# ---- block 1 ----
==> block_1/clocks.png <==
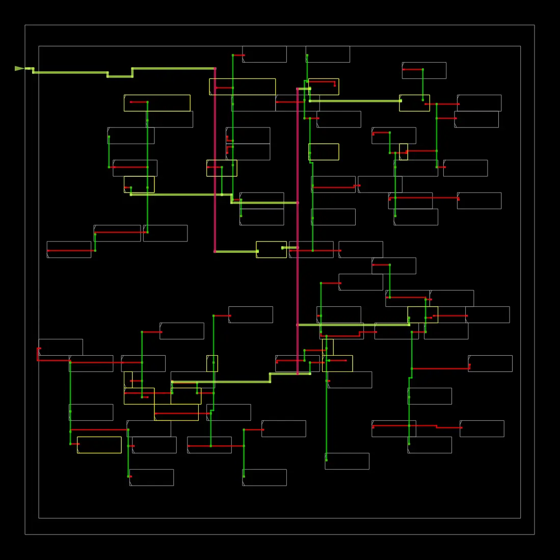
--- config.mk ---
export PLATFORM = sky130hd
export DESIGN_NAME = ps2_key_receiver
export DESIGN_NICKNAME = d
export VERILOG_FILES = /design/src/rtl/ps2_key_receiver.sv
export SDC_FILE = /design/constraint.sdc
export NUM_CORES = 1
export LEC_CHECK = 0
export CORE_MARGIN = 2
export CORE_UTILIZATION = 40
export DETAILED_ROUTE_END_ITERATION = 10
export GPL_ROUTABILITY_DRIVEN = 0
export PLACE_DENSITY = 0.66
export SLEW_MARGIN = 30
export SYNTH_ARGS = -nofsm -noshare
export SYNTH_HDL_FRONTEND = slang
export SYNTH_SLANG_ARGS = --single-unit
--- constraint.sdc ---
create_clock -name clk_i -period 1.8 [get_ports clk_i]
set_input_delay 0.27 -clock clk_i [delete_from_list [all_inputs] [get_ports clk_i]]
set_output_delay 0.27 -clock clk_i [all_outputs]
set_load 0.01 [all_outputs]
--- src/rtl/ps2_key_receiver.sv ---
// Host-side PS/2 keyboard receiver: synchronizes and filters the device-driven bus, deframes
// 11-bit frames into bytes and folds E0/F0 prefixes into one key event per scan code.
module ps2_key_receiver #(
    parameter int unsigned SYNC_STAGES    = 2,
    parameter int unsigned FILTER_LEN     = 4,
    parameter int unsigned TIMEOUT_CYCLES = 5000
) (
    input  logic       clk_i,
    input  logic       reset_i,
    input  logic       ps2_clk_i,
    input  logic       ps2_data_i,
    output logic [7:0] rx_data_o,
    output logic       rx_valid_o,
    output logic       rx_err_o,
    output logic [1:0] err_code_o,
    output logic [7:0] key_code_o,
    output logic       key_valid_o,
    output logic       key_break_o,
    output logic       key_ext_o
);

    localparam int unsigned TmoW = $clog2(TIMEOUT_CYCLES + 1);
    localparam int unsigned FltW = $clog2(FILTER_LEN + 1);

    localparam logic [1:0] ErrStart   = 2'd0;
    localparam logic [1:0] ErrParity  = 2'd1;
    localparam logic [1:0] ErrStop    = 2'd2;
    localparam logic [1:0] ErrTimeout = 2'd3;

    localparam logic [7:0] ByteExt   = 8'hE0;
    localparam logic [7:0] ByteBreak = 8'hF0;

    typedef enum logic [1:0] {
        StIdle,
        StRecv,
        StDone
    } state_e;

    // ------------------------------------------------------------------
    // Synchronizers (reset to the idle-high bus level)
    // ------------------------------------------------------------------
    logic [SYNC_STAGES-1:0] clk_sync_q;
    logic [SYNC_STAGES-1:0] data_sync_q;
    logic                   clk_s;
    logic                   data_s;

    always_ff @(posedge clk_i) begin
        if (reset_i) begin
            clk_sync_q  <= '1;
            data_sync_q <= '1;
        end else begin
            clk_sync_q  <= {clk_sync_q[SYNC_STAGES-2:0], ps2_clk_i};
            data_sync_q <= {data_sync_q[SYNC_STAGES-2:0], ps2_data_i};
        end
    end

    assign clk_s  = clk_sync_q[SYNC_STAGES-1];
    assign data_s = data_sync_q[SYNC_STAGES-1];

    // ------------------------------------------------------------------
    // Clock glitch filter and falling-edge strobe
    // ------------------------------------------------------------------
    logic            flt_q;
    logic            flt_d;
    logic            flt_prev_q;
    logic [FltW-1:0] flt_cnt_q;
    logic [FltW-1:0] flt_cnt_d;
    logic            fall;

    // Counts consecutive samples that disagree with the filtered level.
    always_comb begin
        flt_d     = flt_q;
        flt_cnt_d = '0;
        if (clk_s != flt_q) begin
            if (flt_cnt_q == FltW'(FILTER_LEN - 1)) begin
                flt_d = clk_s;
            end else begin
                flt_cnt_d = flt_cnt_q + 1'b1;
            end
        end
    end

    always_ff @(posedge clk_i) begin
        if (reset_i) begin
            flt_q      <= 1'b1;
            flt_prev_q <= 1'b1;
            flt_cnt_q  <= '0;
        end else begin
            flt_q      <= flt_d;
            flt_prev_q <= flt_q;
            flt_cnt_q  <= flt_cnt_d;
        end
    end

    assign fall = flt_prev_q & ~flt_q;

    // ------------------------------------------------------------------
    // Frame FSM
    // ------------------------------------------------------------------
    state_e          state_q;
    logic [3:0]      bit_cnt_q;
    logic [TmoW-1:0] tmo_q;
    logic [7:0]      shift_q;
    logic            par_q;
    logic [7:0]      rx_data_q;
    logic            rx_valid_q;
    logic            rx_err_q;
    logic [1:0]      err_code_q;
    logic            par_ok;

    assign par_ok = ^{shift_q, par_q};

    // Frame checks resolve on the stop-bit edge, so the result is visible while in StDone.
    always_ff @(posedge clk_i) begin
        if (reset_i) begin
            state_q    <= StIdle;
            bit_cnt_q  <= '0;
            tmo_q      <= '0;
            shift_q    <= '0;
            par_q      <= 1'b0;
            rx_data_q  <= '0;
            rx_valid_q <= 1'b0;
            rx_err_q   <= 1'b0;
            err_code_q <= '0;
        end else begin
            rx_valid_q <= 1'b0;
            rx_err_q   <= 1'b0;

            if (fall || state_q != StRecv) begin
                tmo_q <= '0;
            end else begin
                tmo_q <= tmo_q + 1'b1;
            end

            unique case (state_q)
                StIdle: begin
                    if (fall) begin
                        if (!data_s) begin
                            state_q   <= StRecv;
                            bit_cnt_q <= 4'd1;
                            shift_q   <= '0;
                        end else begin
                            rx_err_q   <= 1'b1;
                            err_code_q <= ErrStart;
                        end
                    end
                end
                StRecv: begin
                    if (fall) begin
                        bit_cnt_q <= bit_cnt_q + 4'd1;
                        if (bit_cnt_q <= 4'd8) begin
                            shift_q <= {data_s, shift_q[7:1]};
                        end else if (bit_cnt_q == 4'd9) begin
                            par_q <= data_s;
                        end else begin
                            state_q <= StDone;
                            if (!par_ok) begin
                                rx_err_q   <= 1'b1;
                                err_code_q <= ErrParity;
                            end else if (!data_s) begin
                                rx_err_q   <= 1'b1;
                                err_code_q <= ErrStop;
                            end else begin
                                rx_data_q  <= shift_q;
                                rx_valid_q <= 1'b1;
                            end
                        end
                    end else if (tmo_q == TmoW'(TIMEOUT_CYCLES)) begin
                        state_q    <= StIdle;
                        rx_err_q   <= 1'b1;
                        err_code_q <= ErrTimeout;
                    end
                end
                StDone: begin
                    state_q <= StIdle;
                end
                default: begin
                    state_q <= StIdle;
                end
            endcase
        end
    end

    // ------------------------------------------------------------------
    // Key layer: fold prefix bytes into a single event
    // ------------------------------------------------------------------
    logic       ext_pend_q;
    logic       brk_pend_q;
    logic [7:0] key_code_q;
    logic       key_valid_q;
    logic       key_break_q;
    logic       key_ext_q;

    always_ff @(posedge clk_i) begin
        if (reset_i) begin
            ext_pend_q  <= 1'b0;
            brk_pend_q  <= 1'b0;
            key_code_q  <= '0;
            key_valid_q <= 1'b0;
            key_break_q <= 1'b0;
            key_ext_q   <= 1'b0;
        end else begin
            key_valid_q <= 1'b0;
            if (rx_err_q) begin
                ext_pend_q <= 1'b0;
                brk_pend_q <= 1'b0;
            end else if (rx_valid_q) begin
                if (rx_data_q == ByteExt) begin
                    ext_pend_q <= 1'b1;
                end else if (rx_data_q == ByteBreak) begin
                    brk_pend_q <= 1'b1;
                end else begin
                    key_valid_q <= 1'b1;
                    key_code_q  <= rx_data_q;
                    key_break_q <= brk_pend_q;
                    key_ext_q   <= ext_pend_q;
                    ext_pend_q  <= 1'b0;
                    brk_pend_q  <= 1'b0;
                end
            end
        end
    end

    assign rx_data_o   = rx_data_q;
    assign rx_valid_o  = rx_valid_q;
    assign rx_err_o    = rx_err_q;
    assign err_code_o  = err_code_q;
    assign key_code_o  = key_code_q;
    assign key_valid_o = key_valid_q;
    assign key_break_o = key_break_q;
    assign key_ext_o   = key_ext_q;

endmodule
==> flow_summary.ini <==
; physical design summary
[synth]
yosys-stat-area_um2 = 2630
syn_area_per_cell_um2 = 9.34
common_cells = 62 x dfxtp_1, 46 x nor2_1, 23 x a21oi_1, 17 x nand3_1, 12 x and3_1
synth-main-ff-cell = dfxtp_1

[critical_path]
critPathArrivalTime_ps = 2020
ff2ff_setup_slack_ps = -0.2
r2r_end = rx_data_o[0]

[clock_tree]
ctsResizeCount = 0
clk_pin_slew_ps = 60

[timing]
setup_viol = 1
setup_ws_ps = -0.210
finalHoldWorstSlack_ps = 416

[route]
wl_per_cell_um = 12.8
firstDrtPassIters = 4
drc = 0
viasPerCell = 5.04

[layout]
antennaDiodeCount = 0
seq_cell_count = 62
fin_nets = 344

[pwr]
fin_total_pwr_mw = 2.73

[status]
violations = negative setup slack
status = finished with violations

[global_routing]
grt_use_met2 = 0.221
grtUsageTotal = 0.149

[placement]
dp_cells = 393

[worst_hold_path]
min_path_type = reg2reg

[floorplanning]
nWellTaps = 77
dieWidth_um = 85.1
## Picture notes: block_1/clocks.png
TritonCTS Buffers: 9
count of clock tree sinks: 62

-- cells by family (layout without fill, tap and decap cells) --
kind of cell               after synthesis  after routing  synth area share
and+or+nand+nor                        118            118             0.229
DFF                                     62             62             0.471
AOI/OAI and AO/OA                       46             46             0.111
xor gates and xnor gates                18             18            0.0708
buffers and inverters                   18             72            0.0285
muxes                                   13             15            0.0561
adders and majority gates                7              7            0.0333
-- power by group --
part	leakage (nW)	internal, mW	switching (mW)
clock network	0.110	0.813	0.496
registers	0.502	1.38	0.00318
logic	0.670	0.0173	0.0212
total	1.28	2.21	0.521

# ---- block 2 ----
==> block_2/clocks.png <==
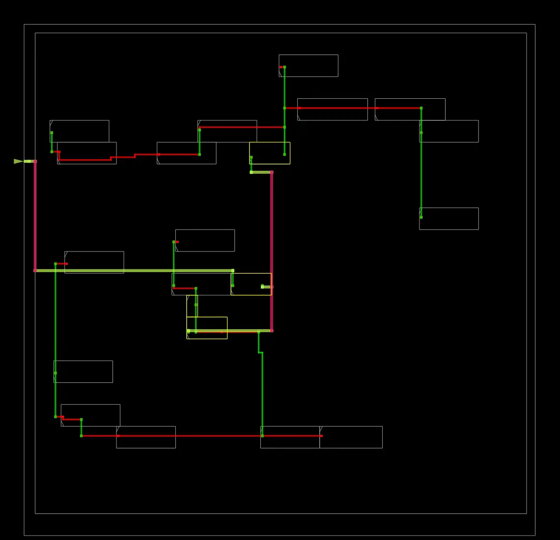
==> block_2/flops_by_reg.png <==
The bar under the picture is 20 um long.
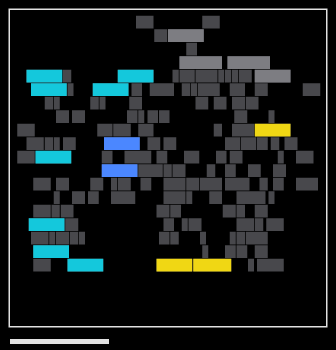
===== src/rtl/seq_link_pkg.sv =====
// Shared definitions for the 10010 sync-pattern serial link
// (transmitter and Mealy detector).
package seq_link_pkg;

  localparam logic [4:0] SYNC_PAT = 5'b10010;
  localparam int         SYNC_LEN = 5;

  typedef logic [1:0] tx_state_t;

  localparam tx_state_t IDLE    = 2'd0;
  localparam tx_state_t SYNC    = 2'd1;
  localparam tx_state_t PAYLOAD = 2'd2;
  localparam tx_state_t GAP     = 2'd3;

  function automatic int max_int(input int a, input int b);
    return (a > b) ? a : b;
  endfunction

endpackage


===== src/rtl/bit_tick_gen.sv =====
// Bit-period enable: bit_end is high on the last clk cycle of each serial bit.
// clr restarts the period so a new frame's first bit gets its full CLK_DIV cycles.
module bit_tick_gen #(
  parameter int CLK_DIV = 4
) (
  input  logic clk,
  input  logic rest,
  input  logic clr,
  output logic bit_end
);

  localparam int            CW   = (CLK_DIV > 1) ? $clog2(CLK_DIV) : 1;
  localparam logic [CW-1:0] LAST = CW'(CLK_DIV - 1);

  logic [CW-1:0] cnt;

  assign bit_end = (cnt == LAST);

  always_ff @(posedge clk) begin
    if (rest || clr || bit_end) cnt <= '0;
    else                        cnt <= cnt + CW'(1);
  end

endmodule


===== src/rtl/seq_tx_10010.sv =====
// Serial frame transmitter: sync 10010, payload MSB first, GAP_BITS zeros,
// each bit held CLK_DIV cycles. w is a flop, so start/data never reach the line combinationally.
module seq_tx_10010
  import seq_link_pkg::*;
#(
  parameter int DATA_W   = 8,
  parameter int CLK_DIV  = 4,
  parameter int GAP_BITS = 2
) (
  input  logic              clk,
  input  logic              rest,
  input  logic              start,
  input  logic [DATA_W-1:0] data,
  output logic              ready,
  output logic              w,
  output logic              frame_active,
  output logic              done
);

  // One down-counter serves as sync index, payload bit count and gap count.
  localparam int IDX_MAX = max_int(max_int(SYNC_LEN, DATA_W), GAP_BITS);
  localparam int IDX_W   = $clog2(IDX_MAX);

  tx_state_t         state, state_nxt;
  logic [IDX_W-1:0]  idx, idx_nxt;
  logic [DATA_W-1:0] shreg, shreg_nxt;
  logic              done_nxt, w_nxt;
  logic              accept, bit_end;

  assign ready        = (state == IDLE);
  assign frame_active = (state != IDLE);
  assign accept       = start && ready;

  bit_tick_gen #(.CLK_DIV(CLK_DIV)) u_tick (
    .clk     (clk),
    .rest    (rest),
    .clr     (accept),
    .bit_end (bit_end)
  );

  always_comb begin
    state_nxt = state;
    idx_nxt   = idx;
    shreg_nxt = shreg;
    done_nxt  = 1'b0;
    case (state)
      IDLE: begin
        if (start) begin
          shreg_nxt = data;
          state_nxt = SYNC;
          idx_nxt   = IDX_W'(SYNC_LEN - 1);
        end
      end
      SYNC: begin
        if (bit_end) begin
          if (idx == '0) begin
            state_nxt = PAYLOAD;
            idx_nxt   = IDX_W'(DATA_W - 1);
          end else begin
            idx_nxt = idx - IDX_W'(1);
          end
        end
      end
      PAYLOAD: begin
        if (bit_end) begin
          shreg_nxt = shreg << 1;
          if (idx == '0) begin
            if (GAP_BITS > 0) begin
              state_nxt = GAP;
              idx_nxt   = IDX_W'(GAP_BITS - 1);
            end else begin
              state_nxt = IDLE;
              done_nxt  = 1'b1;
            end
          end else begin
            idx_nxt = idx - IDX_W'(1);
          end
        end
      end
      default: begin
        if (bit_end) begin
          if (idx == '0) begin
            state_nxt = IDLE;
            done_nxt  = 1'b1;
          end else begin
            idx_nxt = idx - IDX_W'(1);
          end
        end
      end
    endcase
  end

  // Line value is derived from the next state so w changes exactly on the bit boundary.
  always_comb begin
    w_nxt = 1'b0;
    case (state_nxt)
      SYNC:    w_nxt = SYNC_PAT[idx_nxt[2:0]];
      PAYLOAD: w_nxt = shreg_nxt[DATA_W-1];
      default: w_nxt = 1'b0;
    endcase
  end

  always_ff @(posedge clk) begin
    if (rest) begin
      state <= IDLE;
      idx   <= '0;
      shreg <= '0;
      w     <= 1'b0;
      done  <= 1'b0;
    end else begin
      state <= state_nxt;
      idx   <= idx_nxt;
      shreg <= shreg_nxt;
      w     <= w_nxt;
      done  <= done_nxt;
    end
  end

endmodule


===== config.mk =====
export PLATFORM = sky130hd
export DESIGN_NAME = seq_tx_10010
export DESIGN_NICKNAME = d
export VERILOG_FILES = /design/src/rtl/seq_link_pkg.sv /design/src/rtl/bit_tick_gen.sv /design/src/rtl/seq_tx_10010.sv
export SDC_FILE = /design/constraint.sdc
export NUM_CORES = 1
export LEC_CHECK = 0
export CORE_UTILIZATION = 25
export CTS_CLUSTER_DIAMETER = 80
export CTS_CLUSTER_SIZE = 40
export DETAILED_ROUTE_END_ITERATION = 12
export PLACE_DENSITY = 0.48
export SLEW_MARGIN = 20
export SYNTH_ARGS = -nofsm -noshare
export SYNTH_HDL_FRONTEND = slang
export SYNTH_SLANG_ARGS = --single-unit

===== constraint.sdc =====
create_clock -name clk -period 1.8 [get_ports clk]
set_input_delay 0.36 -clock clk [delete_from_list [all_inputs] [get_ports clk]]
set_output_delay 0.36 -clock clk [all_outputs]
set_load 0.005 [all_outputs]

==> flow_summary.ini <==
; physical design summary
[status]
status = finished clean

[worst_hold_path]
min_path_cells = 1
hp-start = u_tick.cnt[0]

[placement]
placed_cell_area_um2 = 1250
io_buffers = 14
dp_cells = 184

[critical_path]
crit_start = idx[0]
r2r_end = w
endpoint_kind = flop

[floorplanning]
fp.dieH_um = 63.6

[synth]
yosys-stat-area_um2 = 950
top_cell = dfxtp_1
logic_family = simple AND/OR/NAND/NOR gates
synthArstFlopShare = 0
syn_area_per_cell_um2 = 8.71

[pwr]
seqPwrFrac = 0.476
pg_comb_mw = 0.172
pwr_density_cell_nw_per_um2 = 646

[global_routing]
grt_first_pass_wirelength_mm = 3.97
grt_pass1_vias = 915
grt_max_degree = 18

[timing]
finalSetupTns_ps = 0

[clock_tree]
cts_tree = done
About block_2/clocks.png:
TritonCTS Buffers: 3
Layout clock buffers: 4
Clk. pwr: 0.281 mW

About block_2/flops_by_reg.png:
[yellow] idx | sequential cells: 3
[blue] u_tick.cnt | sequential cells: 2
[cyan] shreg | sequential cells: 8
not colored: 4

==> timing repair <==
action,in CTS,in global routing
pin swaps,0,4
setup buffers,1,2
endpoints found under the setup margin,3,2
resized,5,6
==> worst max-delay path: stages (launching register included) <==
cell	delay [ps]
dfxtp_1	310
inv_1	90
ha_2	240
nand2b_4	70
ha_1	270
nand2b_1	140
a21oi_1	180
nor3_1	90
a21oi_2	160
o21ai_2	60
==> sequential cells by signal, indices dropped and copies added (netlist names) <==
name and count:
shreg 8, idx 3, state 2, u_tick.cnt 2
done 1, w 1

# ---- block 3 ----
[config.mk]
export PLATFORM = sky130hd
export DESIGN_NAME = pkt_slot_seq_flat
export DESIGN_NICKNAME = d
export VERILOG_FILES = /design/src/rtl/pkt_slot_seq_pkg.sv /design/src/rtl/pkt_slot_seq_if.sv /design/src/rtl/pkt_slot_seq_occ_decode.sv /design/src/rtl/pkt_slot_seq.sv /design/src/flat_wrapper.sv
export SDC_FILE = /design/constraint.sdc
export NUM_CORES = 1
export LEC_CHECK = 0
export ABC_AREA = 1
export CAP_MARGIN = 20
export CORE_ASPECT_RATIO = 0.6
export CORE_MARGIN = 2
export CORE_UTILIZATION = 44
export CTS_BUF_LIST = sky130_fd_sc_hd__clkbuf_8 sky130_fd_sc_hd__clkbuf_16
export CTS_CLUSTER_SIZE = 25
export DETAILED_ROUTE_END_ITERATION = 16
export PLACE_DENSITY = 0.88
export SLEW_MARGIN = 10
export SYNTH_ARGS = -nofsm -noshare
export SYNTH_HDL_FRONTEND = slang
export SYNTH_SLANG_ARGS = --single-unit
[constraint.sdc]
create_clock -name clk_6M -period 2.1 [get_ports clk_6M]
set_input_delay 0.42 -clock clk_6M [delete_from_list [all_inputs] [get_ports clk_6M]]
set_output_delay 0.42 -clock clk_6M [all_outputs]
set_load 0.03 [all_outputs]
[src/rtl/pkt_slot_seq_pkg.sv]
// Shared types and the packet-type occupancy table for the baseband slot sequencer.
package bb_slot_pkg;

  typedef enum logic [1:0] {StIdle, StTx, StRx} slot_st_e;

  typedef enum logic [3:0] {
    PkNull = 4'h0, PkPoll = 4'h1, PkFhs = 4'h2, PkDm1 = 4'h3,
    PkDh1  = 4'h4, PkHv1  = 4'h5, PkHv2 = 4'h6, PkHv3 = 4'h7,
    PkDv   = 4'h8, PkAux1 = 4'h9, PkDm3 = 4'ha, PkDh3 = 4'hb,
    PkEv4  = 4'hc, PkEv5  = 4'hd, PkDm5 = 4'he, PkDh5 = 4'hf
  } pk_type_e;

  // Raw occupancy before any MAX_SLOTS clamp.
  function automatic int unsigned slots_of_type(logic [3:0] pk_type);
    int unsigned n;
    case (pk_type)
      PkDm3, PkDh3, PkEv4, PkEv5: n = 3;
      PkDm5, PkDh5:               n = 5;
      default:                    n = 1;
    endcase
    return n;
  endfunction

endpackage

[src/rtl/pkt_slot_seq_if.sv]
// Control/status bundle between the link controller and the slot sequencer.
interface pkt_slot_seq_if #(
  parameter int unsigned CNT_W = 3
) ();
  logic             ms_tslot_p;
  logic             tx_start;
  logic             rx_start;
  logic [3:0]       tx_pk_type;
  logic             rx_hdr_valid;
  logic             rx_hdr_err;
  logic [3:0]       rx_pk_type;
  logic             abort;
  logic             tx_active;
  logic             rx_active;
  logic [CNT_W-1:0] tx_slot_idx;
  logic [CNT_W-1:0] rx_slot_idx;
  logic [CNT_W-1:0] tx_occ_slots;
  logic [CNT_W-1:0] rx_occ_slots;
  logic             txextendslot;
  logic             rxextendslot;
  logic             conns_rx1stslot;
  logic             ms_TXslot_endp;
  logic             ms_RXslot_endp;
  logic             slots_err;
  logic             start_drop;

  modport master (
    output ms_tslot_p, tx_start, rx_start, tx_pk_type, rx_hdr_valid, rx_hdr_err, rx_pk_type,
           abort,
    input  tx_active, rx_active, tx_slot_idx, rx_slot_idx, tx_occ_slots, rx_occ_slots,
           txextendslot, rxextendslot, conns_rx1stslot, ms_TXslot_endp, ms_RXslot_endp,
           slots_err, start_drop
  );

  modport slave (
    input  ms_tslot_p, tx_start, rx_start, tx_pk_type, rx_hdr_valid, rx_hdr_err, rx_pk_type,
           abort,
    output tx_active, rx_active, tx_slot_idx, rx_slot_idx, tx_occ_slots, rx_occ_slots,
           txextendslot, rxextendslot, conns_rx1stslot, ms_TXslot_endp, ms_RXslot_endp,
           slots_err, start_drop
  );
endinterface

[src/rtl/pkt_slot_seq_occ_decode.sv]
// Packet type to slot occupancy, clamped to MAX_SLOTS with an overflow flag.
module slot_occ_decode
  import bb_slot_pkg::*;
#(
  parameter int unsigned MAX_SLOTS = 5,
  parameter int unsigned CNT_W     = 3
) (
  input  logic [3:0]       pk_type_i,
  output logic [CNT_W-1:0] occ_o,
  output logic             clamped_o
);
  int unsigned raw;

  always_comb begin
    raw       = slots_of_type(pk_type_i);
    clamped_o = raw > MAX_SLOTS;
    occ_o     = clamped_o ? CNT_W'(MAX_SLOTS) : CNT_W'(raw);
  end
endmodule

[src/rtl/pkt_slot_seq.sv]
// TX/RX multi-slot sequencer: tracks slot occupancy per direction and flags slot boundaries.
module pkt_slot_seq
  import bb_slot_pkg::*;
#(
  parameter int unsigned MAX_SLOTS = 5,
  parameter int unsigned CNT_W     = 3
) (
  input logic           clk_6M,
  input logic           rst,
  pkt_slot_seq_if.slave bus
);
  slot_st_e         st_q, st_d;
  logic [CNT_W-1:0] tx_idx_q, tx_idx_d, rx_idx_q, rx_idx_d;
  logic [CNT_W-1:0] tx_occ_q, tx_occ_d, rx_occ_q, rx_occ_d;
  logic [CNT_W-1:0] tx_dec_occ, rx_dec_occ;
  logic             tx_dec_clamp, rx_dec_clamp;
  logic             tx_last, rx_last, bnd, tx_load, rx_hdr_load, drop;

  slot_occ_decode #(.MAX_SLOTS(MAX_SLOTS), .CNT_W(CNT_W)) u_tx_dec (
    .pk_type_i (bus.tx_pk_type),
    .occ_o     (tx_dec_occ),
    .clamped_o (tx_dec_clamp)
  );

  slot_occ_decode #(.MAX_SLOTS(MAX_SLOTS), .CNT_W(CNT_W)) u_rx_dec (
    .pk_type_i (bus.rx_pk_type),
    .occ_o     (rx_dec_occ),
    .clamped_o (rx_dec_clamp)
  );

  assign tx_last = tx_idx_q == tx_occ_q;
  assign rx_last = rx_idx_q >= rx_occ_q;
  assign bnd     = bus.ms_tslot_p & ~bus.abort;

  always_ff @(posedge clk_6M) begin
    if (rst) begin
      st_q     <= StIdle;
      tx_idx_q <= '0;
      rx_idx_q <= '0;
      tx_occ_q <= CNT_W'(1);
      rx_occ_q <= CNT_W'(1);
    end else begin
      st_q     <= st_d;
      tx_idx_q <= tx_idx_d;
      rx_idx_q <= rx_idx_d;
      tx_occ_q <= tx_occ_d;
      rx_occ_q <= rx_occ_d;
    end
  end

  always_comb begin
    st_d        = st_q;
    tx_idx_d    = tx_idx_q;
    rx_idx_d    = rx_idx_q;
    tx_occ_d    = tx_occ_q;
    rx_occ_d    = rx_occ_q;
    tx_load     = 1'b0;
    rx_hdr_load = 1'b0;
    if (bus.abort) begin
      st_d     = StIdle;
      tx_idx_d = '0;
      rx_idx_d = '0;
    end else begin
      unique case (st_q)
        StIdle: begin
          if (bus.ms_tslot_p) begin
            if (bus.tx_start) begin
              tx_load = 1'b1;
            end else if (bus.rx_start) begin
              st_d     = StRx;
              rx_idx_d = CNT_W'(1);
              rx_occ_d = CNT_W'(1);
            end
          end
        end
        StTx: begin
          if (bus.ms_tslot_p) begin
            if (tx_last) begin
              st_d     = StRx;
              tx_idx_d = '0;
              rx_idx_d = CNT_W'(1);
              rx_occ_d = CNT_W'(1);
            end else begin
              tx_idx_d = tx_idx_q + CNT_W'(1);
            end
          end
        end
        StRx: begin
          // Only a clean header in the first RX slot may extend the window.
          if (bus.rx_hdr_valid && !bus.rx_hdr_err && rx_idx_q == CNT_W'(1)) begin
            rx_hdr_load = 1'b1;
            rx_occ_d    = rx_dec_occ;
          end
          if (bus.ms_tslot_p) begin
            if (rx_last) begin
              rx_idx_d = '0;
              if (bus.tx_start) tx_load = 1'b1;
              else              st_d    = StIdle;
            end else begin
              rx_idx_d = rx_idx_q + CNT_W'(1);
            end
          end
        end
        default: st_d = StIdle;
      endcase
      if (tx_load) begin
        st_d     = StTx;
        tx_idx_d = CNT_W'(1);
        tx_occ_d = tx_dec_occ;
      end
    end
  end

  always_comb begin
    drop = 1'b0;
    if (bnd) begin
      unique case (st_q)
        StIdle:  drop = bus.tx_start & bus.rx_start;
        StTx:    drop = bus.tx_start | bus.rx_start;
        StRx:    drop = rx_last ? bus.rx_start : (bus.tx_start | bus.rx_start);
        default: drop = 1'b0;
      endcase
    end
    bus.tx_active       = st_q == StTx;
    bus.rx_active       = st_q == StRx;
    bus.tx_slot_idx     = tx_idx_q;
    bus.rx_slot_idx     = rx_idx_q;
    bus.tx_occ_slots    = tx_occ_q;
    bus.rx_occ_slots    = rx_occ_q;
    bus.txextendslot    = (st_q == StTx) && (tx_idx_q >= CNT_W'(2));
    bus.rxextendslot    = (st_q == StRx) && (rx_idx_q >= CNT_W'(2));
    bus.conns_rx1stslot = (st_q == StRx) && (rx_idx_q == CNT_W'(1));
    bus.ms_TXslot_endp  = ~rst & bnd & (st_q == StTx) & tx_last;
    bus.ms_RXslot_endp  = ~rst & bnd & (st_q == StRx) & rx_last;
    bus.slots_err       = ~rst & ((tx_load & tx_dec_clamp) | (rx_hdr_load & rx_dec_clamp));
    bus.start_drop      = ~rst & drop;
  end
endmodule

[src/flat_wrapper.sv]
// flat-port wrapper written by rule: the top's interface ports become plain ports
module pkt_slot_seq_flat import bb_slot_pkg::*;
#(
  parameter int unsigned MAX_SLOTS = 5,
  parameter int unsigned CNT_W     = 3
)
  (clk_6M, rst, bus_ms_tslot_p, bus_tx_start, bus_rx_start, bus_tx_pk_type, bus_rx_hdr_valid, bus_rx_hdr_err, bus_rx_pk_type, bus_abort, bus_tx_active, bus_rx_active, bus_tx_slot_idx, bus_rx_slot_idx, bus_tx_occ_slots, bus_rx_occ_slots, bus_txextendslot, bus_rxextendslot, bus_conns_rx1stslot, bus_ms_TXslot_endp, bus_ms_RXslot_endp, bus_slots_err, bus_start_drop);
  pkt_slot_seq_if #(.CNT_W(CNT_W)) bus_i ();
  input logic clk_6M;
  input logic rst;
  input wire logic [$bits(bus_i.ms_tslot_p)-1:0] bus_ms_tslot_p;
  input wire logic [$bits(bus_i.tx_start)-1:0] bus_tx_start;
  input wire logic [$bits(bus_i.rx_start)-1:0] bus_rx_start;
  input wire logic [$bits(bus_i.tx_pk_type)-1:0] bus_tx_pk_type;
  input wire logic [$bits(bus_i.rx_hdr_valid)-1:0] bus_rx_hdr_valid;
  input wire logic [$bits(bus_i.rx_hdr_err)-1:0] bus_rx_hdr_err;
  input wire logic [$bits(bus_i.rx_pk_type)-1:0] bus_rx_pk_type;
  input wire logic [$bits(bus_i.abort)-1:0] bus_abort;
  output wire logic [$bits(bus_i.tx_active)-1:0] bus_tx_active;
  output wire logic [$bits(bus_i.rx_active)-1:0] bus_rx_active;
  output wire logic [$bits(bus_i.tx_slot_idx)-1:0] bus_tx_slot_idx;
  output wire logic [$bits(bus_i.rx_slot_idx)-1:0] bus_rx_slot_idx;
  output wire logic [$bits(bus_i.tx_occ_slots)-1:0] bus_tx_occ_slots;
  output wire logic [$bits(bus_i.rx_occ_slots)-1:0] bus_rx_occ_slots;
  output wire logic [$bits(bus_i.txextendslot)-1:0] bus_txextendslot;
  output wire logic [$bits(bus_i.rxextendslot)-1:0] bus_rxextendslot;
  output wire logic [$bits(bus_i.conns_rx1stslot)-1:0] bus_conns_rx1stslot;
  output wire logic [$bits(bus_i.ms_TXslot_endp)-1:0] bus_ms_TXslot_endp;
  output wire logic [$bits(bus_i.ms_RXslot_endp)-1:0] bus_ms_RXslot_endp;
  output wire logic [$bits(bus_i.slots_err)-1:0] bus_slots_err;
  output wire logic [$bits(bus_i.start_drop)-1:0] bus_start_drop;
  assign bus_i.ms_tslot_p = bus_ms_tslot_p;
  assign bus_i.tx_start = bus_tx_start;
  assign bus_i.rx_start = bus_rx_start;
  assign bus_i.tx_pk_type = bus_tx_pk_type;
  assign bus_i.rx_hdr_valid = bus_rx_hdr_valid;
  assign bus_i.rx_hdr_err = bus_rx_hdr_err;
  assign bus_i.rx_pk_type = bus_rx_pk_type;
  assign bus_i.abort = bus_abort;
  assign bus_tx_active = bus_i.tx_active;
  assign bus_rx_active = bus_i.rx_active;
  assign bus_tx_slot_idx = bus_i.tx_slot_idx;
  assign bus_rx_slot_idx = bus_i.rx_slot_idx;
  assign bus_tx_occ_slots = bus_i.tx_occ_slots;
  assign bus_rx_occ_slots = bus_i.rx_occ_slots;
  assign bus_txextendslot = bus_i.txextendslot;
  assign bus_rxextendslot = bus_i.rxextendslot;
  assign bus_conns_rx1stslot = bus_i.conns_rx1stslot;
  assign bus_ms_TXslot_endp = bus_i.ms_TXslot_endp;
  assign bus_ms_RXslot_endp = bus_i.ms_RXslot_endp;
  assign bus_slots_err = bus_i.slots_err;
  assign bus_start_drop = bus_i.start_drop;
  pkt_slot_seq #(.MAX_SLOTS(MAX_SLOTS), .CNT_W(CNT_W)) u_core (.clk_6M(clk_6M), .rst(rst), .bus(bus_i));
endmodule
==> flow_summary.ini <==
; physical design summary
[synth]
yosysTopAreaCell = dfxtp_1
top_cell = nand2_1
yosys-stat-area_um2 = 1020
synth-compound-area-share = 0.137
ys_types = 32
yosys-top-cells-area = dfxtp_1 24%, nand2_1 12%, nor2_1 8.8%
syn_area_per_cell_um2 = 6.59

[floorplanning]
std_cell_rows = 13
die-area_um2 = 2730

[status]
status = finished clean

[clock_tree]
cts_root_buffer = clkbuf_8
ctsResizeCount = 9
cts_max_level = 1
clock_latency_ps = 240

[critical_path]
r2r_end = u_core.st_q[1]
crit_start = bus_abort

[global_routing]
antenna_found_initial = 0
gr-total-overflow = 0
grt_use_met2 = 0.385

[pwr]
pwr_density_cell_nw_per_um2 = 439
p_int_mw = 0.479
clkPwrFrac = 0.375

[timing]
hold_viol_final = 0
fin_crit_sh = 0.963

[worst_hold_path]
min_path_type = reg2reg
worstHoldEndpoint = u_core.bus.tx_occ_slots[2]

[run]
maxCapViolCount = 0

[route]
firstDrtPassIters = 4
## area by class of cell
cell class | instances | area [um2]
fillers | 186 | 651
repair buffers | 43 | 395
multi-input cells | 111 | 683
inverters | 29 | 111
clock buffers | 4 | 55.1
flip-flops and latches | 12 | 246
well taps | 30 | 37.5
## worst max-delay path: stages
cell and delay [ps]:
clkdlybuf4s50_1 470, nor2_4 170, nand2_1 90, a21oi_1 120, o221ai_1 120, inv_1 80
buf_6 130
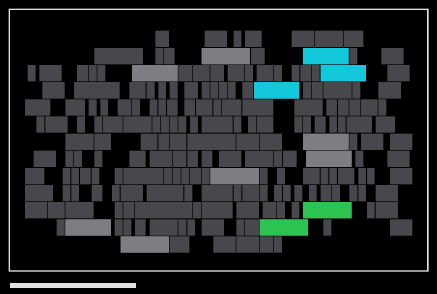
(block_3/flops_by_reg.png)
The bar under the picture is 20 um long.
[green] u_core.bus.rx_occ_slots | sequential cells: 2
[cyan] u_core.bus.tx_slot_idx | sequential cells: 3
Register Area: 246 um2
sequential share of cell area: 0.161
Core Util, Final: 0.701


# ---- block 4 ----
<file path="src/rtl/gc_pkg.sv">
// gc_pkg: command codes, FSM encodings and GRAM widths shared by the UART GRAM writer (UART_PARITY_EN adds RX_PARITY)
package gc_pkg;
  localparam int GRAM_AW = 12;
  localparam int GRAM_DW = 7;
  localparam logic [7:0] CMD_SET_CURSOR = 8'hFF;
  localparam logic [7:0] CMD_CLEAR_CODE = 8'hFE;
  localparam logic [7:0] LF = 8'h0A;
  localparam logic [7:0] CR = 8'h0D;
  typedef enum logic [2:0] {
    RX_IDLE,
    RX_START,
    RX_DATA,
`ifdef UART_PARITY_EN
    RX_PARITY,
`endif
    RX_STOP,
    RX_WAIT_HIGH
  } rx_state_e;
  typedef enum logic [1:0] {
    CMD_IDLE,
    CMD_ROW,
    CMD_COL,
    CMD_CLEAR
  } cmd_state_e;
  // row*cols as a shift-and-add over the row bits, so no multiplier is built
  function automatic logic [GRAM_AW-1:0] row_times_cols(input logic [7:0] row, input logic [GRAM_AW-1:0] cols);
    logic [GRAM_AW-1:0] acc;
    acc = '0;
    for (int i = 0; i < 8; i++) acc = row[i] ? acc + (cols << i) : acc;
    return acc;
  endfunction
endpackage

</file>
<file path="src/rtl/uart_rx_core.sv">
// uart_rx_core: rxd synchroniser, 16x oversample tick and RX FSM; 8N1, or 8E1 when UART_PARITY_EN is defined
module uart_rx_core
  import gc_pkg::*;
#(
  parameter int CLK_FREQ = 50000000,
  parameter int BAUD     = 115200
) (
  input  logic       clk,
  input  logic       rst_n,
  input  logic       rxd,
  output logic       byte_valid,
  output logic [7:0] byte_data,
  output logic       frame_error,
  output logic       clk_uart_enable
);
  localparam int DIV_RAW = CLK_FREQ / (BAUD * 16);
  localparam int DIV = DIV_RAW < 1 ? 1 : DIV_RAW;
  localparam logic [15:0] DIV_LAST = 16'(DIV - 1);
  rx_state_e   state_q, state_d;
  logic [1:0]  sync_q, sync_d;
  logic [15:0] div_q, div_d;
  logic [3:0]  os_q, os_d;
  logic [2:0]  bit_q, bit_d;
  logic [7:0]  shift_q, shift_d;
  logic [7:0]  data_q, data_d;
  logic        valid_q, valid_d;
  logic        ferr_q, ferr_d;
  logic        tick_q, tick_d;
  logic        rx, tick, mid, par_ok;
`ifdef UART_PARITY_EN
  logic        par_q, par_d;
  assign par_ok = ~^{shift_q, par_q};
`else
  assign par_ok = 1'b1;
`endif
  assign rx              = sync_q[1];
  assign tick            = div_q == DIV_LAST;
  assign mid             = tick && os_q == 4'd15;
  assign byte_valid      = valid_q;
  assign byte_data       = data_q;
  assign frame_error     = ferr_q;
  assign clk_uart_enable = tick_q;
  // state and datapath registers; synchroniser idles high
  always_ff @(posedge clk or negedge rst_n) begin
    if (!rst_n) begin
      state_q <= RX_IDLE;
      sync_q  <= 2'b11;
      div_q   <= '0;
      os_q    <= '0;
      bit_q   <= '0;
      shift_q <= '0;
      data_q  <= '0;
      valid_q <= 1'b0;
      ferr_q  <= 1'b0;
      tick_q  <= 1'b0;
`ifdef UART_PARITY_EN
      par_q   <= 1'b0;
`endif
    end else begin
      state_q <= state_d;
      sync_q  <= sync_d;
      div_q   <= div_d;
      os_q    <= os_d;
      bit_q   <= bit_d;
      shift_q <= shift_d;
      data_q  <= data_d;
      valid_q <= valid_d;
      ferr_q  <= ferr_d;
      tick_q  <= tick_d;
`ifdef UART_PARITY_EN
      par_q   <= par_d;
`endif
    end
  end
  // frame decode: start qualified at tick 8, then every 16 ticks samples mid-bit
  always_comb begin
    state_d = state_q;
    sync_d  = {sync_q[0], rxd};
    div_d   = tick ? '0 : div_q + 16'd1;
    os_d    = tick ? os_q + 4'd1 : os_q;
    bit_d   = bit_q;
    shift_d = shift_q;
    data_d  = data_q;
    valid_d = 1'b0;
    ferr_d  = 1'b0;
    tick_d  = tick;
`ifdef UART_PARITY_EN
    par_d   = par_q;
`endif
    case (state_q)
      RX_IDLE: if (!rx) begin
        state_d = RX_START;
        div_d   = '0;
        os_d    = '0;
      end
      RX_START: if (tick && os_q == 4'd7) begin
        state_d = rx ? RX_IDLE : RX_DATA;
        os_d    = '0;
        bit_d   = '0;
      end
      RX_DATA: if (mid) begin
        shift_d = {rx, shift_q[7:1]};
        bit_d   = bit_q + 3'd1;
`ifdef UART_PARITY_EN
        if (bit_q == 3'd7) state_d = RX_PARITY;
      end
      RX_PARITY: if (mid) begin
        par_d   = rx;
        state_d = RX_STOP;
      end
`else
        if (bit_q == 3'd7) state_d = RX_STOP;
      end
`endif
      RX_STOP: if (mid) begin
        valid_d = rx && par_ok;
        ferr_d  = !(rx && par_ok);
        data_d  = shift_q;
        state_d = rx ? RX_IDLE : RX_WAIT_HIGH;
      end
      RX_WAIT_HIGH: if (rx) state_d = RX_IDLE;
      default: state_d = RX_IDLE;
    endcase
  end
endmodule

</file>
<file path="src/rtl/uart_gram_writer.sv">
// uart_gram_writer: turns a UART command stream into GRAM writes at an auto-advancing cursor (UART_PARITY_EN selects 8E1)
module uart_gram_writer
  import gc_pkg::*;
#(
  parameter int CLK_FREQ = 50000000,
  parameter int BAUD     = 115200,
  parameter int COLS     = 80,
  parameter int ROWS     = 30,
  parameter logic [GRAM_DW-1:0] CLEAR_CHAR = 7'h20
) (
  input  logic               clk,
  input  logic               rst_n,
  input  logic               rxd,
  output logic               clk_uart_enable,
  output logic [GRAM_DW-1:0] gram_write_data,
  output logic [GRAM_AW-1:0] gram_write_address,
  output logic               gram_write_enable,
  output logic               busy,
  output logic               frame_error,
  output logic               overrun
);
  localparam logic [7:0] COLS_B = 8'(COLS);
  localparam logic [7:0] ROWS_B = 8'(ROWS);
  localparam logic [7:0] LAST_COL = 8'(COLS - 1);
  localparam logic [7:0] LAST_ROW = 8'(ROWS - 1);
  localparam logic [GRAM_AW-1:0] COLS_A = GRAM_AW'(COLS);
  localparam logic [GRAM_AW-1:0] LAST_ADDR = GRAM_AW'(COLS * ROWS - 1);
  cmd_state_e         state_q, state_d;
  logic [7:0]         row_q, row_d, col_q, col_d, set_row_q, set_row_d;
  logic [GRAM_AW-1:0] base_q, base_d, clr_q, clr_d, waddr_q, waddr_d;
  logic [GRAM_DW-1:0] wdata_q, wdata_d;
  logic [7:0]         pend_q, pend_d;
  logic               pend_v_q, pend_v_d;
  logic               we_q, we_d, busy_q, busy_d, ovr_q, ovr_d;
  logic               rx_valid, from_pend, in_valid, col_last, row_wrap;
  logic [7:0]         rx_data, in_data, next_row;
  logic [GRAM_AW-1:0] next_base;
  uart_rx_core #(.CLK_FREQ(CLK_FREQ), .BAUD(BAUD)) u_rx (
    .clk             (clk),
    .rst_n           (rst_n),
    .rxd             (rxd),
    .byte_valid      (rx_valid),
    .byte_data       (rx_data),
    .frame_error     (frame_error),
    .clk_uart_enable (clk_uart_enable)
  );
  assign from_pend          = pend_v_q && state_q != CMD_CLEAR;
  assign in_valid           = from_pend || (rx_valid && state_q != CMD_CLEAR);
  assign in_data            = from_pend ? pend_q : rx_data;
  assign col_last           = col_q == LAST_COL;
  assign row_wrap           = row_q == LAST_ROW;
  assign next_row           = row_wrap ? '0 : row_q + 8'd1;
  assign next_base          = row_wrap ? '0 : base_q + COLS_A;
  assign gram_write_enable  = we_q;
  assign gram_write_data    = wdata_q;
  assign gram_write_address = waddr_q;
  assign busy               = busy_q;
  assign overrun            = ovr_q;
  // command FSM, cursor, pending byte and registered write port
  always_ff @(posedge clk or negedge rst_n) begin
    if (!rst_n) begin
      state_q   <= CMD_IDLE;
      row_q     <= '0;
      col_q     <= '0;
      set_row_q <= '0;
      base_q    <= '0;
      clr_q     <= '0;
      pend_q    <= '0;
      pend_v_q  <= 1'b0;
      we_q      <= 1'b0;
      wdata_q   <= '0;
      waddr_q   <= '0;
      busy_q    <= 1'b0;
      ovr_q     <= 1'b0;
    end else begin
      state_q   <= state_d;
      row_q     <= row_d;
      col_q     <= col_d;
      set_row_q <= set_row_d;
      base_q    <= base_d;
      clr_q     <= clr_d;
      pend_q    <= pend_d;
      pend_v_q  <= pend_v_d;
      we_q      <= we_d;
      wdata_q   <= wdata_d;
      waddr_q   <= waddr_d;
      busy_q    <= busy_d;
      ovr_q     <= ovr_d;
    end
  end
  // byte decode; during a clear, arriving bytes park in the one-entry pending slot
  always_comb begin
    state_d   = state_q;
    row_d     = row_q;
    col_d     = col_q;
    set_row_d = set_row_q;
    base_d    = base_q;
    clr_d     = clr_q;
    pend_d    = pend_q;
    pend_v_d  = pend_v_q;
    we_d      = 1'b0;
    wdata_d   = wdata_q;
    waddr_d   = waddr_q;
    busy_d    = 1'b0;
    ovr_d     = 1'b0;
    if (state_q == CMD_CLEAR) begin
      if (rx_valid) begin
        ovr_d    = pend_v_q;
        pend_v_d = 1'b1;
        pend_d   = pend_v_q ? pend_q : rx_data;
      end
    end else if (from_pend) begin
      pend_v_d = rx_valid;
      pend_d   = rx_data;
    end
    case (state_q)
      CMD_IDLE: if (in_valid) begin
        if (in_data == CMD_SET_CURSOR) state_d = CMD_ROW;
        else if (in_data == CMD_CLEAR_CODE) begin
          state_d = CMD_CLEAR;
          clr_d   = '0;
        end else if (in_data == LF || in_data == CR) begin
          col_d  = '0;
          row_d  = in_data == LF ? next_row : row_q;
          base_d = in_data == LF ? next_base : base_q;
        end else if (!in_data[7]) begin
          we_d    = 1'b1;
          wdata_d = in_data[6:0];
          waddr_d = base_q + GRAM_AW'(col_q);
          col_d   = col_last ? '0 : col_q + 8'd1;
          row_d   = col_last ? next_row : row_q;
          base_d  = col_last ? next_base : base_q;
        end
      end
      CMD_ROW: if (in_valid) begin
        set_row_d = in_data;
        state_d   = CMD_COL;
      end
      CMD_COL: if (in_valid) begin
        state_d = CMD_IDLE;
        if (set_row_q < ROWS_B && in_data < COLS_B) begin
          row_d  = set_row_q;
          col_d  = in_data;
          base_d = row_times_cols(set_row_q, COLS_A);
        end
      end
      CMD_CLEAR: begin
        we_d    = 1'b1;
        busy_d  = 1'b1;
        wdata_d = CLEAR_CHAR;
        waddr_d = clr_q;
        clr_d   = clr_q + 1'b1;
        if (clr_q == LAST_ADDR) begin
          state_d = CMD_IDLE;
          row_d   = '0;
          col_d   = '0;
          base_d  = '0;
        end
      end
      default: state_d = CMD_IDLE;
    endcase
  end
endmodule

</file>
<file path="config.mk">
export PLATFORM = sky130hd
export DESIGN_NAME = uart_gram_writer
export DESIGN_NICKNAME = d
export VERILOG_FILES = /design/src/rtl/gc_pkg.sv /design/src/rtl/uart_rx_core.sv /design/src/rtl/uart_gram_writer.sv
export SDC_FILE = /design/constraint.sdc
export NUM_CORES = 1
export LEC_CHECK = 0
export ABC_AREA = 0
export CORE_UTILIZATION = 45
export DETAILED_ROUTE_END_ITERATION = 8
export SYNTH_ARGS = -nofsm -noshare
export SYNTH_HDL_FRONTEND = slang
export SYNTH_SLANG_ARGS = --single-unit
</file>
<file path="constraint.sdc">
create_clock -name clk -period 3.8 [get_ports clk]
set_input_delay 0.57 -clock clk [delete_from_list [all_inputs] [get_ports clk]]
set_output_delay 0.57 -clock clk [all_outputs]
set_load 0.1 [all_outputs]
</file>
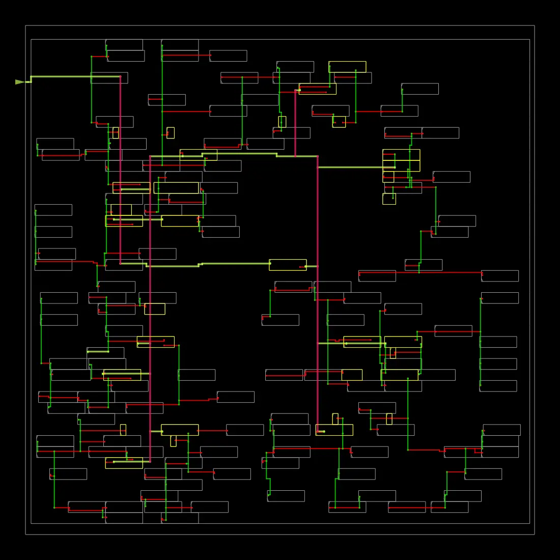
(block_4/clocks.png)
skew final: 10.9 ps
count of clock tree sinks: 124
Seq cells: 124
TritonCTS Buffers: 17
Skew-Pair Late Insertion Delay: 420 ps

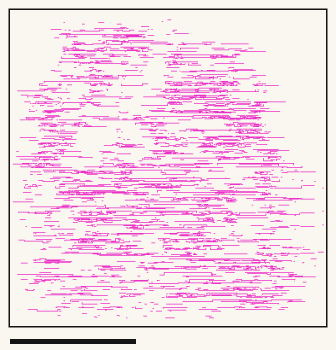
(block_4/layer_met1.png)
The bar under the picture is 50 um long.
longest straight run: 36.3 um
nets with wire on the layer: 688
main direction: horizontal
share of all routed wire: 48%

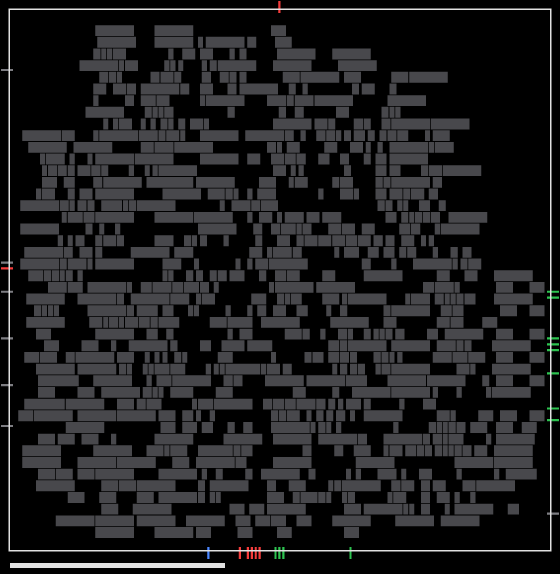
(block_4/io_placement.png)
The bar under the picture is 50 um long. Pins as bars across the die edge, other pins in gray.
[green] gram_write_address | pins: 12 | direction: output | edge: 8 east, 4 south
[blue] busy | pins: 1 | direction: output | edge: south
[red] gram_write_data | pins: 7 | direction: output | edge: 5 south, 1 west, 1 north
all pins by edge: 10 south, 9 east, 7 west, 1 north

-- flip-flops by register name, summed over array words and instances, names as in the netlist, 4 cells and up --
name and count:
clr_q 12, base_q 8, row_q 8, gram_write_data 7, col_q 8, u_rx.shift_q 8, u_rx.div_q 16, pend_q 8
set_row_q 8, gram_write_address 12, u_rx.os_q 4, u_rx.byte_data 8
-- worst max-delay path, delay by kind of cell (launching register included) --
kind                       cells  cell delay (ps)
DFF                            1              410
xor gates and xnor gates       2              400
adders and majority gates      4             1110
muxes                          2              590
AOI/OAI and AO/OA              3              540
and+or+nand+nor                2              350
==> flow_summary.ini <==
; physical design summary
[status]
status = finished clean

[synth]
ys_types = 67
synth_area_um2 = 6900
synth-compound-area-share = 0.136
synth-main-ff-cell = dfrtp_1

[layout]
signal_buffers = 36
regArea_um2 = 3110

[run]
maxCapViolCount = 0

[global_routing]
grt_pass1_vias = 5069
grt_util_met1 = 0.277

[pwr]
swShare = 0.206

[critical_path]
crit_top_cell = ha_1
r2r_cells = 13
reg2reg_from = set_row_q[0]
ff2ff_setup_slack_ps = 270
max_stage_delay_ps = 410

[route]
drt_iter0_drc = 349

[floorplanning]
fp_util = 0.468

# ---- block 5 ----
==> block_5/flops_by_reg.png <==
The bar under the picture is 100 um long.
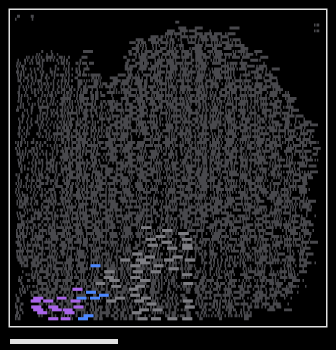
==> block_5/io_placement.png <==
The bar under the picture is 100 um long. Pins as bars across the die edge, other pins in gray.
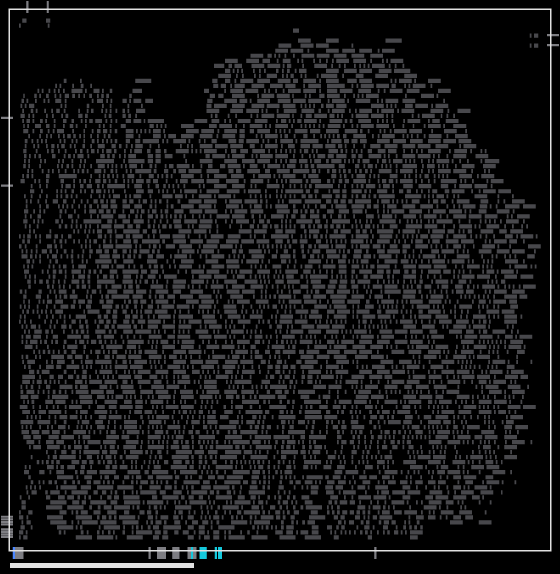
==> block_5/clocks.png <==
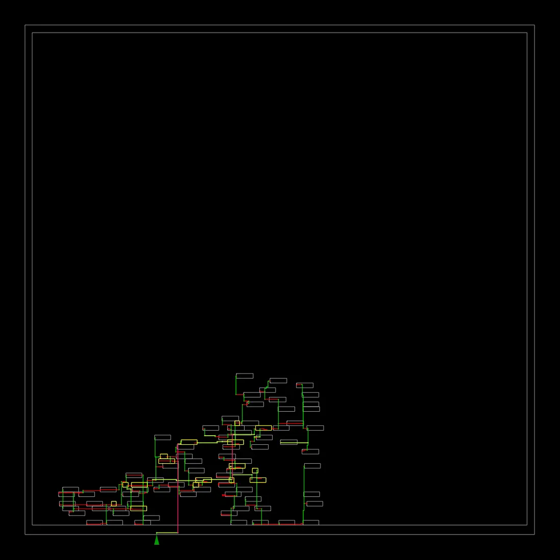
`config.mk`:
```
export PLATFORM = sky130hd
export DESIGN_NAME = mandelbrot_accel_flat
export DESIGN_NICKNAME = d
export VERILOG_FILES = /design/src/rtl/mandelbrot_accel_pkg.sv /design/src/rtl/mandelbrot_accel_if.sv /design/src/rtl/mandelbrot_accel_step.sv /design/src/rtl/mandelbrot_accel.sv /design/src/flat_wrapper.sv
export SDC_FILE = /design/constraint.sdc
export NUM_CORES = 2
export LEC_CHECK = 0
export ABC_AREA = 1
export ABC_CLOCK_PERIOD_IN_PS = 8900
export CAP_MARGIN = 20
export CELL_PAD_IN_SITES_DETAIL_PLACEMENT = 1
export CELL_PAD_IN_SITES_GLOBAL_PLACEMENT = 1
export CORE_MARGIN = 4
export CORE_UTILIZATION = 43
export CTS_CLUSTER_DIAMETER = 60
export DETAILED_ROUTE_END_ITERATION = 10
export GPL_ROUTABILITY_DRIVEN = 1
export GPL_TIMING_DRIVEN = 0
export PLACE_DENSITY = 0.78
export SLEW_MARGIN = 5
export SYNTH_ARGS = -nofsm -noshare
export SYNTH_HDL_FRONTEND = slang
export SYNTH_SLANG_ARGS = --single-unit
```
`constraint.sdc`:
```
create_clock -name clk -period 8.9 [get_ports clk]
set_input_delay 0.89 -clock clk [delete_from_list [all_inputs] [get_ports clk]]
set_output_delay 0.89 -clock clk [all_outputs]
set_load 0.01 [all_outputs]
```
`src/rtl/mandelbrot_accel_pkg.sv`:
```
// mandelbrot_accel_pkg: shared widths, fixed-point constants and control bit indices
package mandelbrot_accel_pkg;
  localparam int W = 16;
  localparam int FRAC = 12;
  localparam int MAX_ITER_DEF = 127;
  localparam int START = 0;
  localparam int LOAD_CR = 1;
  localparam int LOAD_CI = 2;
  localparam logic signed [2*W:0] ESCAPE_THRESH = 33'sd1 <<< (2*FRAC + 2);
  typedef logic signed [W-1:0] q_t;
endpackage

```
`src/rtl/mandelbrot_accel_if.sv`:
```
// mandelbrot_accel_if: Tiny Tapeout style pin bundle between harness and user block
interface mandelbrot_accel_if;
  logic       ena;
  logic [7:0] ui_in;
  logic [7:0] uio_in;
  logic [7:0] uo_out;
  logic [7:0] uio_out;
  logic [7:0] uio_oe;
  modport master (output ena, ui_in, uio_in, input uo_out, uio_out, uio_oe);
  modport slave (input ena, ui_in, uio_in, output uo_out, uio_out, uio_oe);
endinterface

```
`src/rtl/mandelbrot_accel_step.sv`:
```
// mandelbrot_accel_step: one z <- z^2 + c step in Q4.12 plus the |z|^2 > 4 escape test
module mandelbrot_step
  import mandelbrot_accel_pkg::*;
(
  input  q_t   zr,
  input  q_t   zi,
  input  q_t   cr,
  input  q_t   ci,
  output q_t   zr_nxt,
  output q_t   zi_nxt,
  output logic escape
);
  logic signed [2*W-1:0] zr2, zi2, zrzi;
  logic signed [2*W:0] mag, re, im;
  always_comb begin
    zr2 = 32'(zr) * 32'(zr);
    zi2 = 32'(zi) * 32'(zi);
    zrzi = 32'(zr) * 32'(zi);
    mag = 33'(zr2) + 33'(zi2);
    re = 33'(zr2) - 33'(zi2);
    im = 33'(zrzi) + 33'(zrzi);
    zr_nxt = W'(re >>> FRAC) + cr;
    zi_nxt = W'(im >>> FRAC) + ci;
    escape = mag > ESCAPE_THRESH;
  end
endmodule

```
`src/rtl/mandelbrot_accel.sv`:
```
// mandelbrot_accel: byte-loaded point c, one Mandelbrot iteration per clock, reports escape count
module mandelbrot_accel
  import mandelbrot_accel_pkg::*;
#(
  parameter int MAX_ITER = MAX_ITER_DEF
) (
  input logic clk,
  input logic rst_n,
  mandelbrot_accel_if.slave bus
);
  localparam logic [0:0] IDLE = 1'b0;
  localparam logic [0:0] BUSY = 1'b1;
  logic [0:0] state;
  logic done, escape;
  logic [6:0] n;
  q_t cr, ci, zr, zi, zr_nxt, zi_nxt;
  logic unused;
  mandelbrot_step u_step (
    .zr(zr), .zi(zi), .cr(cr), .ci(ci),
    .zr_nxt(zr_nxt), .zi_nxt(zi_nxt), .escape(escape)
  );
  always_ff @(posedge clk or negedge rst_n)
    if (!rst_n) begin
      state <= IDLE;
      done <= 1'b0;
      n <= '0;
      cr <= '0;
      ci <= '0;
      zr <= '0;
      zi <= '0;
    end else if (state == IDLE) begin
      if (bus.ui_in[LOAD_CR]) cr <= {cr[7:0], bus.uio_in};
      if (bus.ui_in[LOAD_CI]) ci <= {ci[7:0], bus.uio_in};
      if (bus.ui_in[START]) begin
        zr <= '0;
        zi <= '0;
        n <= '0;
        done <= 1'b0;
        state <= BUSY;
      end
    end else if (escape || n == 7'(MAX_ITER)) begin
      state <= IDLE;
      done <= 1'b1;
    end else begin
      zr <= zr_nxt;
      zi <= zi_nxt;
      n <= n + 7'd1;
    end
  assign bus.uo_out = {done, n};
  assign bus.uio_out = '0;
  assign bus.uio_oe = '0;
  assign unused = ^{bus.ena, bus.ui_in[7:3]};
endmodule

```
`src/flat_wrapper.sv`:
```
// flat-port wrapper written by rule: the top's interface ports become plain ports
module mandelbrot_accel_flat import mandelbrot_accel_pkg::*;
#(
  parameter int MAX_ITER = MAX_ITER_DEF
)
  (clk, rst_n, bus_ena, bus_ui_in, bus_uio_in, bus_uo_out, bus_uio_out, bus_uio_oe);
  mandelbrot_accel_if bus_i ();
  input logic clk;
  input logic rst_n;
  input wire logic [$bits(bus_i.ena)-1:0] bus_ena;
  input wire logic [$bits(bus_i.ui_in)-1:0] bus_ui_in;
  input wire logic [$bits(bus_i.uio_in)-1:0] bus_uio_in;
  output wire logic [$bits(bus_i.uo_out)-1:0] bus_uo_out;
  output wire logic [$bits(bus_i.uio_out)-1:0] bus_uio_out;
  output wire logic [$bits(bus_i.uio_oe)-1:0] bus_uio_oe;
  assign bus_i.ena = bus_ena;
  assign bus_i.ui_in = bus_ui_in;
  assign bus_i.uio_in = bus_uio_in;
  assign bus_uo_out = bus_i.uo_out;
  assign bus_uio_out = bus_i.uio_out;
  assign bus_uio_oe = bus_i.uio_oe;
  mandelbrot_accel #(.MAX_ITER(MAX_ITER)) u_core (.clk(clk), .rst_n(rst_n), .bus(bus_i));
endmodule
```
==> flow_summary.ini <==
; physical design summary
[timing]
tightest_slew_ps = 890
setup_ws_ps = -417
setup_viol = 40

[global_routing]
gr-total-overflow = 0

[layout]
area.share.combinational = 0.723
antennaDiodeCount = 2
logic_area_um2 = 29000
stdcell_count = 5724
regArea_um2 = 1860
lay_top_cells = 1343 x inv_1, 957 x nand2_1, 690 x fa_1, 288 x ha_1, 135 x nor2_1
final_area_um2 = 40100

[critical_path]
crit_path_end = u_core.zr[15]
crit_start = u_core.zr[1]

[clock_tree]
cts_root_buffer = clkbuf_16

[status]
status = finished with violations
violations = negative setup slack

[synth]
synthArstFlopShare = 1.00
synth-main-ff-cell = dfrtp_1

[route]
viasPerCell = 5.40
About block_5/flops_by_reg.png:
[blue] u_core.n | sequential cells: 7 | where: south-west
[purple] u_core.cr | sequential cells: 16 | where: south-west

About block_5/io_placement.png:
[cyan] bus_uio_in | pins: 8 | direction: input | edge: south
[blue] bus_ena | pins: 1 | direction: input | edge: south
all pins by edge: 29 south, 10 west, 2 east, 2 north

About block_5/clocks.png:
Layout clock buffers: 9
Seq cells: 73

[kinds of logic (layout without fill, tap and decap cells)]
logic type / Yosys count / count (layout)
buffers and inverters: 1540 / 1658
AND/OR/NAND/NOR: 1377 / 1377
adder cells (fa/ha/maj): 1029 / 1029
AND-OR/OR-AND: 330 / 330
XOR/XNOR: 166 / 166
flip-flops: 73 / 73
multiplexers: 13 / 13
other: 1 / 18
[per-layer routing]
metal	GRT usage	share of wire
met5	0	0.00011
met4	0.153	0.081
met3	0.0410	0.076
met2	0.514	0.47
met1	0.368	0.37

# ---- block 6 ----
==> block_6/clocks.png <==
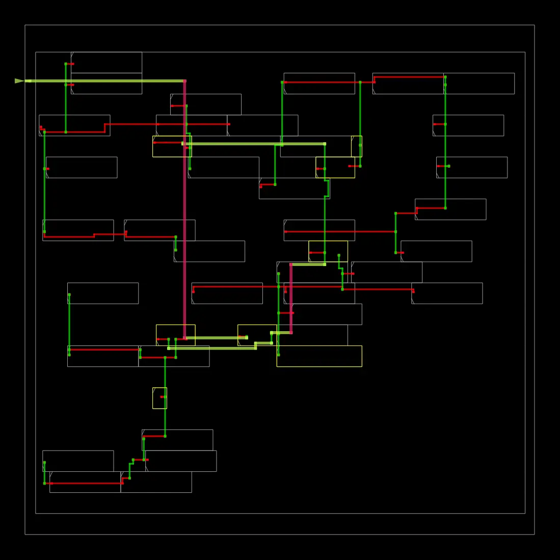
==> block_6/io_placement.png <==
The bar under the picture is 20 um long. Pins as bars across the die edge, other pins in gray.
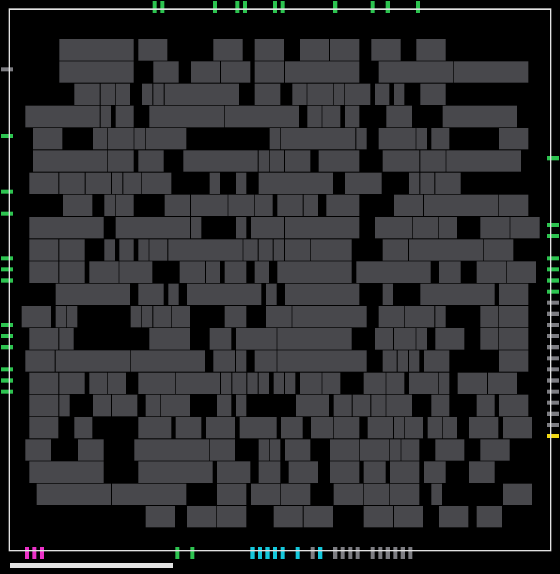
===== config.mk =====
export PLATFORM = sky130hd
export DESIGN_NAME = cu_fsm_multi
export DESIGN_NICKNAME = d
export VERILOG_FILES = /design/src/rtl/cu_fsm_multi.sv
export SDC_FILE = /design/constraint.sdc
export NUM_CORES = 1
export LEC_CHECK = 0
export CORE_UTILIZATION = 49
export DETAILED_ROUTE_END_ITERATION = 10
export PLACE_DENSITY = 0.81
export SYNTH_ARGS = -nofsm -noshare
export SYNTH_HDL_FRONTEND = slang
export SYNTH_SLANG_ARGS = --single-unit

===== constraint.sdc =====
create_clock -name clk -period 11.15 [get_ports clk]
set_input_delay 3.345 -clock clk [delete_from_list [all_inputs] [get_ports clk]]
set_output_delay 3.345 -clock clk [all_outputs]
set_load 0.1 [all_outputs]

===== src/rtl/cu_fsm_multi.sv =====
// Multi-cycle sequencing controller for the OTTER core: steps each instruction
// through fetch and decode, plus optional memory, mul/div and trap entry states.
module cu_fsm_multi #(
  parameter bit EN_MULDIV = 1'b1,
  parameter bit EN_INTR   = 1'b1,
  parameter int CNT_W     = 32
) (
  input  logic             clk,
  input  logic             rst,
  input  logic [6:0]       opcode,
  input  logic [2:0]       func3,
  input  logic [6:0]       func7,
  input  logic             mem_ready,
  input  logic             md_done,
  input  logic             intr,
  input  logic             mie,
  output logic             mem_rden1,
  output logic             mem_rden2,
  output logic             mem_we2,
  output logic             ir_we,
  output logic             rf_we,
  output logic             pc_we,
  output logic             md_start,
  output logic             int_taken,
  output logic             illegal_instr,
  output logic [CNT_W-1:0] instret,
  output logic [2:0]       state_o
);
  // state  | meaning
  // FETCH  | instruction read in flight, IR loads on mem_ready
  // DECODE | classify IR, retire single-cycle ops, sample interrupt
  // MEM    | data read or write held until mem_ready
  // MULDIV | waiting for md_done from the mul/div unit
  // TRAP   | one-cycle trap entry, then refetch from mtvec
  typedef enum logic [2:0] {
    ST_FETCH  = 3'd0,
    ST_DECODE = 3'd1,
    ST_MEM    = 3'd2,
    ST_MULDIV = 3'd3,
    ST_TRAP   = 3'd4
  } state_t;

  localparam logic [6:0] OP_LUI    = 7'b0110111;
  localparam logic [6:0] OP_AUIPC  = 7'b0010111;
  localparam logic [6:0] OP_JAL    = 7'b1101111;
  localparam logic [6:0] OP_JALR   = 7'b1100111;
  localparam logic [6:0] OP_BRANCH = 7'b1100011;
  localparam logic [6:0] OP_LOAD   = 7'b0000011;
  localparam logic [6:0] OP_STORE  = 7'b0100011;
  localparam logic [6:0] OP_IMM    = 7'b0010011;
  localparam logic [6:0] OP_REG    = 7'b0110011;
  localparam logic [6:0] OP_SYSTEM = 7'b1110011;

  state_t           state, state_nxt;
  logic             mem_wr, mem_wr_nxt;
  logic [CNT_W-1:0] cnt;
  logic             legal, is_md, retire;
  logic             rden1, rden2, we2, irw, rfw, pcw, mds, trap, ill;
  logic             unused_func3;

  // func3 plays no part in sequencing; the datapath decoder owns it.
  assign unused_func3 = ^func3;

  always_comb begin
    legal = 1'b0;
    is_md = 1'b0;
    case (opcode)
      OP_LUI, OP_AUIPC, OP_JAL, OP_JALR, OP_BRANCH,
      OP_LOAD, OP_STORE, OP_IMM, OP_SYSTEM: legal = 1'b1;
      OP_REG: begin
        if (func7 == 7'b0000000 || func7 == 7'b0100000) begin
          legal = 1'b1;
        end else if (EN_MULDIV && func7 == 7'b0000001) begin
          legal = 1'b1;
          is_md = 1'b1;
        end
      end
      default: legal = 1'b0;
    endcase
  end

  always_ff @(posedge clk or posedge rst) begin
    if (rst) begin
      state  <= ST_FETCH;
      mem_wr <= 1'b0;
      cnt    <= '0;
    end else begin
      state  <= state_nxt;
      mem_wr <= mem_wr_nxt;
      if (retire) cnt <= cnt + CNT_W'(1);
    end
  end

  always_comb begin
    state_nxt  = state;
    mem_wr_nxt = mem_wr;
    rden1  = 1'b0;
    rden2  = 1'b0;
    we2    = 1'b0;
    irw    = 1'b0;
    rfw    = 1'b0;
    pcw    = 1'b0;
    mds    = 1'b0;
    trap   = 1'b0;
    ill    = 1'b0;
    retire = 1'b0;
    case (state)
      ST_FETCH: begin
        rden1 = 1'b1;
        if (mem_ready) begin
          irw       = 1'b1;
          state_nxt = ST_DECODE;
        end
      end
      ST_DECODE: begin
        if (EN_INTR && intr && mie) begin
          state_nxt = ST_TRAP;
        end else if (!legal) begin
          ill = 1'b1;
          // Without trap support the bad word is skipped and not counted.
          if (EN_INTR) begin
            state_nxt = ST_TRAP;
          end else begin
            pcw       = 1'b1;
            state_nxt = ST_FETCH;
          end
        end else if (opcode == OP_LOAD || opcode == OP_STORE) begin
          mem_wr_nxt = (opcode == OP_STORE);
          state_nxt  = ST_MEM;
        end else if (is_md) begin
          mds       = 1'b1;
          state_nxt = ST_MULDIV;
        end else if (opcode == OP_BRANCH) begin
          pcw       = 1'b1;
          retire    = 1'b1;
          state_nxt = ST_FETCH;
        end else begin
          rfw       = 1'b1;
          pcw       = 1'b1;
          retire    = 1'b1;
          state_nxt = ST_FETCH;
        end
      end
      ST_MEM: begin
        rden2 = !mem_wr;
        we2   = mem_wr;
        if (mem_ready) begin
          rfw       = !mem_wr;
          pcw       = 1'b1;
          retire    = 1'b1;
          state_nxt = ST_FETCH;
        end
      end
      ST_MULDIV: begin
        if (md_done) begin
          rfw       = 1'b1;
          pcw       = 1'b1;
          retire    = 1'b1;
          state_nxt = ST_FETCH;
        end
      end
      ST_TRAP: begin
        trap      = 1'b1;
        pcw       = 1'b1;
        state_nxt = ST_FETCH;
      end
      default: state_nxt = ST_FETCH;
    endcase
  end

  // Strobes are forced low while reset is held, since FETCH would otherwise
  // present a fetch request during reset.
  assign mem_rden1     = rden1 & ~rst;
  assign mem_rden2     = rden2 & ~rst;
  assign mem_we2       = we2   & ~rst;
  assign ir_we         = irw   & ~rst;
  assign rf_we         = rfw   & ~rst;
  assign pc_we         = pcw   & ~rst;
  assign md_start      = mds   & ~rst;
  assign int_taken     = trap  & ~rst;
  assign illegal_instr = ill   & ~rst;
  assign instret       = cnt;
  assign state_o       = state;
endmodule


==> flow_summary.ini <==
; physical design summary
[synth]
yosysSeqAreaShare = 0.448
yosys-stat-area_um2 = 2010
ys_types = 48
synth-compound-area-share = 0.0790
syn_area_per_cell_um2 = 9.91

[status]
status = finished clean

[floorplanning]
nWellTaps = 48

[layout]
post-route-util = 0.736
signal_buffers = 64
regArea_um2 = 901
area_delta_synth_final_pct = 38.9

[global_routing]
grt_max_degree = 38
antenna_found_initial = 0

[critical_path]
crit_path_end = pc_we

[run]
tool_warnings = 29

[timing]
setup_viol = 0
fin_crit_sh = 0.892
fmax_ghz = 0.101

[route]
dr_total_vias = 1710
Notes on block_6/clocks.png above:
Skew-Pair Late Insertion Delay: 280 ps
Clk. pwr: 0.110 mW

Notes on block_6/io_placement.png above:
[yellow] rf_we | pins: 1 | direction: output | edge: east
[green] instret | pins: 32 | direction: output | edge: 12 west, 11 north, 7 east, 2 south
[cyan] opcode | pins: 7 | direction: input | edge: south
[magenta] func3 | pins: 3 | direction: input | edge: south

## logic make-up after synthesis
logic type,after synthesis
AND/OR/NAND/NOR,96
flip-flops,36
XOR/XNOR,31
AND-OR/OR-AND,21
buffers and inverters,15
multiplexers,3
adder cells (fa/ha/maj),1
## state kept, by name, summed over array words and instances, names as in the netlist
| signal | count |
|---|---|
| instret | 32 |
| state_o | 3 |
| mem_wr | 1 |
## metrics by stage
step                      cell area [um2]  total power, mW  std cells
after floorplan                      2010            0.203        203
after global placement               2690            0.227        310
after detailed placement             2690            0.228        310
after CTS                            2800            0.338        318
after global routing                 2800            0.349        318
final                                2800            0.335        318

# ---- block 7 ----
===== src/rtl/kf_pkg.sv =====
// kf_pkg: shared opcodes, micro-op field layout and sequencer state encoding
// for the Kalman filter bank sequencer.
package kf_pkg;

  localparam int unsigned OP_W = 3;

  typedef enum logic [2:0] {
    OP_ADD  = 3'd0,
    OP_SUB  = 3'd1,
    OP_MUL  = 3'd2,
    OP_DIV  = 3'd3,
    OP_MOVQ = 3'd4,
    OP_MOVD = 3'd5,
    OP_COPY = 3'd6,
    OP_HALT = 3'd7
  } op_e;

  typedef enum logic [3:0] {
    ST_IDLE,
    ST_FETCH,
    ST_DECODE,
    ST_EXEC,
    ST_ISSUE,
    ST_WAIT,
    ST_WRITE,
    ST_NEXT,
    ST_DONE
  } state_e;

  // Micro-op word layout: {op, dst, src_b, src_a}, src_a in the low bits.
  function automatic int unsigned uop_src_b_lsb(input int unsigned aw);
    return aw;
  endfunction

  function automatic int unsigned uop_dst_lsb(input int unsigned aw);
    return 2 * aw;
  endfunction

  function automatic int unsigned uop_op_lsb(input int unsigned aw);
    return 3 * aw;
  endfunction

endpackage


===== src/rtl/kf_prog_table.sv =====
// kf_prog_table: micro-op program store, synchronous write, registered read.
// Contents are deliberately not reset.
module kf_prog_table #(
  parameter int unsigned DEPTH = 32,
  parameter int unsigned AW    = 5,
  parameter int unsigned DW    = 21
) (
  input  logic          clk,
  input  logic          we,
  input  logic [AW-1:0] waddr,
  input  logic [DW-1:0] wdata,
  input  logic          re,
  input  logic [AW-1:0] raddr,
  output logic [DW-1:0] rdata
);

  logic [DW-1:0] mem [DEPTH];

  always_ff @(posedge clk) begin
    if (we) mem[waddr] <= wdata;
    if (re) rdata <= mem[raddr];
  end

endmodule


===== src/rtl/kf_bank_seq.sv =====
// kf_bank_seq: micro-op sequencer driving the data bank, RQ/RD and the ALU handshake.
// Define KF_BANK_SEQ_TIMEOUT_EN to abort stalled ALU transactions after TIMEOUT cycles.
module kf_bank_seq
  import kf_pkg::*;
#(
  parameter int unsigned W          = 24,
  parameter int unsigned DB_DEPTH   = 40,
  parameter int unsigned ADDRW      = 6,
  parameter int unsigned PROG_DEPTH = 32,
  parameter int unsigned PCW        = 5
`ifdef KF_BANK_SEQ_TIMEOUT_EN
  ,
  parameter int unsigned TIMEOUT    = 255
`endif
) (
  input  logic                   clk,
  input  logic                   rst_n,
  input  logic                   prog_we,
  input  logic [PCW-1:0]         prog_addr,
  input  logic [3+3*ADDRW-1:0]   prog_wdata,
  input  logic                   start,
  output logic                   busy,
  output logic                   done,
  output logic                   err,
  output logic [ADDRW-1:0]       db_raddr_a,
  output logic [ADDRW-1:0]       db_raddr_b,
  input  logic [W-1:0]           db_rdata_a,
  input  logic [W-1:0]           db_rdata_b,
  output logic                   db_we,
  output logic [ADDRW-1:0]       db_waddr,
  output logic [W-1:0]           db_wdata,
  output logic                   rq_we,
  output logic                   rd_we,
  output logic [W-1:0]           rq_d,
  output logic [W-1:0]           rd_d,
  output logic                   alu_req_valid,
  input  logic                   alu_req_ready,
  output logic [1:0]             alu_op,
  input  logic                   alu_rsp_valid,
  input  logic [W-1:0]           alu_rsp_data
);

  localparam int unsigned IW        = OP_W + 3*ADDRW;
  localparam int unsigned SRC_B_LSB = uop_src_b_lsb(ADDRW);
  localparam int unsigned DST_LSB   = uop_dst_lsb(ADDRW);
  localparam int unsigned OP_LSB    = uop_op_lsb(ADDRW);
  localparam int unsigned AW1       = ADDRW + 1;
  localparam logic [AW1-1:0] DB_LIM  = AW1'(DB_DEPTH);
  localparam logic [PCW-1:0] PC_LAST = PCW'(PROG_DEPTH - 1);

  state_e           state, state_nxt;
  logic [PCW-1:0]   pc;
  logic [IW-1:0]    ir;
  logic [W-1:0]     res;
  logic             err_set;
  logic             tmo_hit;
  logic [ADDRW-1:0] src_a, src_b, dst;
  op_e              op;
  logic             op_alu;
  logic             addr_bad;
  logic             unused_rdata_b;

  // Operand B is consumed by the ALU straight from the bank port.
  assign unused_rdata_b = ^db_rdata_b;

  assign src_a  = ir[0 +: ADDRW];
  assign src_b  = ir[SRC_B_LSB +: ADDRW];
  assign dst    = ir[DST_LSB +: ADDRW];
  assign op     = op_e'(ir[OP_LSB +: OP_W]);
  assign op_alu = ~ir[OP_LSB + 2];

  assign addr_bad = ({1'b0, src_a} >= DB_LIM)
                 || (op_alu && ({1'b0, src_b} >= DB_LIM))
                 || ((op_alu || op == OP_COPY) && ({1'b0, dst} >= DB_LIM));

  kf_prog_table #(
    .DEPTH(PROG_DEPTH),
    .AW   (PCW),
    .DW   (IW)
  ) u_prog (
    .clk  (clk),
    .we   (prog_we && !busy),
    .waddr(prog_addr),
    .wdata(prog_wdata),
    .re   (state == ST_FETCH),
    .raddr(pc),
    .rdata(ir)
  );

`ifdef KF_BANK_SEQ_TIMEOUT_EN
  localparam logic [31:0] TMO_LAST = 32'(TIMEOUT - 1);
  logic [31:0] tmo_cnt;

  // Any state change restarts the count, so it is zero on entry to ISSUE and WAIT.
  always_ff @(posedge clk or negedge rst_n) begin
    if (!rst_n)                                       tmo_cnt <= '0;
    else if (state_nxt != state)                      tmo_cnt <= '0;
    else if (state == ST_ISSUE || state == ST_WAIT)   tmo_cnt <= tmo_cnt + 32'd1;
  end

  assign tmo_hit = (tmo_cnt == TMO_LAST);
`else
  assign tmo_hit = 1'b0;
`endif

  always_comb begin
    state_nxt = state;
    err_set   = 1'b0;
    case (state)
      ST_IDLE:   if (start) state_nxt = ST_FETCH;
      ST_FETCH:  state_nxt = ST_DECODE;
      ST_DECODE: begin
        if (op == OP_HALT) begin
          state_nxt = ST_DONE;
        end else if (addr_bad) begin
          err_set   = 1'b1;
          state_nxt = ST_DONE;
        end else if (op_alu) begin
          state_nxt = ST_ISSUE;
        end else begin
          state_nxt = ST_EXEC;
        end
      end
      ST_EXEC:   state_nxt = ST_NEXT;
      ST_ISSUE: begin
        if (alu_req_ready) begin
          state_nxt = ST_WAIT;
        end else if (tmo_hit) begin
          err_set   = 1'b1;
          state_nxt = ST_DONE;
        end
      end
      ST_WAIT: begin
        if (alu_rsp_valid) begin
          state_nxt = ST_WRITE;
        end else if (tmo_hit) begin
          err_set   = 1'b1;
          state_nxt = ST_DONE;
        end
      end
      ST_WRITE:  state_nxt = ST_NEXT;
      ST_NEXT: begin
        if (pc == PC_LAST) begin
          err_set   = 1'b1;
          state_nxt = ST_DONE;
        end else begin
          state_nxt = ST_FETCH;
        end
      end
      ST_DONE:   state_nxt = ST_IDLE;
      default:   state_nxt = ST_IDLE;
    endcase
    if (prog_we && busy) err_set = 1'b1;
    if (alu_rsp_valid && state != ST_WAIT) err_set = 1'b1;
  end

  always_ff @(posedge clk or negedge rst_n) begin
    if (!rst_n) begin
      state <= ST_IDLE;
      pc    <= '0;
      err   <= 1'b0;
      res   <= '0;
    end else begin
      state <= state_nxt;
      if (state == ST_IDLE && start) pc <= '0;
      else if (state == ST_NEXT && state_nxt == ST_FETCH) pc <= pc + 1'b1;
      if (err_set) err <= 1'b1;
      else if (state == ST_IDLE && start) err <= 1'b0;
      if (state == ST_WAIT && alu_rsp_valid) res <= alu_rsp_data;
    end
  end

  always_comb begin
    busy          = (state != ST_IDLE) && (state != ST_DONE);
    done          = (state == ST_DONE);
    db_raddr_a    = '0;
    db_raddr_b    = '0;
    db_we         = 1'b0;
    db_waddr      = '0;
    db_wdata      = '0;
    rq_we         = 1'b0;
    rd_we         = 1'b0;
    rq_d          = '0;
    rd_d          = '0;
    alu_req_valid = 1'b0;
    alu_op        = '0;
    case (state)
      ST_EXEC: begin
        db_raddr_a = src_a;
        case (op)
          OP_MOVQ: begin rq_we = 1'b1; rq_d = db_rdata_a; end
          OP_MOVD: begin rd_we = 1'b1; rd_d = db_rdata_a; end
          OP_COPY: begin db_we = 1'b1; db_waddr = dst; db_wdata = db_rdata_a; end
          default: ;
        endcase
      end
      ST_ISSUE: begin
        db_raddr_a    = src_a;
        db_raddr_b    = src_b;
        alu_req_valid = 1'b1;
        alu_op        = ir[OP_LSB +: 2];
      end
      ST_WRITE: begin
        db_we    = 1'b1;
        db_waddr = dst;
        db_wdata = res;
      end
      default: ;
    endcase
  end

endmodule


===== config.mk =====
export PLATFORM = sky130hd
export DESIGN_NAME = kf_bank_seq
export DESIGN_NICKNAME = d
export VERILOG_FILES = /design/src/rtl/kf_pkg.sv /design/src/rtl/kf_prog_table.sv /design/src/rtl/kf_bank_seq.sv
export SDC_FILE = /design/constraint.sdc
export NUM_CORES = 1
export LEC_CHECK = 0
export ABC_AREA = 0
export CORE_MARGIN = 3
export CORE_UTILIZATION = 63
export CTS_CLUSTER_DIAMETER = 40
export DETAILED_ROUTE_END_ITERATION = 8
export PLACE_DENSITY = 0.86
export REMOVE_ABC_BUFFERS = 1
export SLEW_MARGIN = 5
export SYNTH_ARGS = -nofsm -noshare
export SYNTH_HDL_FRONTEND = slang
export SYNTH_SLANG_ARGS = --single-unit

===== constraint.sdc =====
create_clock -name clk -period 9.2 [get_ports clk]
set_clock_uncertainty 0.2 [all_clocks]
set_input_delay 1.84 -clock clk [delete_from_list [all_inputs] [get_ports clk]]
set_output_delay 1.84 -clock clk [all_outputs]
set_load 0.01 [all_outputs]

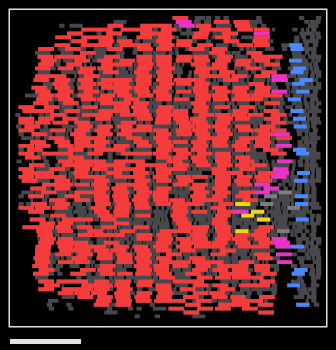
(block_7/flops_by_reg.png)
The bar under the picture is 50 um long.
[yellow] pc | sequential cells: 5
[magenta] u_prog.rdata | sequential cells: 21
[red] u_prog.mem | sequential cells: 672
[blue] res | sequential cells: 24
not colored: 5
Register Area: 21700 um2
sequential share of cell area: 0.630
Core Util, Final: 0.753
Seq group: 3.92 mW

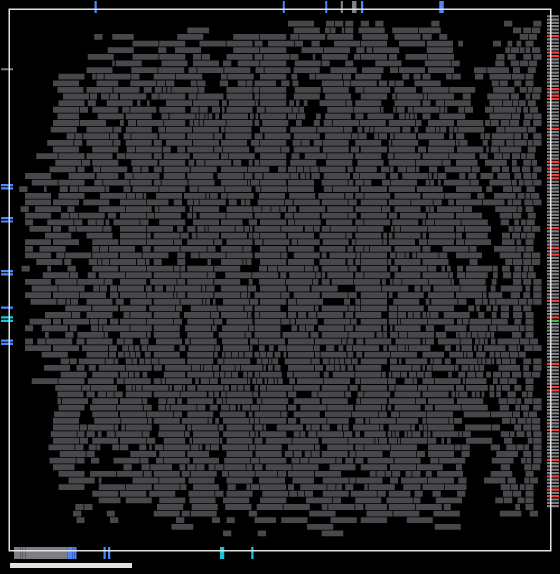
(block_7/io_placement.png)
The bar under the picture is 50 um long. Pins as bars across the die edge, other pins in gray.
[red] db_wdata | pins: 24 | direction: output | edge: east
[cyan] prog_addr | pins: 5 | direction: input | edge: 3 south, 2 west
[green] busy | pins: 1 | direction: output | edge: east
[blue] prog_wdata | pins: 21 | direction: input | edge: 9 west, 6 south, 6 north
all pins by edge: 149 east, 33 south, 12 west, 9 north

==> flow_summary.ini <==
; physical design summary
[critical_path]
path_delay_family = simple AND/OR/NAND/NOR gates
reg2reg_from = pc[0]
endpoint_kind = output pin
cp.required_ps = 7160

[route]
wl_per_cell_um = 25.3
wl_mm = 65.5
viasPerCell = 6.41

[clock_tree]
cts_tree = done
cts_root_buffer = clkbuf_16

[layout]
drive_above_1_share = 0.124
final_area_um2 = 34400
signal_buffers = 225
logic_area_um2 = 7080
fill_cells = 2509

[global_routing]
gr-total-overflow = 0

[floorplanning]
die-area_um2 = 49200
fp.dieH_um = 222

[synth]
ys_cells = 1724

[placement]
dp_cells = 2444
dp_slack_ps = 4020

[timing]
fmax_ghz = 0.192

[status]
status = finished clean
==> worst max-delay path by stage <==
stage,start,to,cells past startpoint
after detailed placement,db_rdata_a[4],db_wdata[4],3
final,state[2],rd_d[9],5
after global placement,db_rdata_a[17],rq_d[17],3
after floorplan,pc[0],pc[3],7
after CTS,state[2],rd_d[9],5
after global routing,state[0],rd_d[9],4
==> state kept, by name (all words and copies together) (netlist names) <==
name and flops:
u_prog.mem 672, res 24, u_prog.rdata 21, pc 5
state 4, err 1
==> per-layer routing <==
layer	track usage	wire [um]
met4	0.102	1830
met5	0	10
met3	0.0563	6350
met1	0.340	24600
met2	0.443	32700

# ---- block 8 ----
==> block_8/layer_met1.png <==
The bar under the picture is 20 um long.
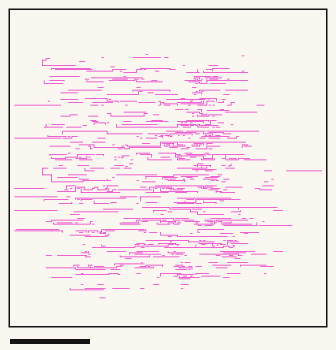
==> block_8/io_placement.png <==
The bar under the picture is 20 um long. Pins as bars across the die edge, other pins in gray.
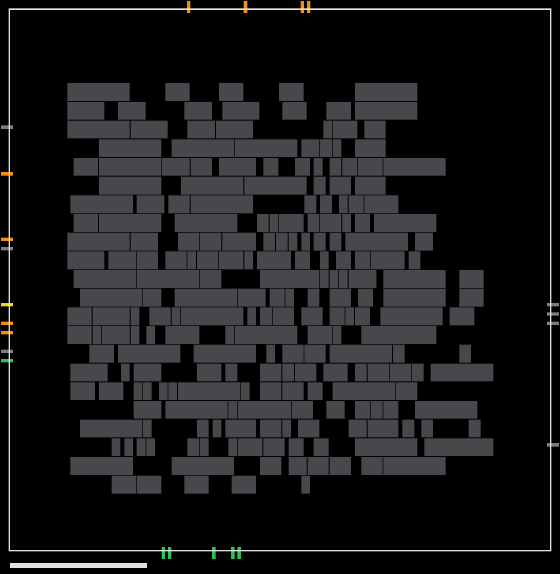
$ cat src/rtl/uart_rx_pkg.sv
// Shared definitions for the UART receive path: FSM state encoding,
// legal oversampling ratios, parity type codes and the 2-of-3 vote helper.
package uart_rx_pkg;

    typedef enum logic [2:0] {
        ST_IDLE   = 3'd0,
        ST_START  = 3'd1,
        ST_DATA   = 3'd2,
        ST_PARITY = 3'd3,
        ST_STOP   = 3'd4
    } rx_state_e;

    localparam logic [5:0] PRESCALE_8  = 6'd8;
    localparam logic [5:0] PRESCALE_16 = 6'd16;
    localparam logic [5:0] PRESCALE_32 = 6'd32;

    localparam logic PAR_EVEN = 1'b0;
    localparam logic PAR_ODD  = 1'b1;

    function automatic logic majority3(input logic a, input logic b, input logic c);
        return (a & b) | (a & c) | (b & c);
    endfunction

endpackage

$ cat src/rtl/uart_rx_sampler.sv
// Bit sampler for the UART receiver. Reports the bit value of the current
// bit period and a one-cycle sample_done strobe when that value is final.
// Build option UART_RX_MAJORITY_VOTE_EN: vote over three samples around the
// mid-bit point, resolved one cycle after the centre; otherwise a single
// sample taken at the centre (edge_cnt == prescale/2).
module uart_rx_sampler
    import uart_rx_pkg::*;
#(
    parameter int PRESCALE_WIDTH = 6
) (
`ifdef UART_RX_MAJORITY_VOTE_EN
    input  logic                      clk,
    input  logic                      rst_n,
`endif
    input  logic                      rx_in,
    input  logic [PRESCALE_WIDTH-1:0] edge_cnt,
    input  logic [PRESCALE_WIDTH-1:0] prescale,
    output logic                      sampled_bit,
    output logic                      sample_done
);

    logic [PRESCALE_WIDTH-1:0] half;
    assign half = prescale >> 1;

`ifdef UART_RX_MAJORITY_VOTE_EN
    logic s0_q, s0_d, s1_q, s1_d;

    // Capture the samples just before and at the centre; the third is live.
    always_comb begin
        s0_d = s0_q;
        s1_d = s1_q;
        if (edge_cnt == half - 1'b1) s0_d = rx_in;
        if (edge_cnt == half)        s1_d = rx_in;
    end

    // Sample holding registers.
    always_ff @(posedge clk or negedge rst_n) begin
        if (!rst_n) begin
            s0_q <= 1'b1;
            s1_q <= 1'b1;
        end else begin
            s0_q <= s0_d;
            s1_q <= s1_d;
        end
    end

    assign sample_done = (edge_cnt == half + 1'b1);
    assign sampled_bit = majority3(s0_q, s1_q, rx_in);
`else
    assign sample_done = (edge_cnt == half);
    assign sampled_bit = rx_in;
`endif

endmodule

$ cat src/rtl/uart_rx_frame.sv
// UART frame receiver: start / DATA_WIDTH data bits (LSB first) / optional
// parity / stop, oversampled at Prescale x baud. Good frames update P_DATA
// with a one-cycle data_valid; bad frames pulse par_err / stp_err and are
// dropped. Build option UART_RX_MAJORITY_VOTE_EN selects 2-of-3 voting in
// the sampler; frame timing is the same either way.
module uart_rx_frame
    import uart_rx_pkg::*;
#(
    parameter int DATA_WIDTH     = 8,
    parameter int PRESCALE_WIDTH = 6
) (
    input  logic                      CLK,
    input  logic                      RST,
    input  logic                      RX_IN,
    input  logic [PRESCALE_WIDTH-1:0] Prescale,
    input  logic                      PAR_EN,
    input  logic                      PAR_TYP,
    output logic [DATA_WIDTH-1:0]     P_DATA,
    output logic                      data_valid,
    output logic                      par_err,
    output logic                      stp_err
);

    localparam int BIT_CNT_W = (DATA_WIDTH > 1) ? $clog2(DATA_WIDTH) : 1;

    rx_state_e                 state_q, state_d;
    logic [PRESCALE_WIDTH-1:0] edge_cnt_q, edge_cnt_d;
    logic [BIT_CNT_W-1:0]      bit_cnt_q, bit_cnt_d;
    logic [DATA_WIDTH-1:0]     shift_q, shift_d;
    logic [PRESCALE_WIDTH-1:0] prescale_q, prescale_d;
    logic                      par_en_q, par_en_d;
    logic                      par_typ_q, par_typ_d;
    logic                      par_fail_q, par_fail_d;
    logic                      stp_fail_q, stp_fail_d;
    logic [DATA_WIDTH-1:0]     p_data_q, p_data_d;
    logic                      data_valid_q, data_valid_d;
    logic                      par_err_q, par_err_d;
    logic                      stp_err_q, stp_err_d;

    logic sampled_bit, sample_done, last_edge;

    // Final cycle of the current bit period, using the ratio latched at start.
    assign last_edge = (edge_cnt_q == prescale_q - 1'b1);

    uart_rx_sampler #(.PRESCALE_WIDTH(PRESCALE_WIDTH)) u_sampler (
`ifdef UART_RX_MAJORITY_VOTE_EN
        .clk         (CLK),
        .rst_n       (RST),
`endif
        .rx_in       (RX_IN),
        .edge_cnt    (edge_cnt_q),
        .prescale    (prescale_q),
        .sampled_bit (sampled_bit),
        .sample_done (sample_done)
    );

    // Frame FSM, counters, deserializer and error checks.
    always_comb begin
        state_d      = state_q;
        edge_cnt_d   = last_edge ? '0 : edge_cnt_q + 1'b1;
        bit_cnt_d    = bit_cnt_q;
        shift_d      = shift_q;
        prescale_d   = prescale_q;
        par_en_d     = par_en_q;
        par_typ_d    = par_typ_q;
        par_fail_d   = par_fail_q;
        stp_fail_d   = stp_fail_q;
        p_data_d     = p_data_q;
        data_valid_d = 1'b0;
        par_err_d    = 1'b0;
        stp_err_d    = 1'b0;
        case (state_q)
            ST_IDLE: begin
                edge_cnt_d = '0;
                bit_cnt_d  = '0;
                if (!RX_IN) begin
                    // This cycle is edge 0 of the start bit.
                    state_d    = ST_START;
                    edge_cnt_d = PRESCALE_WIDTH'(1);
                    prescale_d = Prescale;
                    par_en_d   = PAR_EN;
                    par_typ_d  = PAR_TYP;
                    par_fail_d = 1'b0;
                    stp_fail_d = 1'b0;
                end
            end
            ST_START: begin
                if (sample_done && sampled_bit) begin
                    state_d    = ST_IDLE;
                    edge_cnt_d = '0;
                end else if (last_edge) begin
                    state_d = ST_DATA;
                end
            end
            ST_DATA: begin
                if (sample_done) shift_d = {sampled_bit, shift_q[DATA_WIDTH-1:1]};
                if (last_edge) begin
                    bit_cnt_d = bit_cnt_q + 1'b1;
                    if (bit_cnt_q == BIT_CNT_W'(DATA_WIDTH - 1)) begin
                        bit_cnt_d = '0;
                        state_d   = par_en_q ? ST_PARITY : ST_STOP;
                    end
                end
            end
            ST_PARITY: begin
                // Expected bit is the data XOR, inverted for odd parity.
                if (sample_done)
                    par_fail_d = sampled_bit ^ (^shift_q) ^ (par_typ_q == PAR_ODD);
                if (last_edge) state_d = ST_STOP;
            end
            ST_STOP: begin
                if (sample_done && !sampled_bit) stp_fail_d = 1'b1;
                if (last_edge) begin
                    state_d    = ST_IDLE;
                    edge_cnt_d = '0;
                    if (!par_fail_q && !stp_fail_q) begin
                        p_data_d     = shift_q;
                        data_valid_d = 1'b1;
                    end else begin
                        par_err_d = par_fail_q;
                        stp_err_d = stp_fail_q;
                    end
                end
            end
            default: begin
                state_d    = ST_IDLE;
                edge_cnt_d = '0;
            end
        endcase
    end

    // State and output registers.
    always_ff @(posedge CLK or negedge RST) begin
        if (!RST) begin
            state_q      <= ST_IDLE;
            edge_cnt_q   <= '0;
            bit_cnt_q    <= '0;
            shift_q      <= '0;
            prescale_q   <= '0;
            par_en_q     <= 1'b0;
            par_typ_q    <= 1'b0;
            par_fail_q   <= 1'b0;
            stp_fail_q   <= 1'b0;
            p_data_q     <= '0;
            data_valid_q <= 1'b0;
            par_err_q    <= 1'b0;
            stp_err_q    <= 1'b0;
        end else begin
            state_q      <= state_d;
            edge_cnt_q   <= edge_cnt_d;
            bit_cnt_q    <= bit_cnt_d;
            shift_q      <= shift_d;
            prescale_q   <= prescale_d;
            par_en_q     <= par_en_d;
            par_typ_q    <= par_typ_d;
            par_fail_q   <= par_fail_d;
            stp_fail_q   <= stp_fail_d;
            p_data_q     <= p_data_d;
            data_valid_q <= data_valid_d;
            par_err_q    <= par_err_d;
            stp_err_q    <= stp_err_d;
        end
    end

    assign P_DATA     = p_data_q;
    assign data_valid = data_valid_q;
    assign par_err    = par_err_q;
    assign stp_err    = stp_err_q;

endmodule
$ cat config.mk
export PLATFORM = sky130hd
export DESIGN_NAME = uart_rx_frame
export DESIGN_NICKNAME = d
export VERILOG_FILES = /design/src/rtl/uart_rx_pkg.sv /design/src/rtl/uart_rx_sampler.sv /design/src/rtl/uart_rx_frame.sv
export SDC_FILE = /design/constraint.sdc
export NUM_CORES = 1
export LEC_CHECK = 0
export CORE_MARGIN = 8
export CORE_UTILIZATION = 55
export CTS_BUF_LIST = sky130_fd_sc_hd__clkbuf_4 sky130_fd_sc_hd__clkbuf_8
export CTS_CLUSTER_SIZE = 12
export DETAILED_ROUTE_END_ITERATION = 16
export GPL_TIMING_DRIVEN = 0
export HOLD_SLACK_MARGIN = 0.03
export PLACE_DENSITY = 0.78
export SLEW_MARGIN = 20
export SYNTH_ARGS = -nofsm -noshare
export SYNTH_HDL_FRONTEND = slang
export SYNTH_SLANG_ARGS = --single-unit
$ cat constraint.sdc
create_clock -name CLK -period 2.6 [get_ports CLK]
set_input_delay 0.52 -clock CLK [delete_from_list [all_inputs] [get_ports CLK]]
set_output_delay 0.52 -clock CLK [all_outputs]
set_load 0.02 [all_outputs]
==> flow_summary.ini <==
; physical design summary
[synth]
synthArstFlopShare = 1.00
edf_count = 0
synth_top_area_share = 0.476
synth-main-ff-cell = dfrtp_1

[placement]
post-dp-hpwl_mm = 3.30
gp_congestion = 0.879

[layout]
sh_seq_area = 0.402
fill_cells = 290
logic_area_um2 = 1030
nonClkBufAreaFrac = 0.121

[status]
status = finished clean

[run]
maxCapViolCount = 0

[global_routing]
grt_max_degree = 26
gr-total-overflow = 0

[critical_path]
critPathArrivalTime_ps = 2570
About block_8/layer_met1.png:
main direction: horizontal
wire length on this layer: 1910 um
longest straight run: 26.2 um

About block_8/io_placement.png:
[orange] P_DATA | pins: 8 | direction: output | edge: 4 north, 4 west
[yellow] PAR_EN | pins: 1 | direction: input | edge: west
[green] Prescale | pins: 6 | direction: input | edge: 5 south, 1 west
all pins by edge: 9 west, 5 south, 4 north, 4 east

-- power by group through the flow --
| stage | Clock, mW | Sequential, mW | Combinational [mW] |
|---|---|---|---|
| global route | 0.545 | 0.944 | 1.22 |
| detailed placement | 0 | 0.934 | 1.10 |
| finish | 0.518 | 0.925 | 1.11 |
| floorplan | 0 | 0.898 | 0.886 |
| CTS | 0.519 | 0.922 | 1.10 |
| global placement | 0 | 0.923 | 1.03 |
-- per-layer routing --
layer,track usage,up-vias,share of wire
li1,-,727,-
met1,0.185,761,0.43
met2,0.257,46,0.50
met3,0.0376,9,0.055
met4,0.0500,0,0.016
met5,0,-,0

# ---- block 9 ----
$ cat config.mk
export PLATFORM = sky130hd
export DESIGN_NAME = vote_tally_engine
export DESIGN_NICKNAME = d
export VERILOG_FILES = /design/src/rtl/vote_tally_engine.sv
export SDC_FILE = /design/constraint.sdc
export NUM_CORES = 1
export LEC_CHECK = 0
export CAP_MARGIN = 20
export CORE_MARGIN = 5
export CORE_UTILIZATION = 30
export DETAILED_ROUTE_END_ITERATION = 10
export PLACE_DENSITY = 0.57
export SLEW_MARGIN = 15
export SYNTH_ARGS = -nofsm -noshare
export SYNTH_HDL_FRONTEND = slang
export SYNTH_SLANG_ARGS = --single-unit
export TNS_END_PERCENT = 30
$ cat constraint.sdc
create_clock -name clk -period 13.8 [get_ports clk]
set_input_delay 2.76 -clock clk [delete_from_list [all_inputs] [get_ports clk]]
set_output_delay 2.76 -clock clk [all_outputs]
set_load 0.02 [all_outputs]
$ cat src/rtl/vote_tally_engine.sv
// vote_tally_engine
// Multi-candidate vote tally engine. It takes one-hot ballots on the rising
// edge of confirm and keeps saturating per-candidate and total counters.
// A sequential scan, one candidate per cycle, finds the winner and flags
// ties. Any candidate counter can be read back by index.
// Optional feature: define VOTE_LOCKOUT_EN to block votes for LOCKOUT_CYC
// cycles after each accepted vote.
module vote_tally_engine #(
    parameter int NUM_CAND    = 8,
    parameter int CNT_W       = 16,
    parameter int LOCKOUT_CYC = 4
) (
    input  logic                        clk,
    input  logic                        rst,
    input  logic [NUM_CAND-1:0]         vote_sel,
    input  logic                        confirm,
    input  logic [1:0]                  cmd,
    input  logic [$clog2(NUM_CAND)-1:0] rd_idx,
    output logic [CNT_W-1:0]            rd_count,
    output logic [CNT_W-1:0]            total,
    output logic [NUM_CAND-1:0]         winner,
    output logic                        tie,
    output logic                        result_valid,
    output logic                        busy,
    output logic                        vote_ack,
    output logic                        vote_err
);

    localparam int IDX_W = $clog2(NUM_CAND);
    localparam logic [IDX_W-1:0] LAST_IDX = IDX_W'(NUM_CAND - 1);

    localparam logic [1:0] CMD_VOTE  = 2'b00;
    localparam logic [1:0] CMD_COUNT = 2'b01;
    localparam logic [1:0] CMD_CLEAR = 2'b10;

    typedef enum logic [1:0] {
        ST_VOTE,
        ST_SCAN,
        ST_RESULT,
        ST_CLEAR
    } state_t;

    // Out-of-range parameters stop elaboration instead of building bad hardware.
    if (NUM_CAND < 2 || NUM_CAND > 16 || CNT_W < 1 || LOCKOUT_CYC < 1) begin : g_param_check
        $error("vote_tally_engine: parameter out of range");
    end

    state_t             state;
    logic [CNT_W-1:0]   cnt [NUM_CAND];
    logic               confirm_d;
    logic               rise;

    logic [IDX_W-1:0]   scan_idx;
    logic [CNT_W-1:0]   max_cnt;
    logic [IDX_W-1:0]   max_idx;
    logic               scan_tie;

    logic [CNT_W-1:0]   nxt_max;
    logic [IDX_W-1:0]   nxt_idx;
    logic               nxt_tie;

    logic               sel_onehot;
    logic               sel_sat;
    logic [IDX_W-1:0]   sel_idx;
    logic               lock_busy;
    logic               vote_ok;

    assign rise = confirm & ~confirm_d;
    assign busy = (state == ST_SCAN) || (state == ST_CLEAR);

    // Decode the ballot: one-hot check, its index, and whether its counter is full.
    always_comb begin
        // NOTE: every always_comb output gets a default first so no path leaves it unassigned (no latch).
        sel_sat = 1'b0;
        sel_idx = '0;
        for (int k = 0; k < NUM_CAND; k++) begin
            if (vote_sel[k]) begin
                sel_idx = IDX_W'(k);
                if (cnt[k] == '1) sel_sat = 1'b1;
            end
        end
        sel_onehot = (vote_sel != '0) &&
                     ((vote_sel & (vote_sel - NUM_CAND'(1))) == '0);
    end

    assign vote_ok = (state == ST_VOTE) && (cmd == CMD_VOTE) && rise &&
                     sel_onehot && !sel_sat && (total != '1) && !lock_busy;

    // Running-max update for the candidate currently under the scan pointer.
    always_comb begin
        nxt_max = max_cnt;
        nxt_idx = max_idx;
        nxt_tie = scan_tie;
        if (cnt[scan_idx] > max_cnt) begin
            nxt_max = cnt[scan_idx];
            nxt_idx = scan_idx;
            nxt_tie = 1'b0;
        end else if ((cnt[scan_idx] == max_cnt) && (max_cnt != '0)) begin
            nxt_tie = 1'b1;
        end
    end

    // Control FSM: scan sequencing and registered winner/tie/result_valid.
    always_ff @(posedge clk or posedge rst) begin
        // NOTE: sequential state uses non-blocking assignments so every register samples pre-edge values.
        if (rst) begin
            state        <= ST_VOTE;
            scan_idx     <= '0;
            max_cnt      <= '0;
            max_idx      <= '0;
            scan_tie     <= 1'b0;
            winner       <= '0;
            tie          <= 1'b0;
            result_valid <= 1'b0;
        end else begin
            case (state)
                ST_VOTE: begin
                    if (cmd == CMD_COUNT) begin
                        state    <= ST_SCAN;
                        scan_idx <= '0;
                        max_cnt  <= '0;
                        max_idx  <= '0;
                        scan_tie <= 1'b0;
                    end else if (cmd == CMD_CLEAR) begin
                        state <= ST_CLEAR;
                    end
                end
                ST_SCAN: begin
                    if (cmd == CMD_CLEAR) begin
                        state <= ST_CLEAR;
                    end else begin
                        max_cnt  <= nxt_max;
                        max_idx  <= nxt_idx;
                        scan_tie <= nxt_tie;
                        if (scan_idx == LAST_IDX) begin
                            state        <= ST_RESULT;
                            result_valid <= 1'b1;
                            tie          <= nxt_tie;
                            winner       <= ((nxt_max != '0) && !nxt_tie) ?
                                            (NUM_CAND'(1) << nxt_idx) : '0;
                        end else begin
                            scan_idx <= scan_idx + IDX_W'(1);
                        end
                    end
                end
                ST_RESULT: begin
                    if (cmd == CMD_VOTE || cmd == CMD_CLEAR) begin
                        state        <= (cmd == CMD_VOTE) ? ST_VOTE : ST_CLEAR;
                        winner       <= '0;
                        tie          <= 1'b0;
                        result_valid <= 1'b0;
                    end
                end
                ST_CLEAR: begin
                    winner       <= '0;
                    tie          <= 1'b0;
                    result_valid <= 1'b0;
                    if (cmd != CMD_CLEAR) state <= ST_VOTE;
                end
                default: state <= ST_VOTE;
            endcase
        end
    end

    // Ballot acceptance: edge detect, saturating counters, ack/err pulses.
    always_ff @(posedge clk or posedge rst) begin
        if (rst) begin
            // confirm_d resets high so a confirm held through reset is not an edge.
            confirm_d <= 1'b1;
            // NOTE: the counter array is reset because reset must read back all-zero counts.
            for (int k = 0; k < NUM_CAND; k++) cnt[k] <= '0;
            total    <= '0;
            vote_ack <= 1'b0;
            vote_err <= 1'b0;
        end else begin
            confirm_d <= confirm;
            vote_ack  <= vote_ok;
            vote_err  <= rise & ~vote_ok;
            if (state == ST_CLEAR) begin
                for (int k = 0; k < NUM_CAND; k++) cnt[k] <= '0;
                total <= '0;
            end else if (vote_ok) begin
                cnt[sel_idx] <= cnt[sel_idx] + CNT_W'(1);
                total        <= total + CNT_W'(1);
            end
        end
    end

    // Readout register, sampled from the pre-edge counter values.
    always_ff @(posedge clk or posedge rst) begin
        if (rst) begin
            rd_count <= '0;
        end else if (32'(rd_idx) < NUM_CAND) begin
            rd_count <= cnt[rd_idx];
        end else begin
            rd_count <= '0;
        end
    end

`ifdef VOTE_LOCKOUT_EN
    localparam int LK_W = $clog2(LOCKOUT_CYC + 1);

    logic [LK_W-1:0] lock_cnt;

    // Post-vote lockout down-counter; nonzero blocks new ballots.
    always_ff @(posedge clk or posedge rst) begin
        if (rst) begin
            lock_cnt <= '0;
        end else if (state == ST_CLEAR) begin
            lock_cnt <= '0;
        end else if (vote_ok) begin
            lock_cnt <= LK_W'(LOCKOUT_CYC);
        end else if (lock_cnt != '0) begin
            lock_cnt <= lock_cnt - LK_W'(1);
        end
    end

    assign lock_busy = (lock_cnt != '0);
`else
    assign lock_busy = 1'b0;
`endif

endmodule
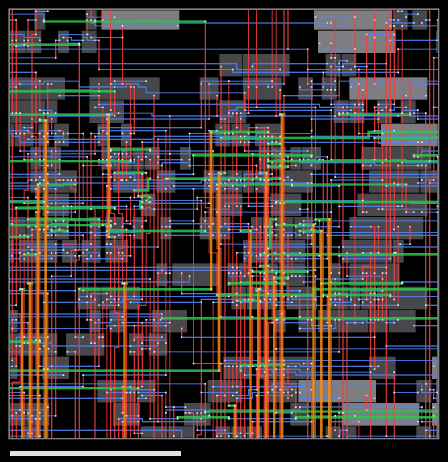
(block_9/detail.png)
The bar under the picture is 20 um long. Window x 80 to 130, y 121 to 171 um. Cells in gray, sequential cells in the stronger gray; small squares are vias.
[orange] metal 4
[blue] metal 1
[red] metal 2
[green] metal 3
netlist names of flops here include: cnt (7)
sequential cells in the window: 7
most frequent: nand2_1 (17), nand3_1 (16)
cells with their middle in the window: 150

==> flow_summary.ini <==
; physical design summary
[critical_path]
crit_fanout = 18
cp.depth = 11

[pwr]
pwr_density_cell_nw_per_um2 = 99.9
pwr-share-comb = 0.184
p_int_mw = 0.934

[floorplanning]
pin_count = 61
nWellTaps = 525

[layout]
logic_gates = 872
logic_area_um2 = 6470
signal_buffers = 81

[synth]
yosys-top-cells-area = dfrtp_1 41%, mux4_2 12%, nand3_1 6.2%
ys_ff = 198
postSynthCellCount = 1194

[clock_tree]
clock-sinks = 198
postCtsSetupBuffers = 0
clock_path_buffers = 2
numCtsBuffers = 17
clk_pin_slew_ps = 70

[placement]
gp_congestion = 0.972

[global_routing]
grt_util_met1 = 0.266
grt_pass1_vias = 9877

[route]
firstDrtPassIters = 6

[status]
status = finished clean
==> worst min-delay path, delay by kind of cell, from the launching register on <==
kind | cells | cell delay [ps]
flops | 1 | 350
simple gates | 2 | 100
==> state kept, by name, summed over array words and instances, names as in the netlist <==
signal / cells
vote_ack: 1
result_valid: 1
winner: 8
max_idx: 3
total: 16
state: 2
max_cnt: 16
vote_err: 1
rd_count: 16
scan_idx: 3
cnt: 128
confirm_d: 1
tie: 1
scan_tie: 1

# ---- block 10 ----
## config.mk

```make
export PLATFORM = sky130hd
export DESIGN_NAME = twenty_bit_div_sequencer_flat
export DESIGN_NICKNAME = d
export VERILOG_FILES = /design/src/rtl/twenty_bit_div_sequencer_if.sv /design/src/rtl/twenty_bit_div_sequencer.sv /design/src/flat_wrapper.sv
export SDC_FILE = /design/constraint.sdc
export NUM_CORES = 1
export LEC_CHECK = 0
export CAP_MARGIN = 10
export CORE_MARGIN = 2
export CORE_UTILIZATION = 45
export CTS_CLUSTER_SIZE = 30
export DETAILED_ROUTE_END_ITERATION = 12
export PLACE_DENSITY_LB_ADDON = 0.3
export SLEW_MARGIN = 20
export SYNTH_ARGS = -nofsm -noshare
export SYNTH_HDL_FRONTEND = slang
export SYNTH_SLANG_ARGS = --single-unit
export TNS_END_PERCENT = 30
```

## constraint.sdc

```tcl
create_clock -name clk -period 6.9 [get_ports clk]
set_input_delay 1.725 -clock clk [delete_from_list [all_inputs] [get_ports clk]]
set_output_delay 1.725 -clock clk [all_outputs]
set_load 0.05 [all_outputs]
```

## src/rtl/twenty_bit_div_sequencer_if.sv

```systemverilog
// Handshake and result bus for the 20-bit sequential divider.
// The requester side is the master. The divider is the slave.
interface twenty_bit_div_sequencer_if;
  logic        start;
  logic [19:0] dividend;
  logic [19:0] divisor;
  logic        busy;
  logic        done;
  logic [19:0] quotient;
  logic [19:0] remainder;
  logic        div_by_zero;

  modport master (
    output start, dividend, divisor,
    input  busy, done, quotient, remainder, div_by_zero
  );

  modport slave (
    input  start, dividend, divisor,
    output busy, done, quotient, remainder, div_by_zero
  );
endinterface

```

## src/rtl/twenty_bit_div_sequencer.sv

```systemverilog
// 20-bit unsigned restoring divider, one iteration per clock.
// Uses a single shared subtractor. The FSM is IDLE -> CALC (20 edges) -> DONE -> IDLE.
// A zero divisor skips CALC and reports quotient all-ones and remainder = dividend.

// Borrow-out subtractor: d = i0 - i1 (mod 2^20), bout = (i0 < i1).
module twenty_bit_subtractor (
  input  logic [19:0] i0,
  input  logic [19:0] i1,
  output logic [19:0] d,
  output logic        bout
);
  logic [20:0] diff;

  // The extra top bit of the 21-bit difference is the borrow.
  assign diff = {1'b0, i0} - {1'b0, i1};
  assign d    = diff[19:0];
  assign bout = diff[20];
endmodule

module twenty_bit_div_sequencer (
  input  logic                          clk,
  input  logic                          rst_n,
  twenty_bit_div_sequencer_if.slave     bus
);
  typedef enum logic [1:0] {
    IDLE = 2'b00,
    CALC = 2'b01,
    DONE = 2'b10
  } state_e;

  localparam logic [4:0]  LAST_ITER = 5'd19;
  localparam logic [19:0] ALL_ONES  = 20'hFFFFF;

  state_e      state_q;
  logic [4:0]  cnt_q;
  logic [19:0] q_q;      // quotient / dividend shift register
  logic [19:0] r_q;      // partial remainder
  logic [19:0] d_q;      // latched divisor
  logic        busy_q;
  logic        done_q;
  logic        dbz_q;

  logic [19:0] sub_i0;
  logic [19:0] sub_d;
  logic        sub_bout;
  logic        accept;
  logic [19:0] r_d;
  logic [19:0] q_d;

  // Shift the next dividend bit into the remainder, then trial-subtract D.
  assign sub_i0 = {r_q[18:0], q_q[19]};

  twenty_bit_subtractor u_sub (
    .i0   (sub_i0),
    .i1   (d_q),
    .d    (sub_d),
    .bout (sub_bout)
  );

  // If R[19] is set, the true shifted value has 21 bits and always exceeds D.
  // The wrapped 20-bit difference is then still the exact remainder.
  assign accept = r_q[19] | ~sub_bout;
  assign r_d    = accept ? sub_d : sub_i0;
  assign q_d    = {q_q[18:0], accept};

  // Control FSM with datapath registers and registered status outputs.
  always_ff @(posedge clk or negedge rst_n) begin
    if (!rst_n) begin
      state_q <= IDLE;
      cnt_q   <= '0;
      q_q     <= '0;
      r_q     <= '0;
      d_q     <= '0;
      busy_q  <= 1'b0;
      done_q  <= 1'b0;
      dbz_q   <= 1'b0;
    end else begin
      case (state_q)
        IDLE: begin
          done_q <= 1'b0;
          if (bus.start) begin
            busy_q <= 1'b1;
            if (bus.divisor == '0) begin
              q_q     <= ALL_ONES;
              r_q     <= bus.dividend;
              dbz_q   <= 1'b1;
              done_q  <= 1'b1;
              state_q <= DONE;
            end else begin
              d_q     <= bus.divisor;
              q_q     <= bus.dividend;
              r_q     <= '0;
              cnt_q   <= '0;
              dbz_q   <= 1'b0;
              state_q <= CALC;
            end
          end
        end
        CALC: begin
          r_q   <= r_d;
          q_q   <= q_d;
          cnt_q <= cnt_q + 5'd1;
          if (cnt_q == LAST_ITER) begin
            done_q  <= 1'b1;
            state_q <= DONE;
          end
        end
        DONE: begin
          // One-cycle result strobe. Any start seen here is dropped.
          done_q  <= 1'b0;
          busy_q  <= 1'b0;
          state_q <= IDLE;
        end
        default: begin
          done_q  <= 1'b0;
          busy_q  <= 1'b0;
          state_q <= IDLE;
        end
      endcase
    end
  end

  assign bus.busy        = busy_q;
  assign bus.done        = done_q;
  assign bus.quotient    = q_q;
  assign bus.remainder   = r_q;
  assign bus.div_by_zero = dbz_q;
endmodule

```

## src/flat_wrapper.sv

```systemverilog
// flat-port wrapper written by rule: the top's interface ports become plain ports
module twenty_bit_div_sequencer_flat 
  (clk, rst_n, bus_start, bus_dividend, bus_divisor, bus_busy, bus_done, bus_quotient, bus_remainder, bus_div_by_zero);
  twenty_bit_div_sequencer_if bus_i ();
  input  logic clk;
  input  logic rst_n;
  input wire logic [$bits(bus_i.start)-1:0] bus_start;
  input wire logic [$bits(bus_i.dividend)-1:0] bus_dividend;
  input wire logic [$bits(bus_i.divisor)-1:0] bus_divisor;
  output wire logic [$bits(bus_i.busy)-1:0] bus_busy;
  output wire logic [$bits(bus_i.done)-1:0] bus_done;
  output wire logic [$bits(bus_i.quotient)-1:0] bus_quotient;
  output wire logic [$bits(bus_i.remainder)-1:0] bus_remainder;
  output wire logic [$bits(bus_i.div_by_zero)-1:0] bus_div_by_zero;
  assign bus_i.start = bus_start;
  assign bus_i.dividend = bus_dividend;
  assign bus_i.divisor = bus_divisor;
  assign bus_busy = bus_i.busy;
  assign bus_done = bus_i.done;
  assign bus_quotient = bus_i.quotient;
  assign bus_remainder = bus_i.remainder;
  assign bus_div_by_zero = bus_i.div_by_zero;
  twenty_bit_div_sequencer u_core (.clk(clk), .rst_n(rst_n), .bus(bus_i));
endmodule
```

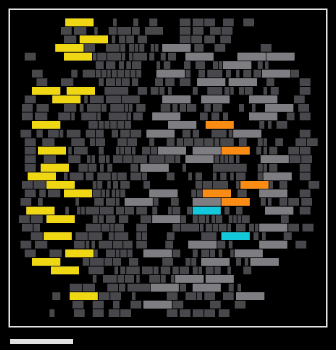
(block_10/flops_by_reg.png)
The bar under the picture is 20 um long.
[orange] u_core.cnt_q | sequential cells: 5
[yellow] u_core.d_q | sequential cells: 20
[cyan] u_core.state_q | sequential cells: 2

==> flow_summary.ini <==
; physical design summary
[layout]
clkCellAreaFrac = 0.0389
nonClkBufAreaFrac = 0.166
area.share.combinational = 0.423

[route]
drt_iter0_drc = 162

[synth]
yosys_warnings = 0
common_cells = 70 x dfrtp_1, 44 x nand2_1, 39 x o21ai_0, 28 x a22oi_1, 26 x inv_1
simple_gate_share = 0.107

[clock_tree]
clk_pin_slew_ps = 80
postCtsHoldBufs = 0
clock-sinks = 70

[floorplanning]
dieWidth_um = 100
std_cell_rows = 35

[global_routing]
antenna_found_initial = 0
grt_max_degree = 71

[critical_path]
endpoint_kind = flop
crit_fanout = 20
cp-start-kind = input port

[status]
status = finished clean
worst max path at each step:
stage / from / end / slack (ps) / depth (start not counted)
floorplan: bus_divisor[6] / u_core.d_q[0] / 3810 / 5
global placement: bus_divisor[14] / u_core.bus.remainder[19] / 2560 / 7
detailed placement: bus_divisor[14] / u_core.bus.remainder[19] / 2460 / 7
CTS: bus_divisor[14] / u_core.bus.remainder[19] / 2830 / 7
global route: bus_divisor[14] / u_core.bus.remainder[19] / 2980 / 7
finish: bus_divisor[14] / u_core.bus.remainder[19] / 3150 / 7

# ---- block 11 ----
==> block_11/metal_density.png <==
The bar under the picture is 20 um long. The die is cut into 14 by 14 equal tiles; dark blue is low, red is high, scaled to the fullest tile. Values are wire area over tile area, all layers added.
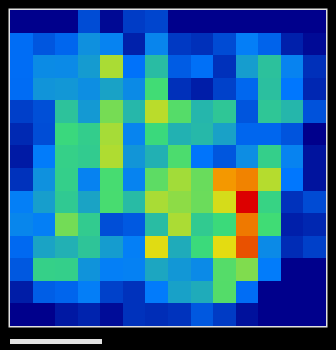
==> block_11/layer_met1.png <==
The bar under the picture is 20 um long.
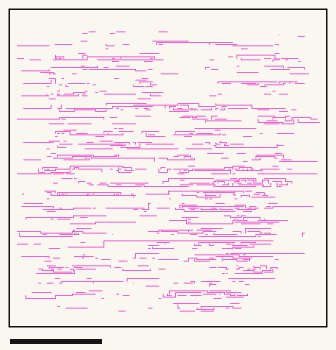
==> block_11/flops_by_reg.png <==
The bar under the picture is 20 um long.
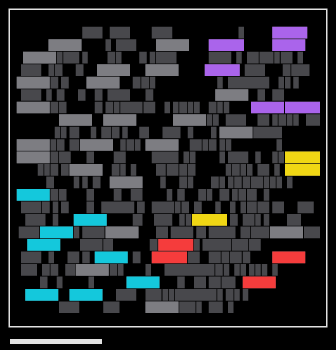
--- src/rtl/usb_rx_decoder.sv ---
// 8N1 UART receiver for the USB bridge rx line. Each good byte is latched onto the
// control bus; glitches and framing errors never reach control.
module usb_rx_decoder #(
  parameter int unsigned CLK_FREQ   = 100_000_000,
  parameter int unsigned BAUD       = 115_200,
  parameter int unsigned OVERSAMPLE = 16,
  parameter logic [7:0]  CTRL_RESET = 8'h00
) (
  input  logic       clk,
  input  logic       reset,
  input  logic       rx,
  output logic [7:0] rx_data,
  output logic       rx_valid,
  output logic       frame_err,
  output logic       busy,
  output logic [7:0] control
);

  localparam int unsigned DIV = (CLK_FREQ + (BAUD * OVERSAMPLE) / 2) / (BAUD * OVERSAMPLE);
  localparam int unsigned DW  = (DIV > 1) ? $clog2(DIV) : 1;
  localparam int unsigned SW  = $clog2(OVERSAMPLE);

  localparam logic [DW-1:0] DIV_LAST  = DW'(DIV - 1);
  localparam logic [SW-1:0] HALF_LAST = SW'(OVERSAMPLE / 2 - 1);
  localparam logic [SW-1:0] BIT_LAST  = SW'(OVERSAMPLE - 1);

  typedef enum logic [2:0] {StIdle, StStart, StData, StStop, StWaitHigh} state_e;

  state_e        state_q, state_d;
  logic          rx_meta_q, rx_s_q;
  logic [DW-1:0] div_q, div_d;
  logic [SW-1:0] samp_q, samp_d;
  logic [2:0]    bit_q, bit_d;
  logic [7:0]    shift_q, shift_d;
  logic [7:0]    rx_data_q, rx_data_d;
  logic          rx_valid_q, rx_valid_d;
  logic          frame_err_q, frame_err_d;
  logic [7:0]    control_q, control_d;
  logic          tick;

  assign tick = (div_q == DIV_LAST);

  always_comb begin
    state_d     = state_q;
    div_d       = tick ? '0 : div_q + 1'b1;
    samp_d      = samp_q;
    bit_d       = bit_q;
    shift_d     = shift_q;
    rx_data_d   = rx_data_q;
    rx_valid_d  = 1'b0;
    frame_err_d = 1'b0;
    control_d   = control_q;
    unique case (state_q)
      StIdle: begin
        if (!rx_s_q) begin
          // Restart the tick divider so sample points line up with the start edge.
          state_d = StStart;
          div_d   = '0;
          samp_d  = '0;
        end
      end
      StStart: begin
        if (tick) begin
          if (samp_q == HALF_LAST) begin
            samp_d  = '0;
            bit_d   = '0;
            state_d = rx_s_q ? StIdle : StData;
          end else begin
            samp_d = samp_q + 1'b1;
          end
        end
      end
      StData: begin
        if (tick) begin
          if (samp_q == BIT_LAST) begin
            samp_d  = '0;
            shift_d = {rx_s_q, shift_q[7:1]};
            bit_d   = bit_q + 3'd1;
            if (bit_q == 3'd7) state_d = StStop;
          end else begin
            samp_d = samp_q + 1'b1;
          end
        end
      end
      StStop: begin
        if (tick) begin
          if (samp_q == BIT_LAST) begin
            samp_d    = '0;
            rx_data_d = shift_q;
            if (rx_s_q) begin
              rx_valid_d = 1'b1;
              control_d  = shift_q;
              state_d    = StIdle;
            end else begin
              frame_err_d = 1'b1;
              state_d     = StWaitHigh;
            end
          end else begin
            samp_d = samp_q + 1'b1;
          end
        end
      end
      StWaitHigh: begin
        if (rx_s_q) state_d = StIdle;
      end
      default: state_d = StIdle;
    endcase
  end

  always_ff @(posedge clk) begin
    if (!reset) begin
      state_q     <= StIdle;
      rx_meta_q   <= 1'b1;
      rx_s_q      <= 1'b1;
      div_q       <= '0;
      samp_q      <= '0;
      bit_q       <= '0;
      shift_q     <= '0;
      rx_data_q   <= '0;
      rx_valid_q  <= 1'b0;
      frame_err_q <= 1'b0;
      control_q   <= CTRL_RESET;
    end else begin
      state_q     <= state_d;
      rx_meta_q   <= rx;
      rx_s_q      <= rx_meta_q;
      div_q       <= div_d;
      samp_q      <= samp_d;
      bit_q       <= bit_d;
      shift_q     <= shift_d;
      rx_data_q   <= rx_data_d;
      rx_valid_q  <= rx_valid_d;
      frame_err_q <= frame_err_d;
      control_q   <= control_d;
    end
  end

  assign rx_data   = rx_data_q;
  assign rx_valid  = rx_valid_q;
  assign frame_err = frame_err_q;
  assign busy      = (state_q != StIdle);
  assign control   = control_q;

endmodule
--- config.mk ---
export PLATFORM = sky130hd
export DESIGN_NAME = usb_rx_decoder
export DESIGN_NICKNAME = d
export VERILOG_FILES = /design/src/rtl/usb_rx_decoder.sv
export SDC_FILE = /design/constraint.sdc
export NUM_CORES = 1
export LEC_CHECK = 0
export ABC_AREA = 1
export CORE_MARGIN = 1
export CORE_UTILIZATION = 42
export DETAILED_ROUTE_END_ITERATION = 16
export PLACE_DENSITY_LB_ADDON = 0.1
export SLEW_MARGIN = 15
export SYNTH_ARGS = -nofsm -noshare
export SYNTH_HDL_FRONTEND = slang
export SYNTH_SLANG_ARGS = --single-unit
--- constraint.sdc ---
create_clock -name clk -period 1.5 [get_ports clk]
set_input_delay 0.3 -clock clk [delete_from_list [all_inputs] [get_ports clk]]
set_output_delay 0.3 -clock clk [all_outputs]
set_load 0.01 [all_outputs]
==> flow_summary.ini <==
; physical design summary
[critical_path]
cp.depth = 1
path_cells = clkdlybuf4s50_1
max_stage_delay_ps = 530
crit_start = rx_data[6]

[synth]
synthAdderAreaFrac = 0.0333
synth_top_area_share = 0.469
synth_area_um2 = 1880
ys_ff = 44
top_cell = dfxtp_1
synth-compound-area-share = 0.109

[clock_tree]
ctsResizeCount = 4
cts_max_level = 2
clock-sinks = 44
cts_root_buffer = clkbuf_8
numCtsBuffers = 5

[timing]
fin_crit_sh = 0.975
fmax_ghz = 0.684
setup_ws_ps = 38.0
slew_viol_final = 0
min_period_ps = 1460

[global_routing]
grt_util_met3 = 0.0493

[placement]
dp_cells = 334

[floorplanning]
die-area_um2 = 4740

[run]
maxCapViolCount = 0

[route]
wl_met1_mm = 1.94
top_layer = met4

[layout]
fin_nets = 300

[status]
status = finished clean
Notes on block_11/metal_density.png above:
emptiest ninth of the die: north-east
mean over tiles: 0.13
tiles over half the peak: 16%
nearly empty tiles: 11%
densest ninth of the die: center
Detailed Route WL: 4.05 mm
Vias: 1695

Notes on block_11/layer_met1.png above:
wire length on this layer: 1940 um
nets with wire on the layer: 272
met1 Track Usage GR: 0.229

Notes on block_11/flops_by_reg.png above:
[purple] div_q | sequential cells: 6 | where: north-east
[red] samp_q | sequential cells: 4
[cyan] rx_data | sequential cells: 8 | where: south-west
[yellow] state_q | sequential cells: 3
not colored: 23

[stage by stage]
step / TNS, ps / util
2_1_floorplan: 0 / -
3_3_place_gp: 0 / 0.553
3_5_place_dp: -71.1 / 0.553
4_1_cts: 0 / 0.586
5_1_grt: -20.1 / 0.614
6_report: 0 / 0.614
[cell type report]
type	instances	area [um2]	area share
timing repair buffer	42	412	0.162
clock buffer	7	96.3	0.0379
clock inverter	1	30.0	0.0118
inverter	22	85.1	0.0335
tap	50	62.6	0.0246
sequential	44	892	0.351
multi-input combinational	177	965	0.379


## Gallery

Signal metal coverage by tile.
shot_01.png
The bar under the picture is 20 um long. The die is cut into 13 by 13 equal tiles; dark blue is low, red is high, scaled to the fullest tile. Values are wire area over tile area, all layers added.
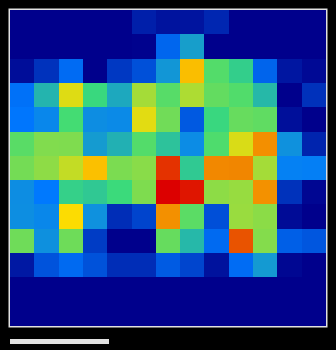
shot_02.png
The bar under the picture is 20 um long. The die is cut into 13 by 8 equal tiles; dark blue is low, red is high, scaled to the fullest tile. Values are wire area over tile area, all layers added.
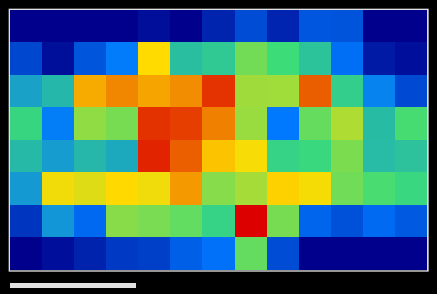
shot_03.png
The bar under the picture is 20 um long. The die is cut into 13 by 13 equal tiles; dark blue is low, red is high, scaled to the fullest tile. Values are wire area over tile area, all layers added.
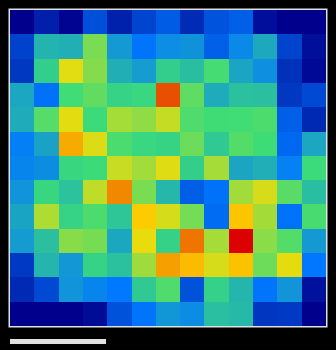
- block 6 = shot_03.png
- block 3 = shot_02.png
- block 2 = shot_01.png
The one with the smallest die is shot_02.png.


==> gallery <==
The metal 1 layer.
image #1
The bar under the picture is 50 um long.
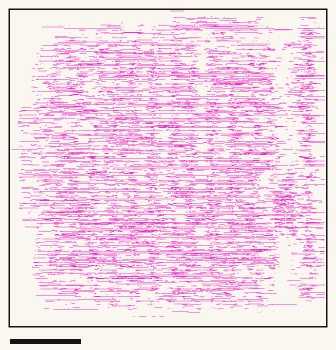
image #2
The bar under the picture is 20 um long.
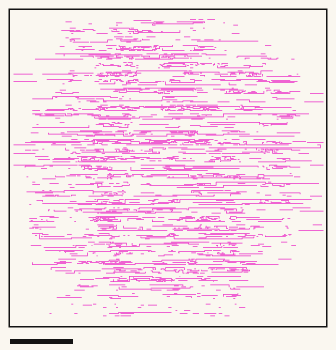
image #3
The bar under the picture is 20 um long.
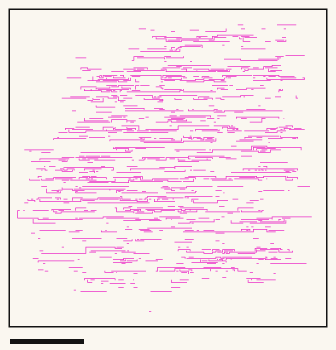
image #4
The bar under the picture is 20 um long.
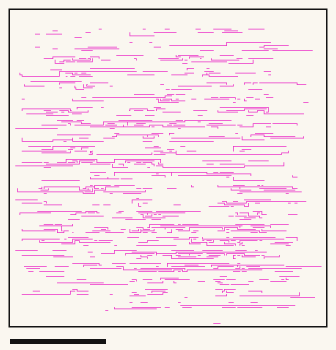
image #5
The bar under the picture is 20 um long.
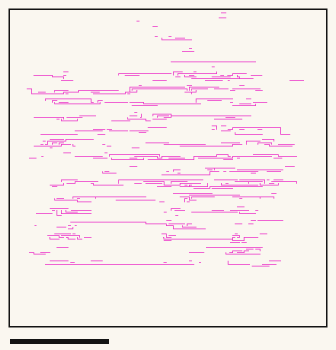
image #6
The bar under the picture is 50 um long.
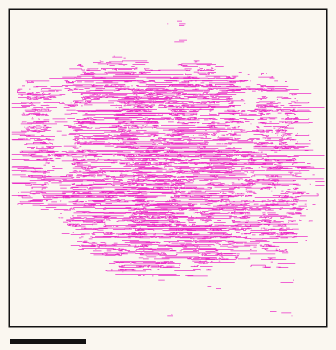
- image #4 = block 6
- image #2 = block 10
- image #6 = block 9
- image #3 = block 1
- image #5 = block 2
- image #1 = block 7

No activity file was given, so power comes from the tool's default toggle rates.
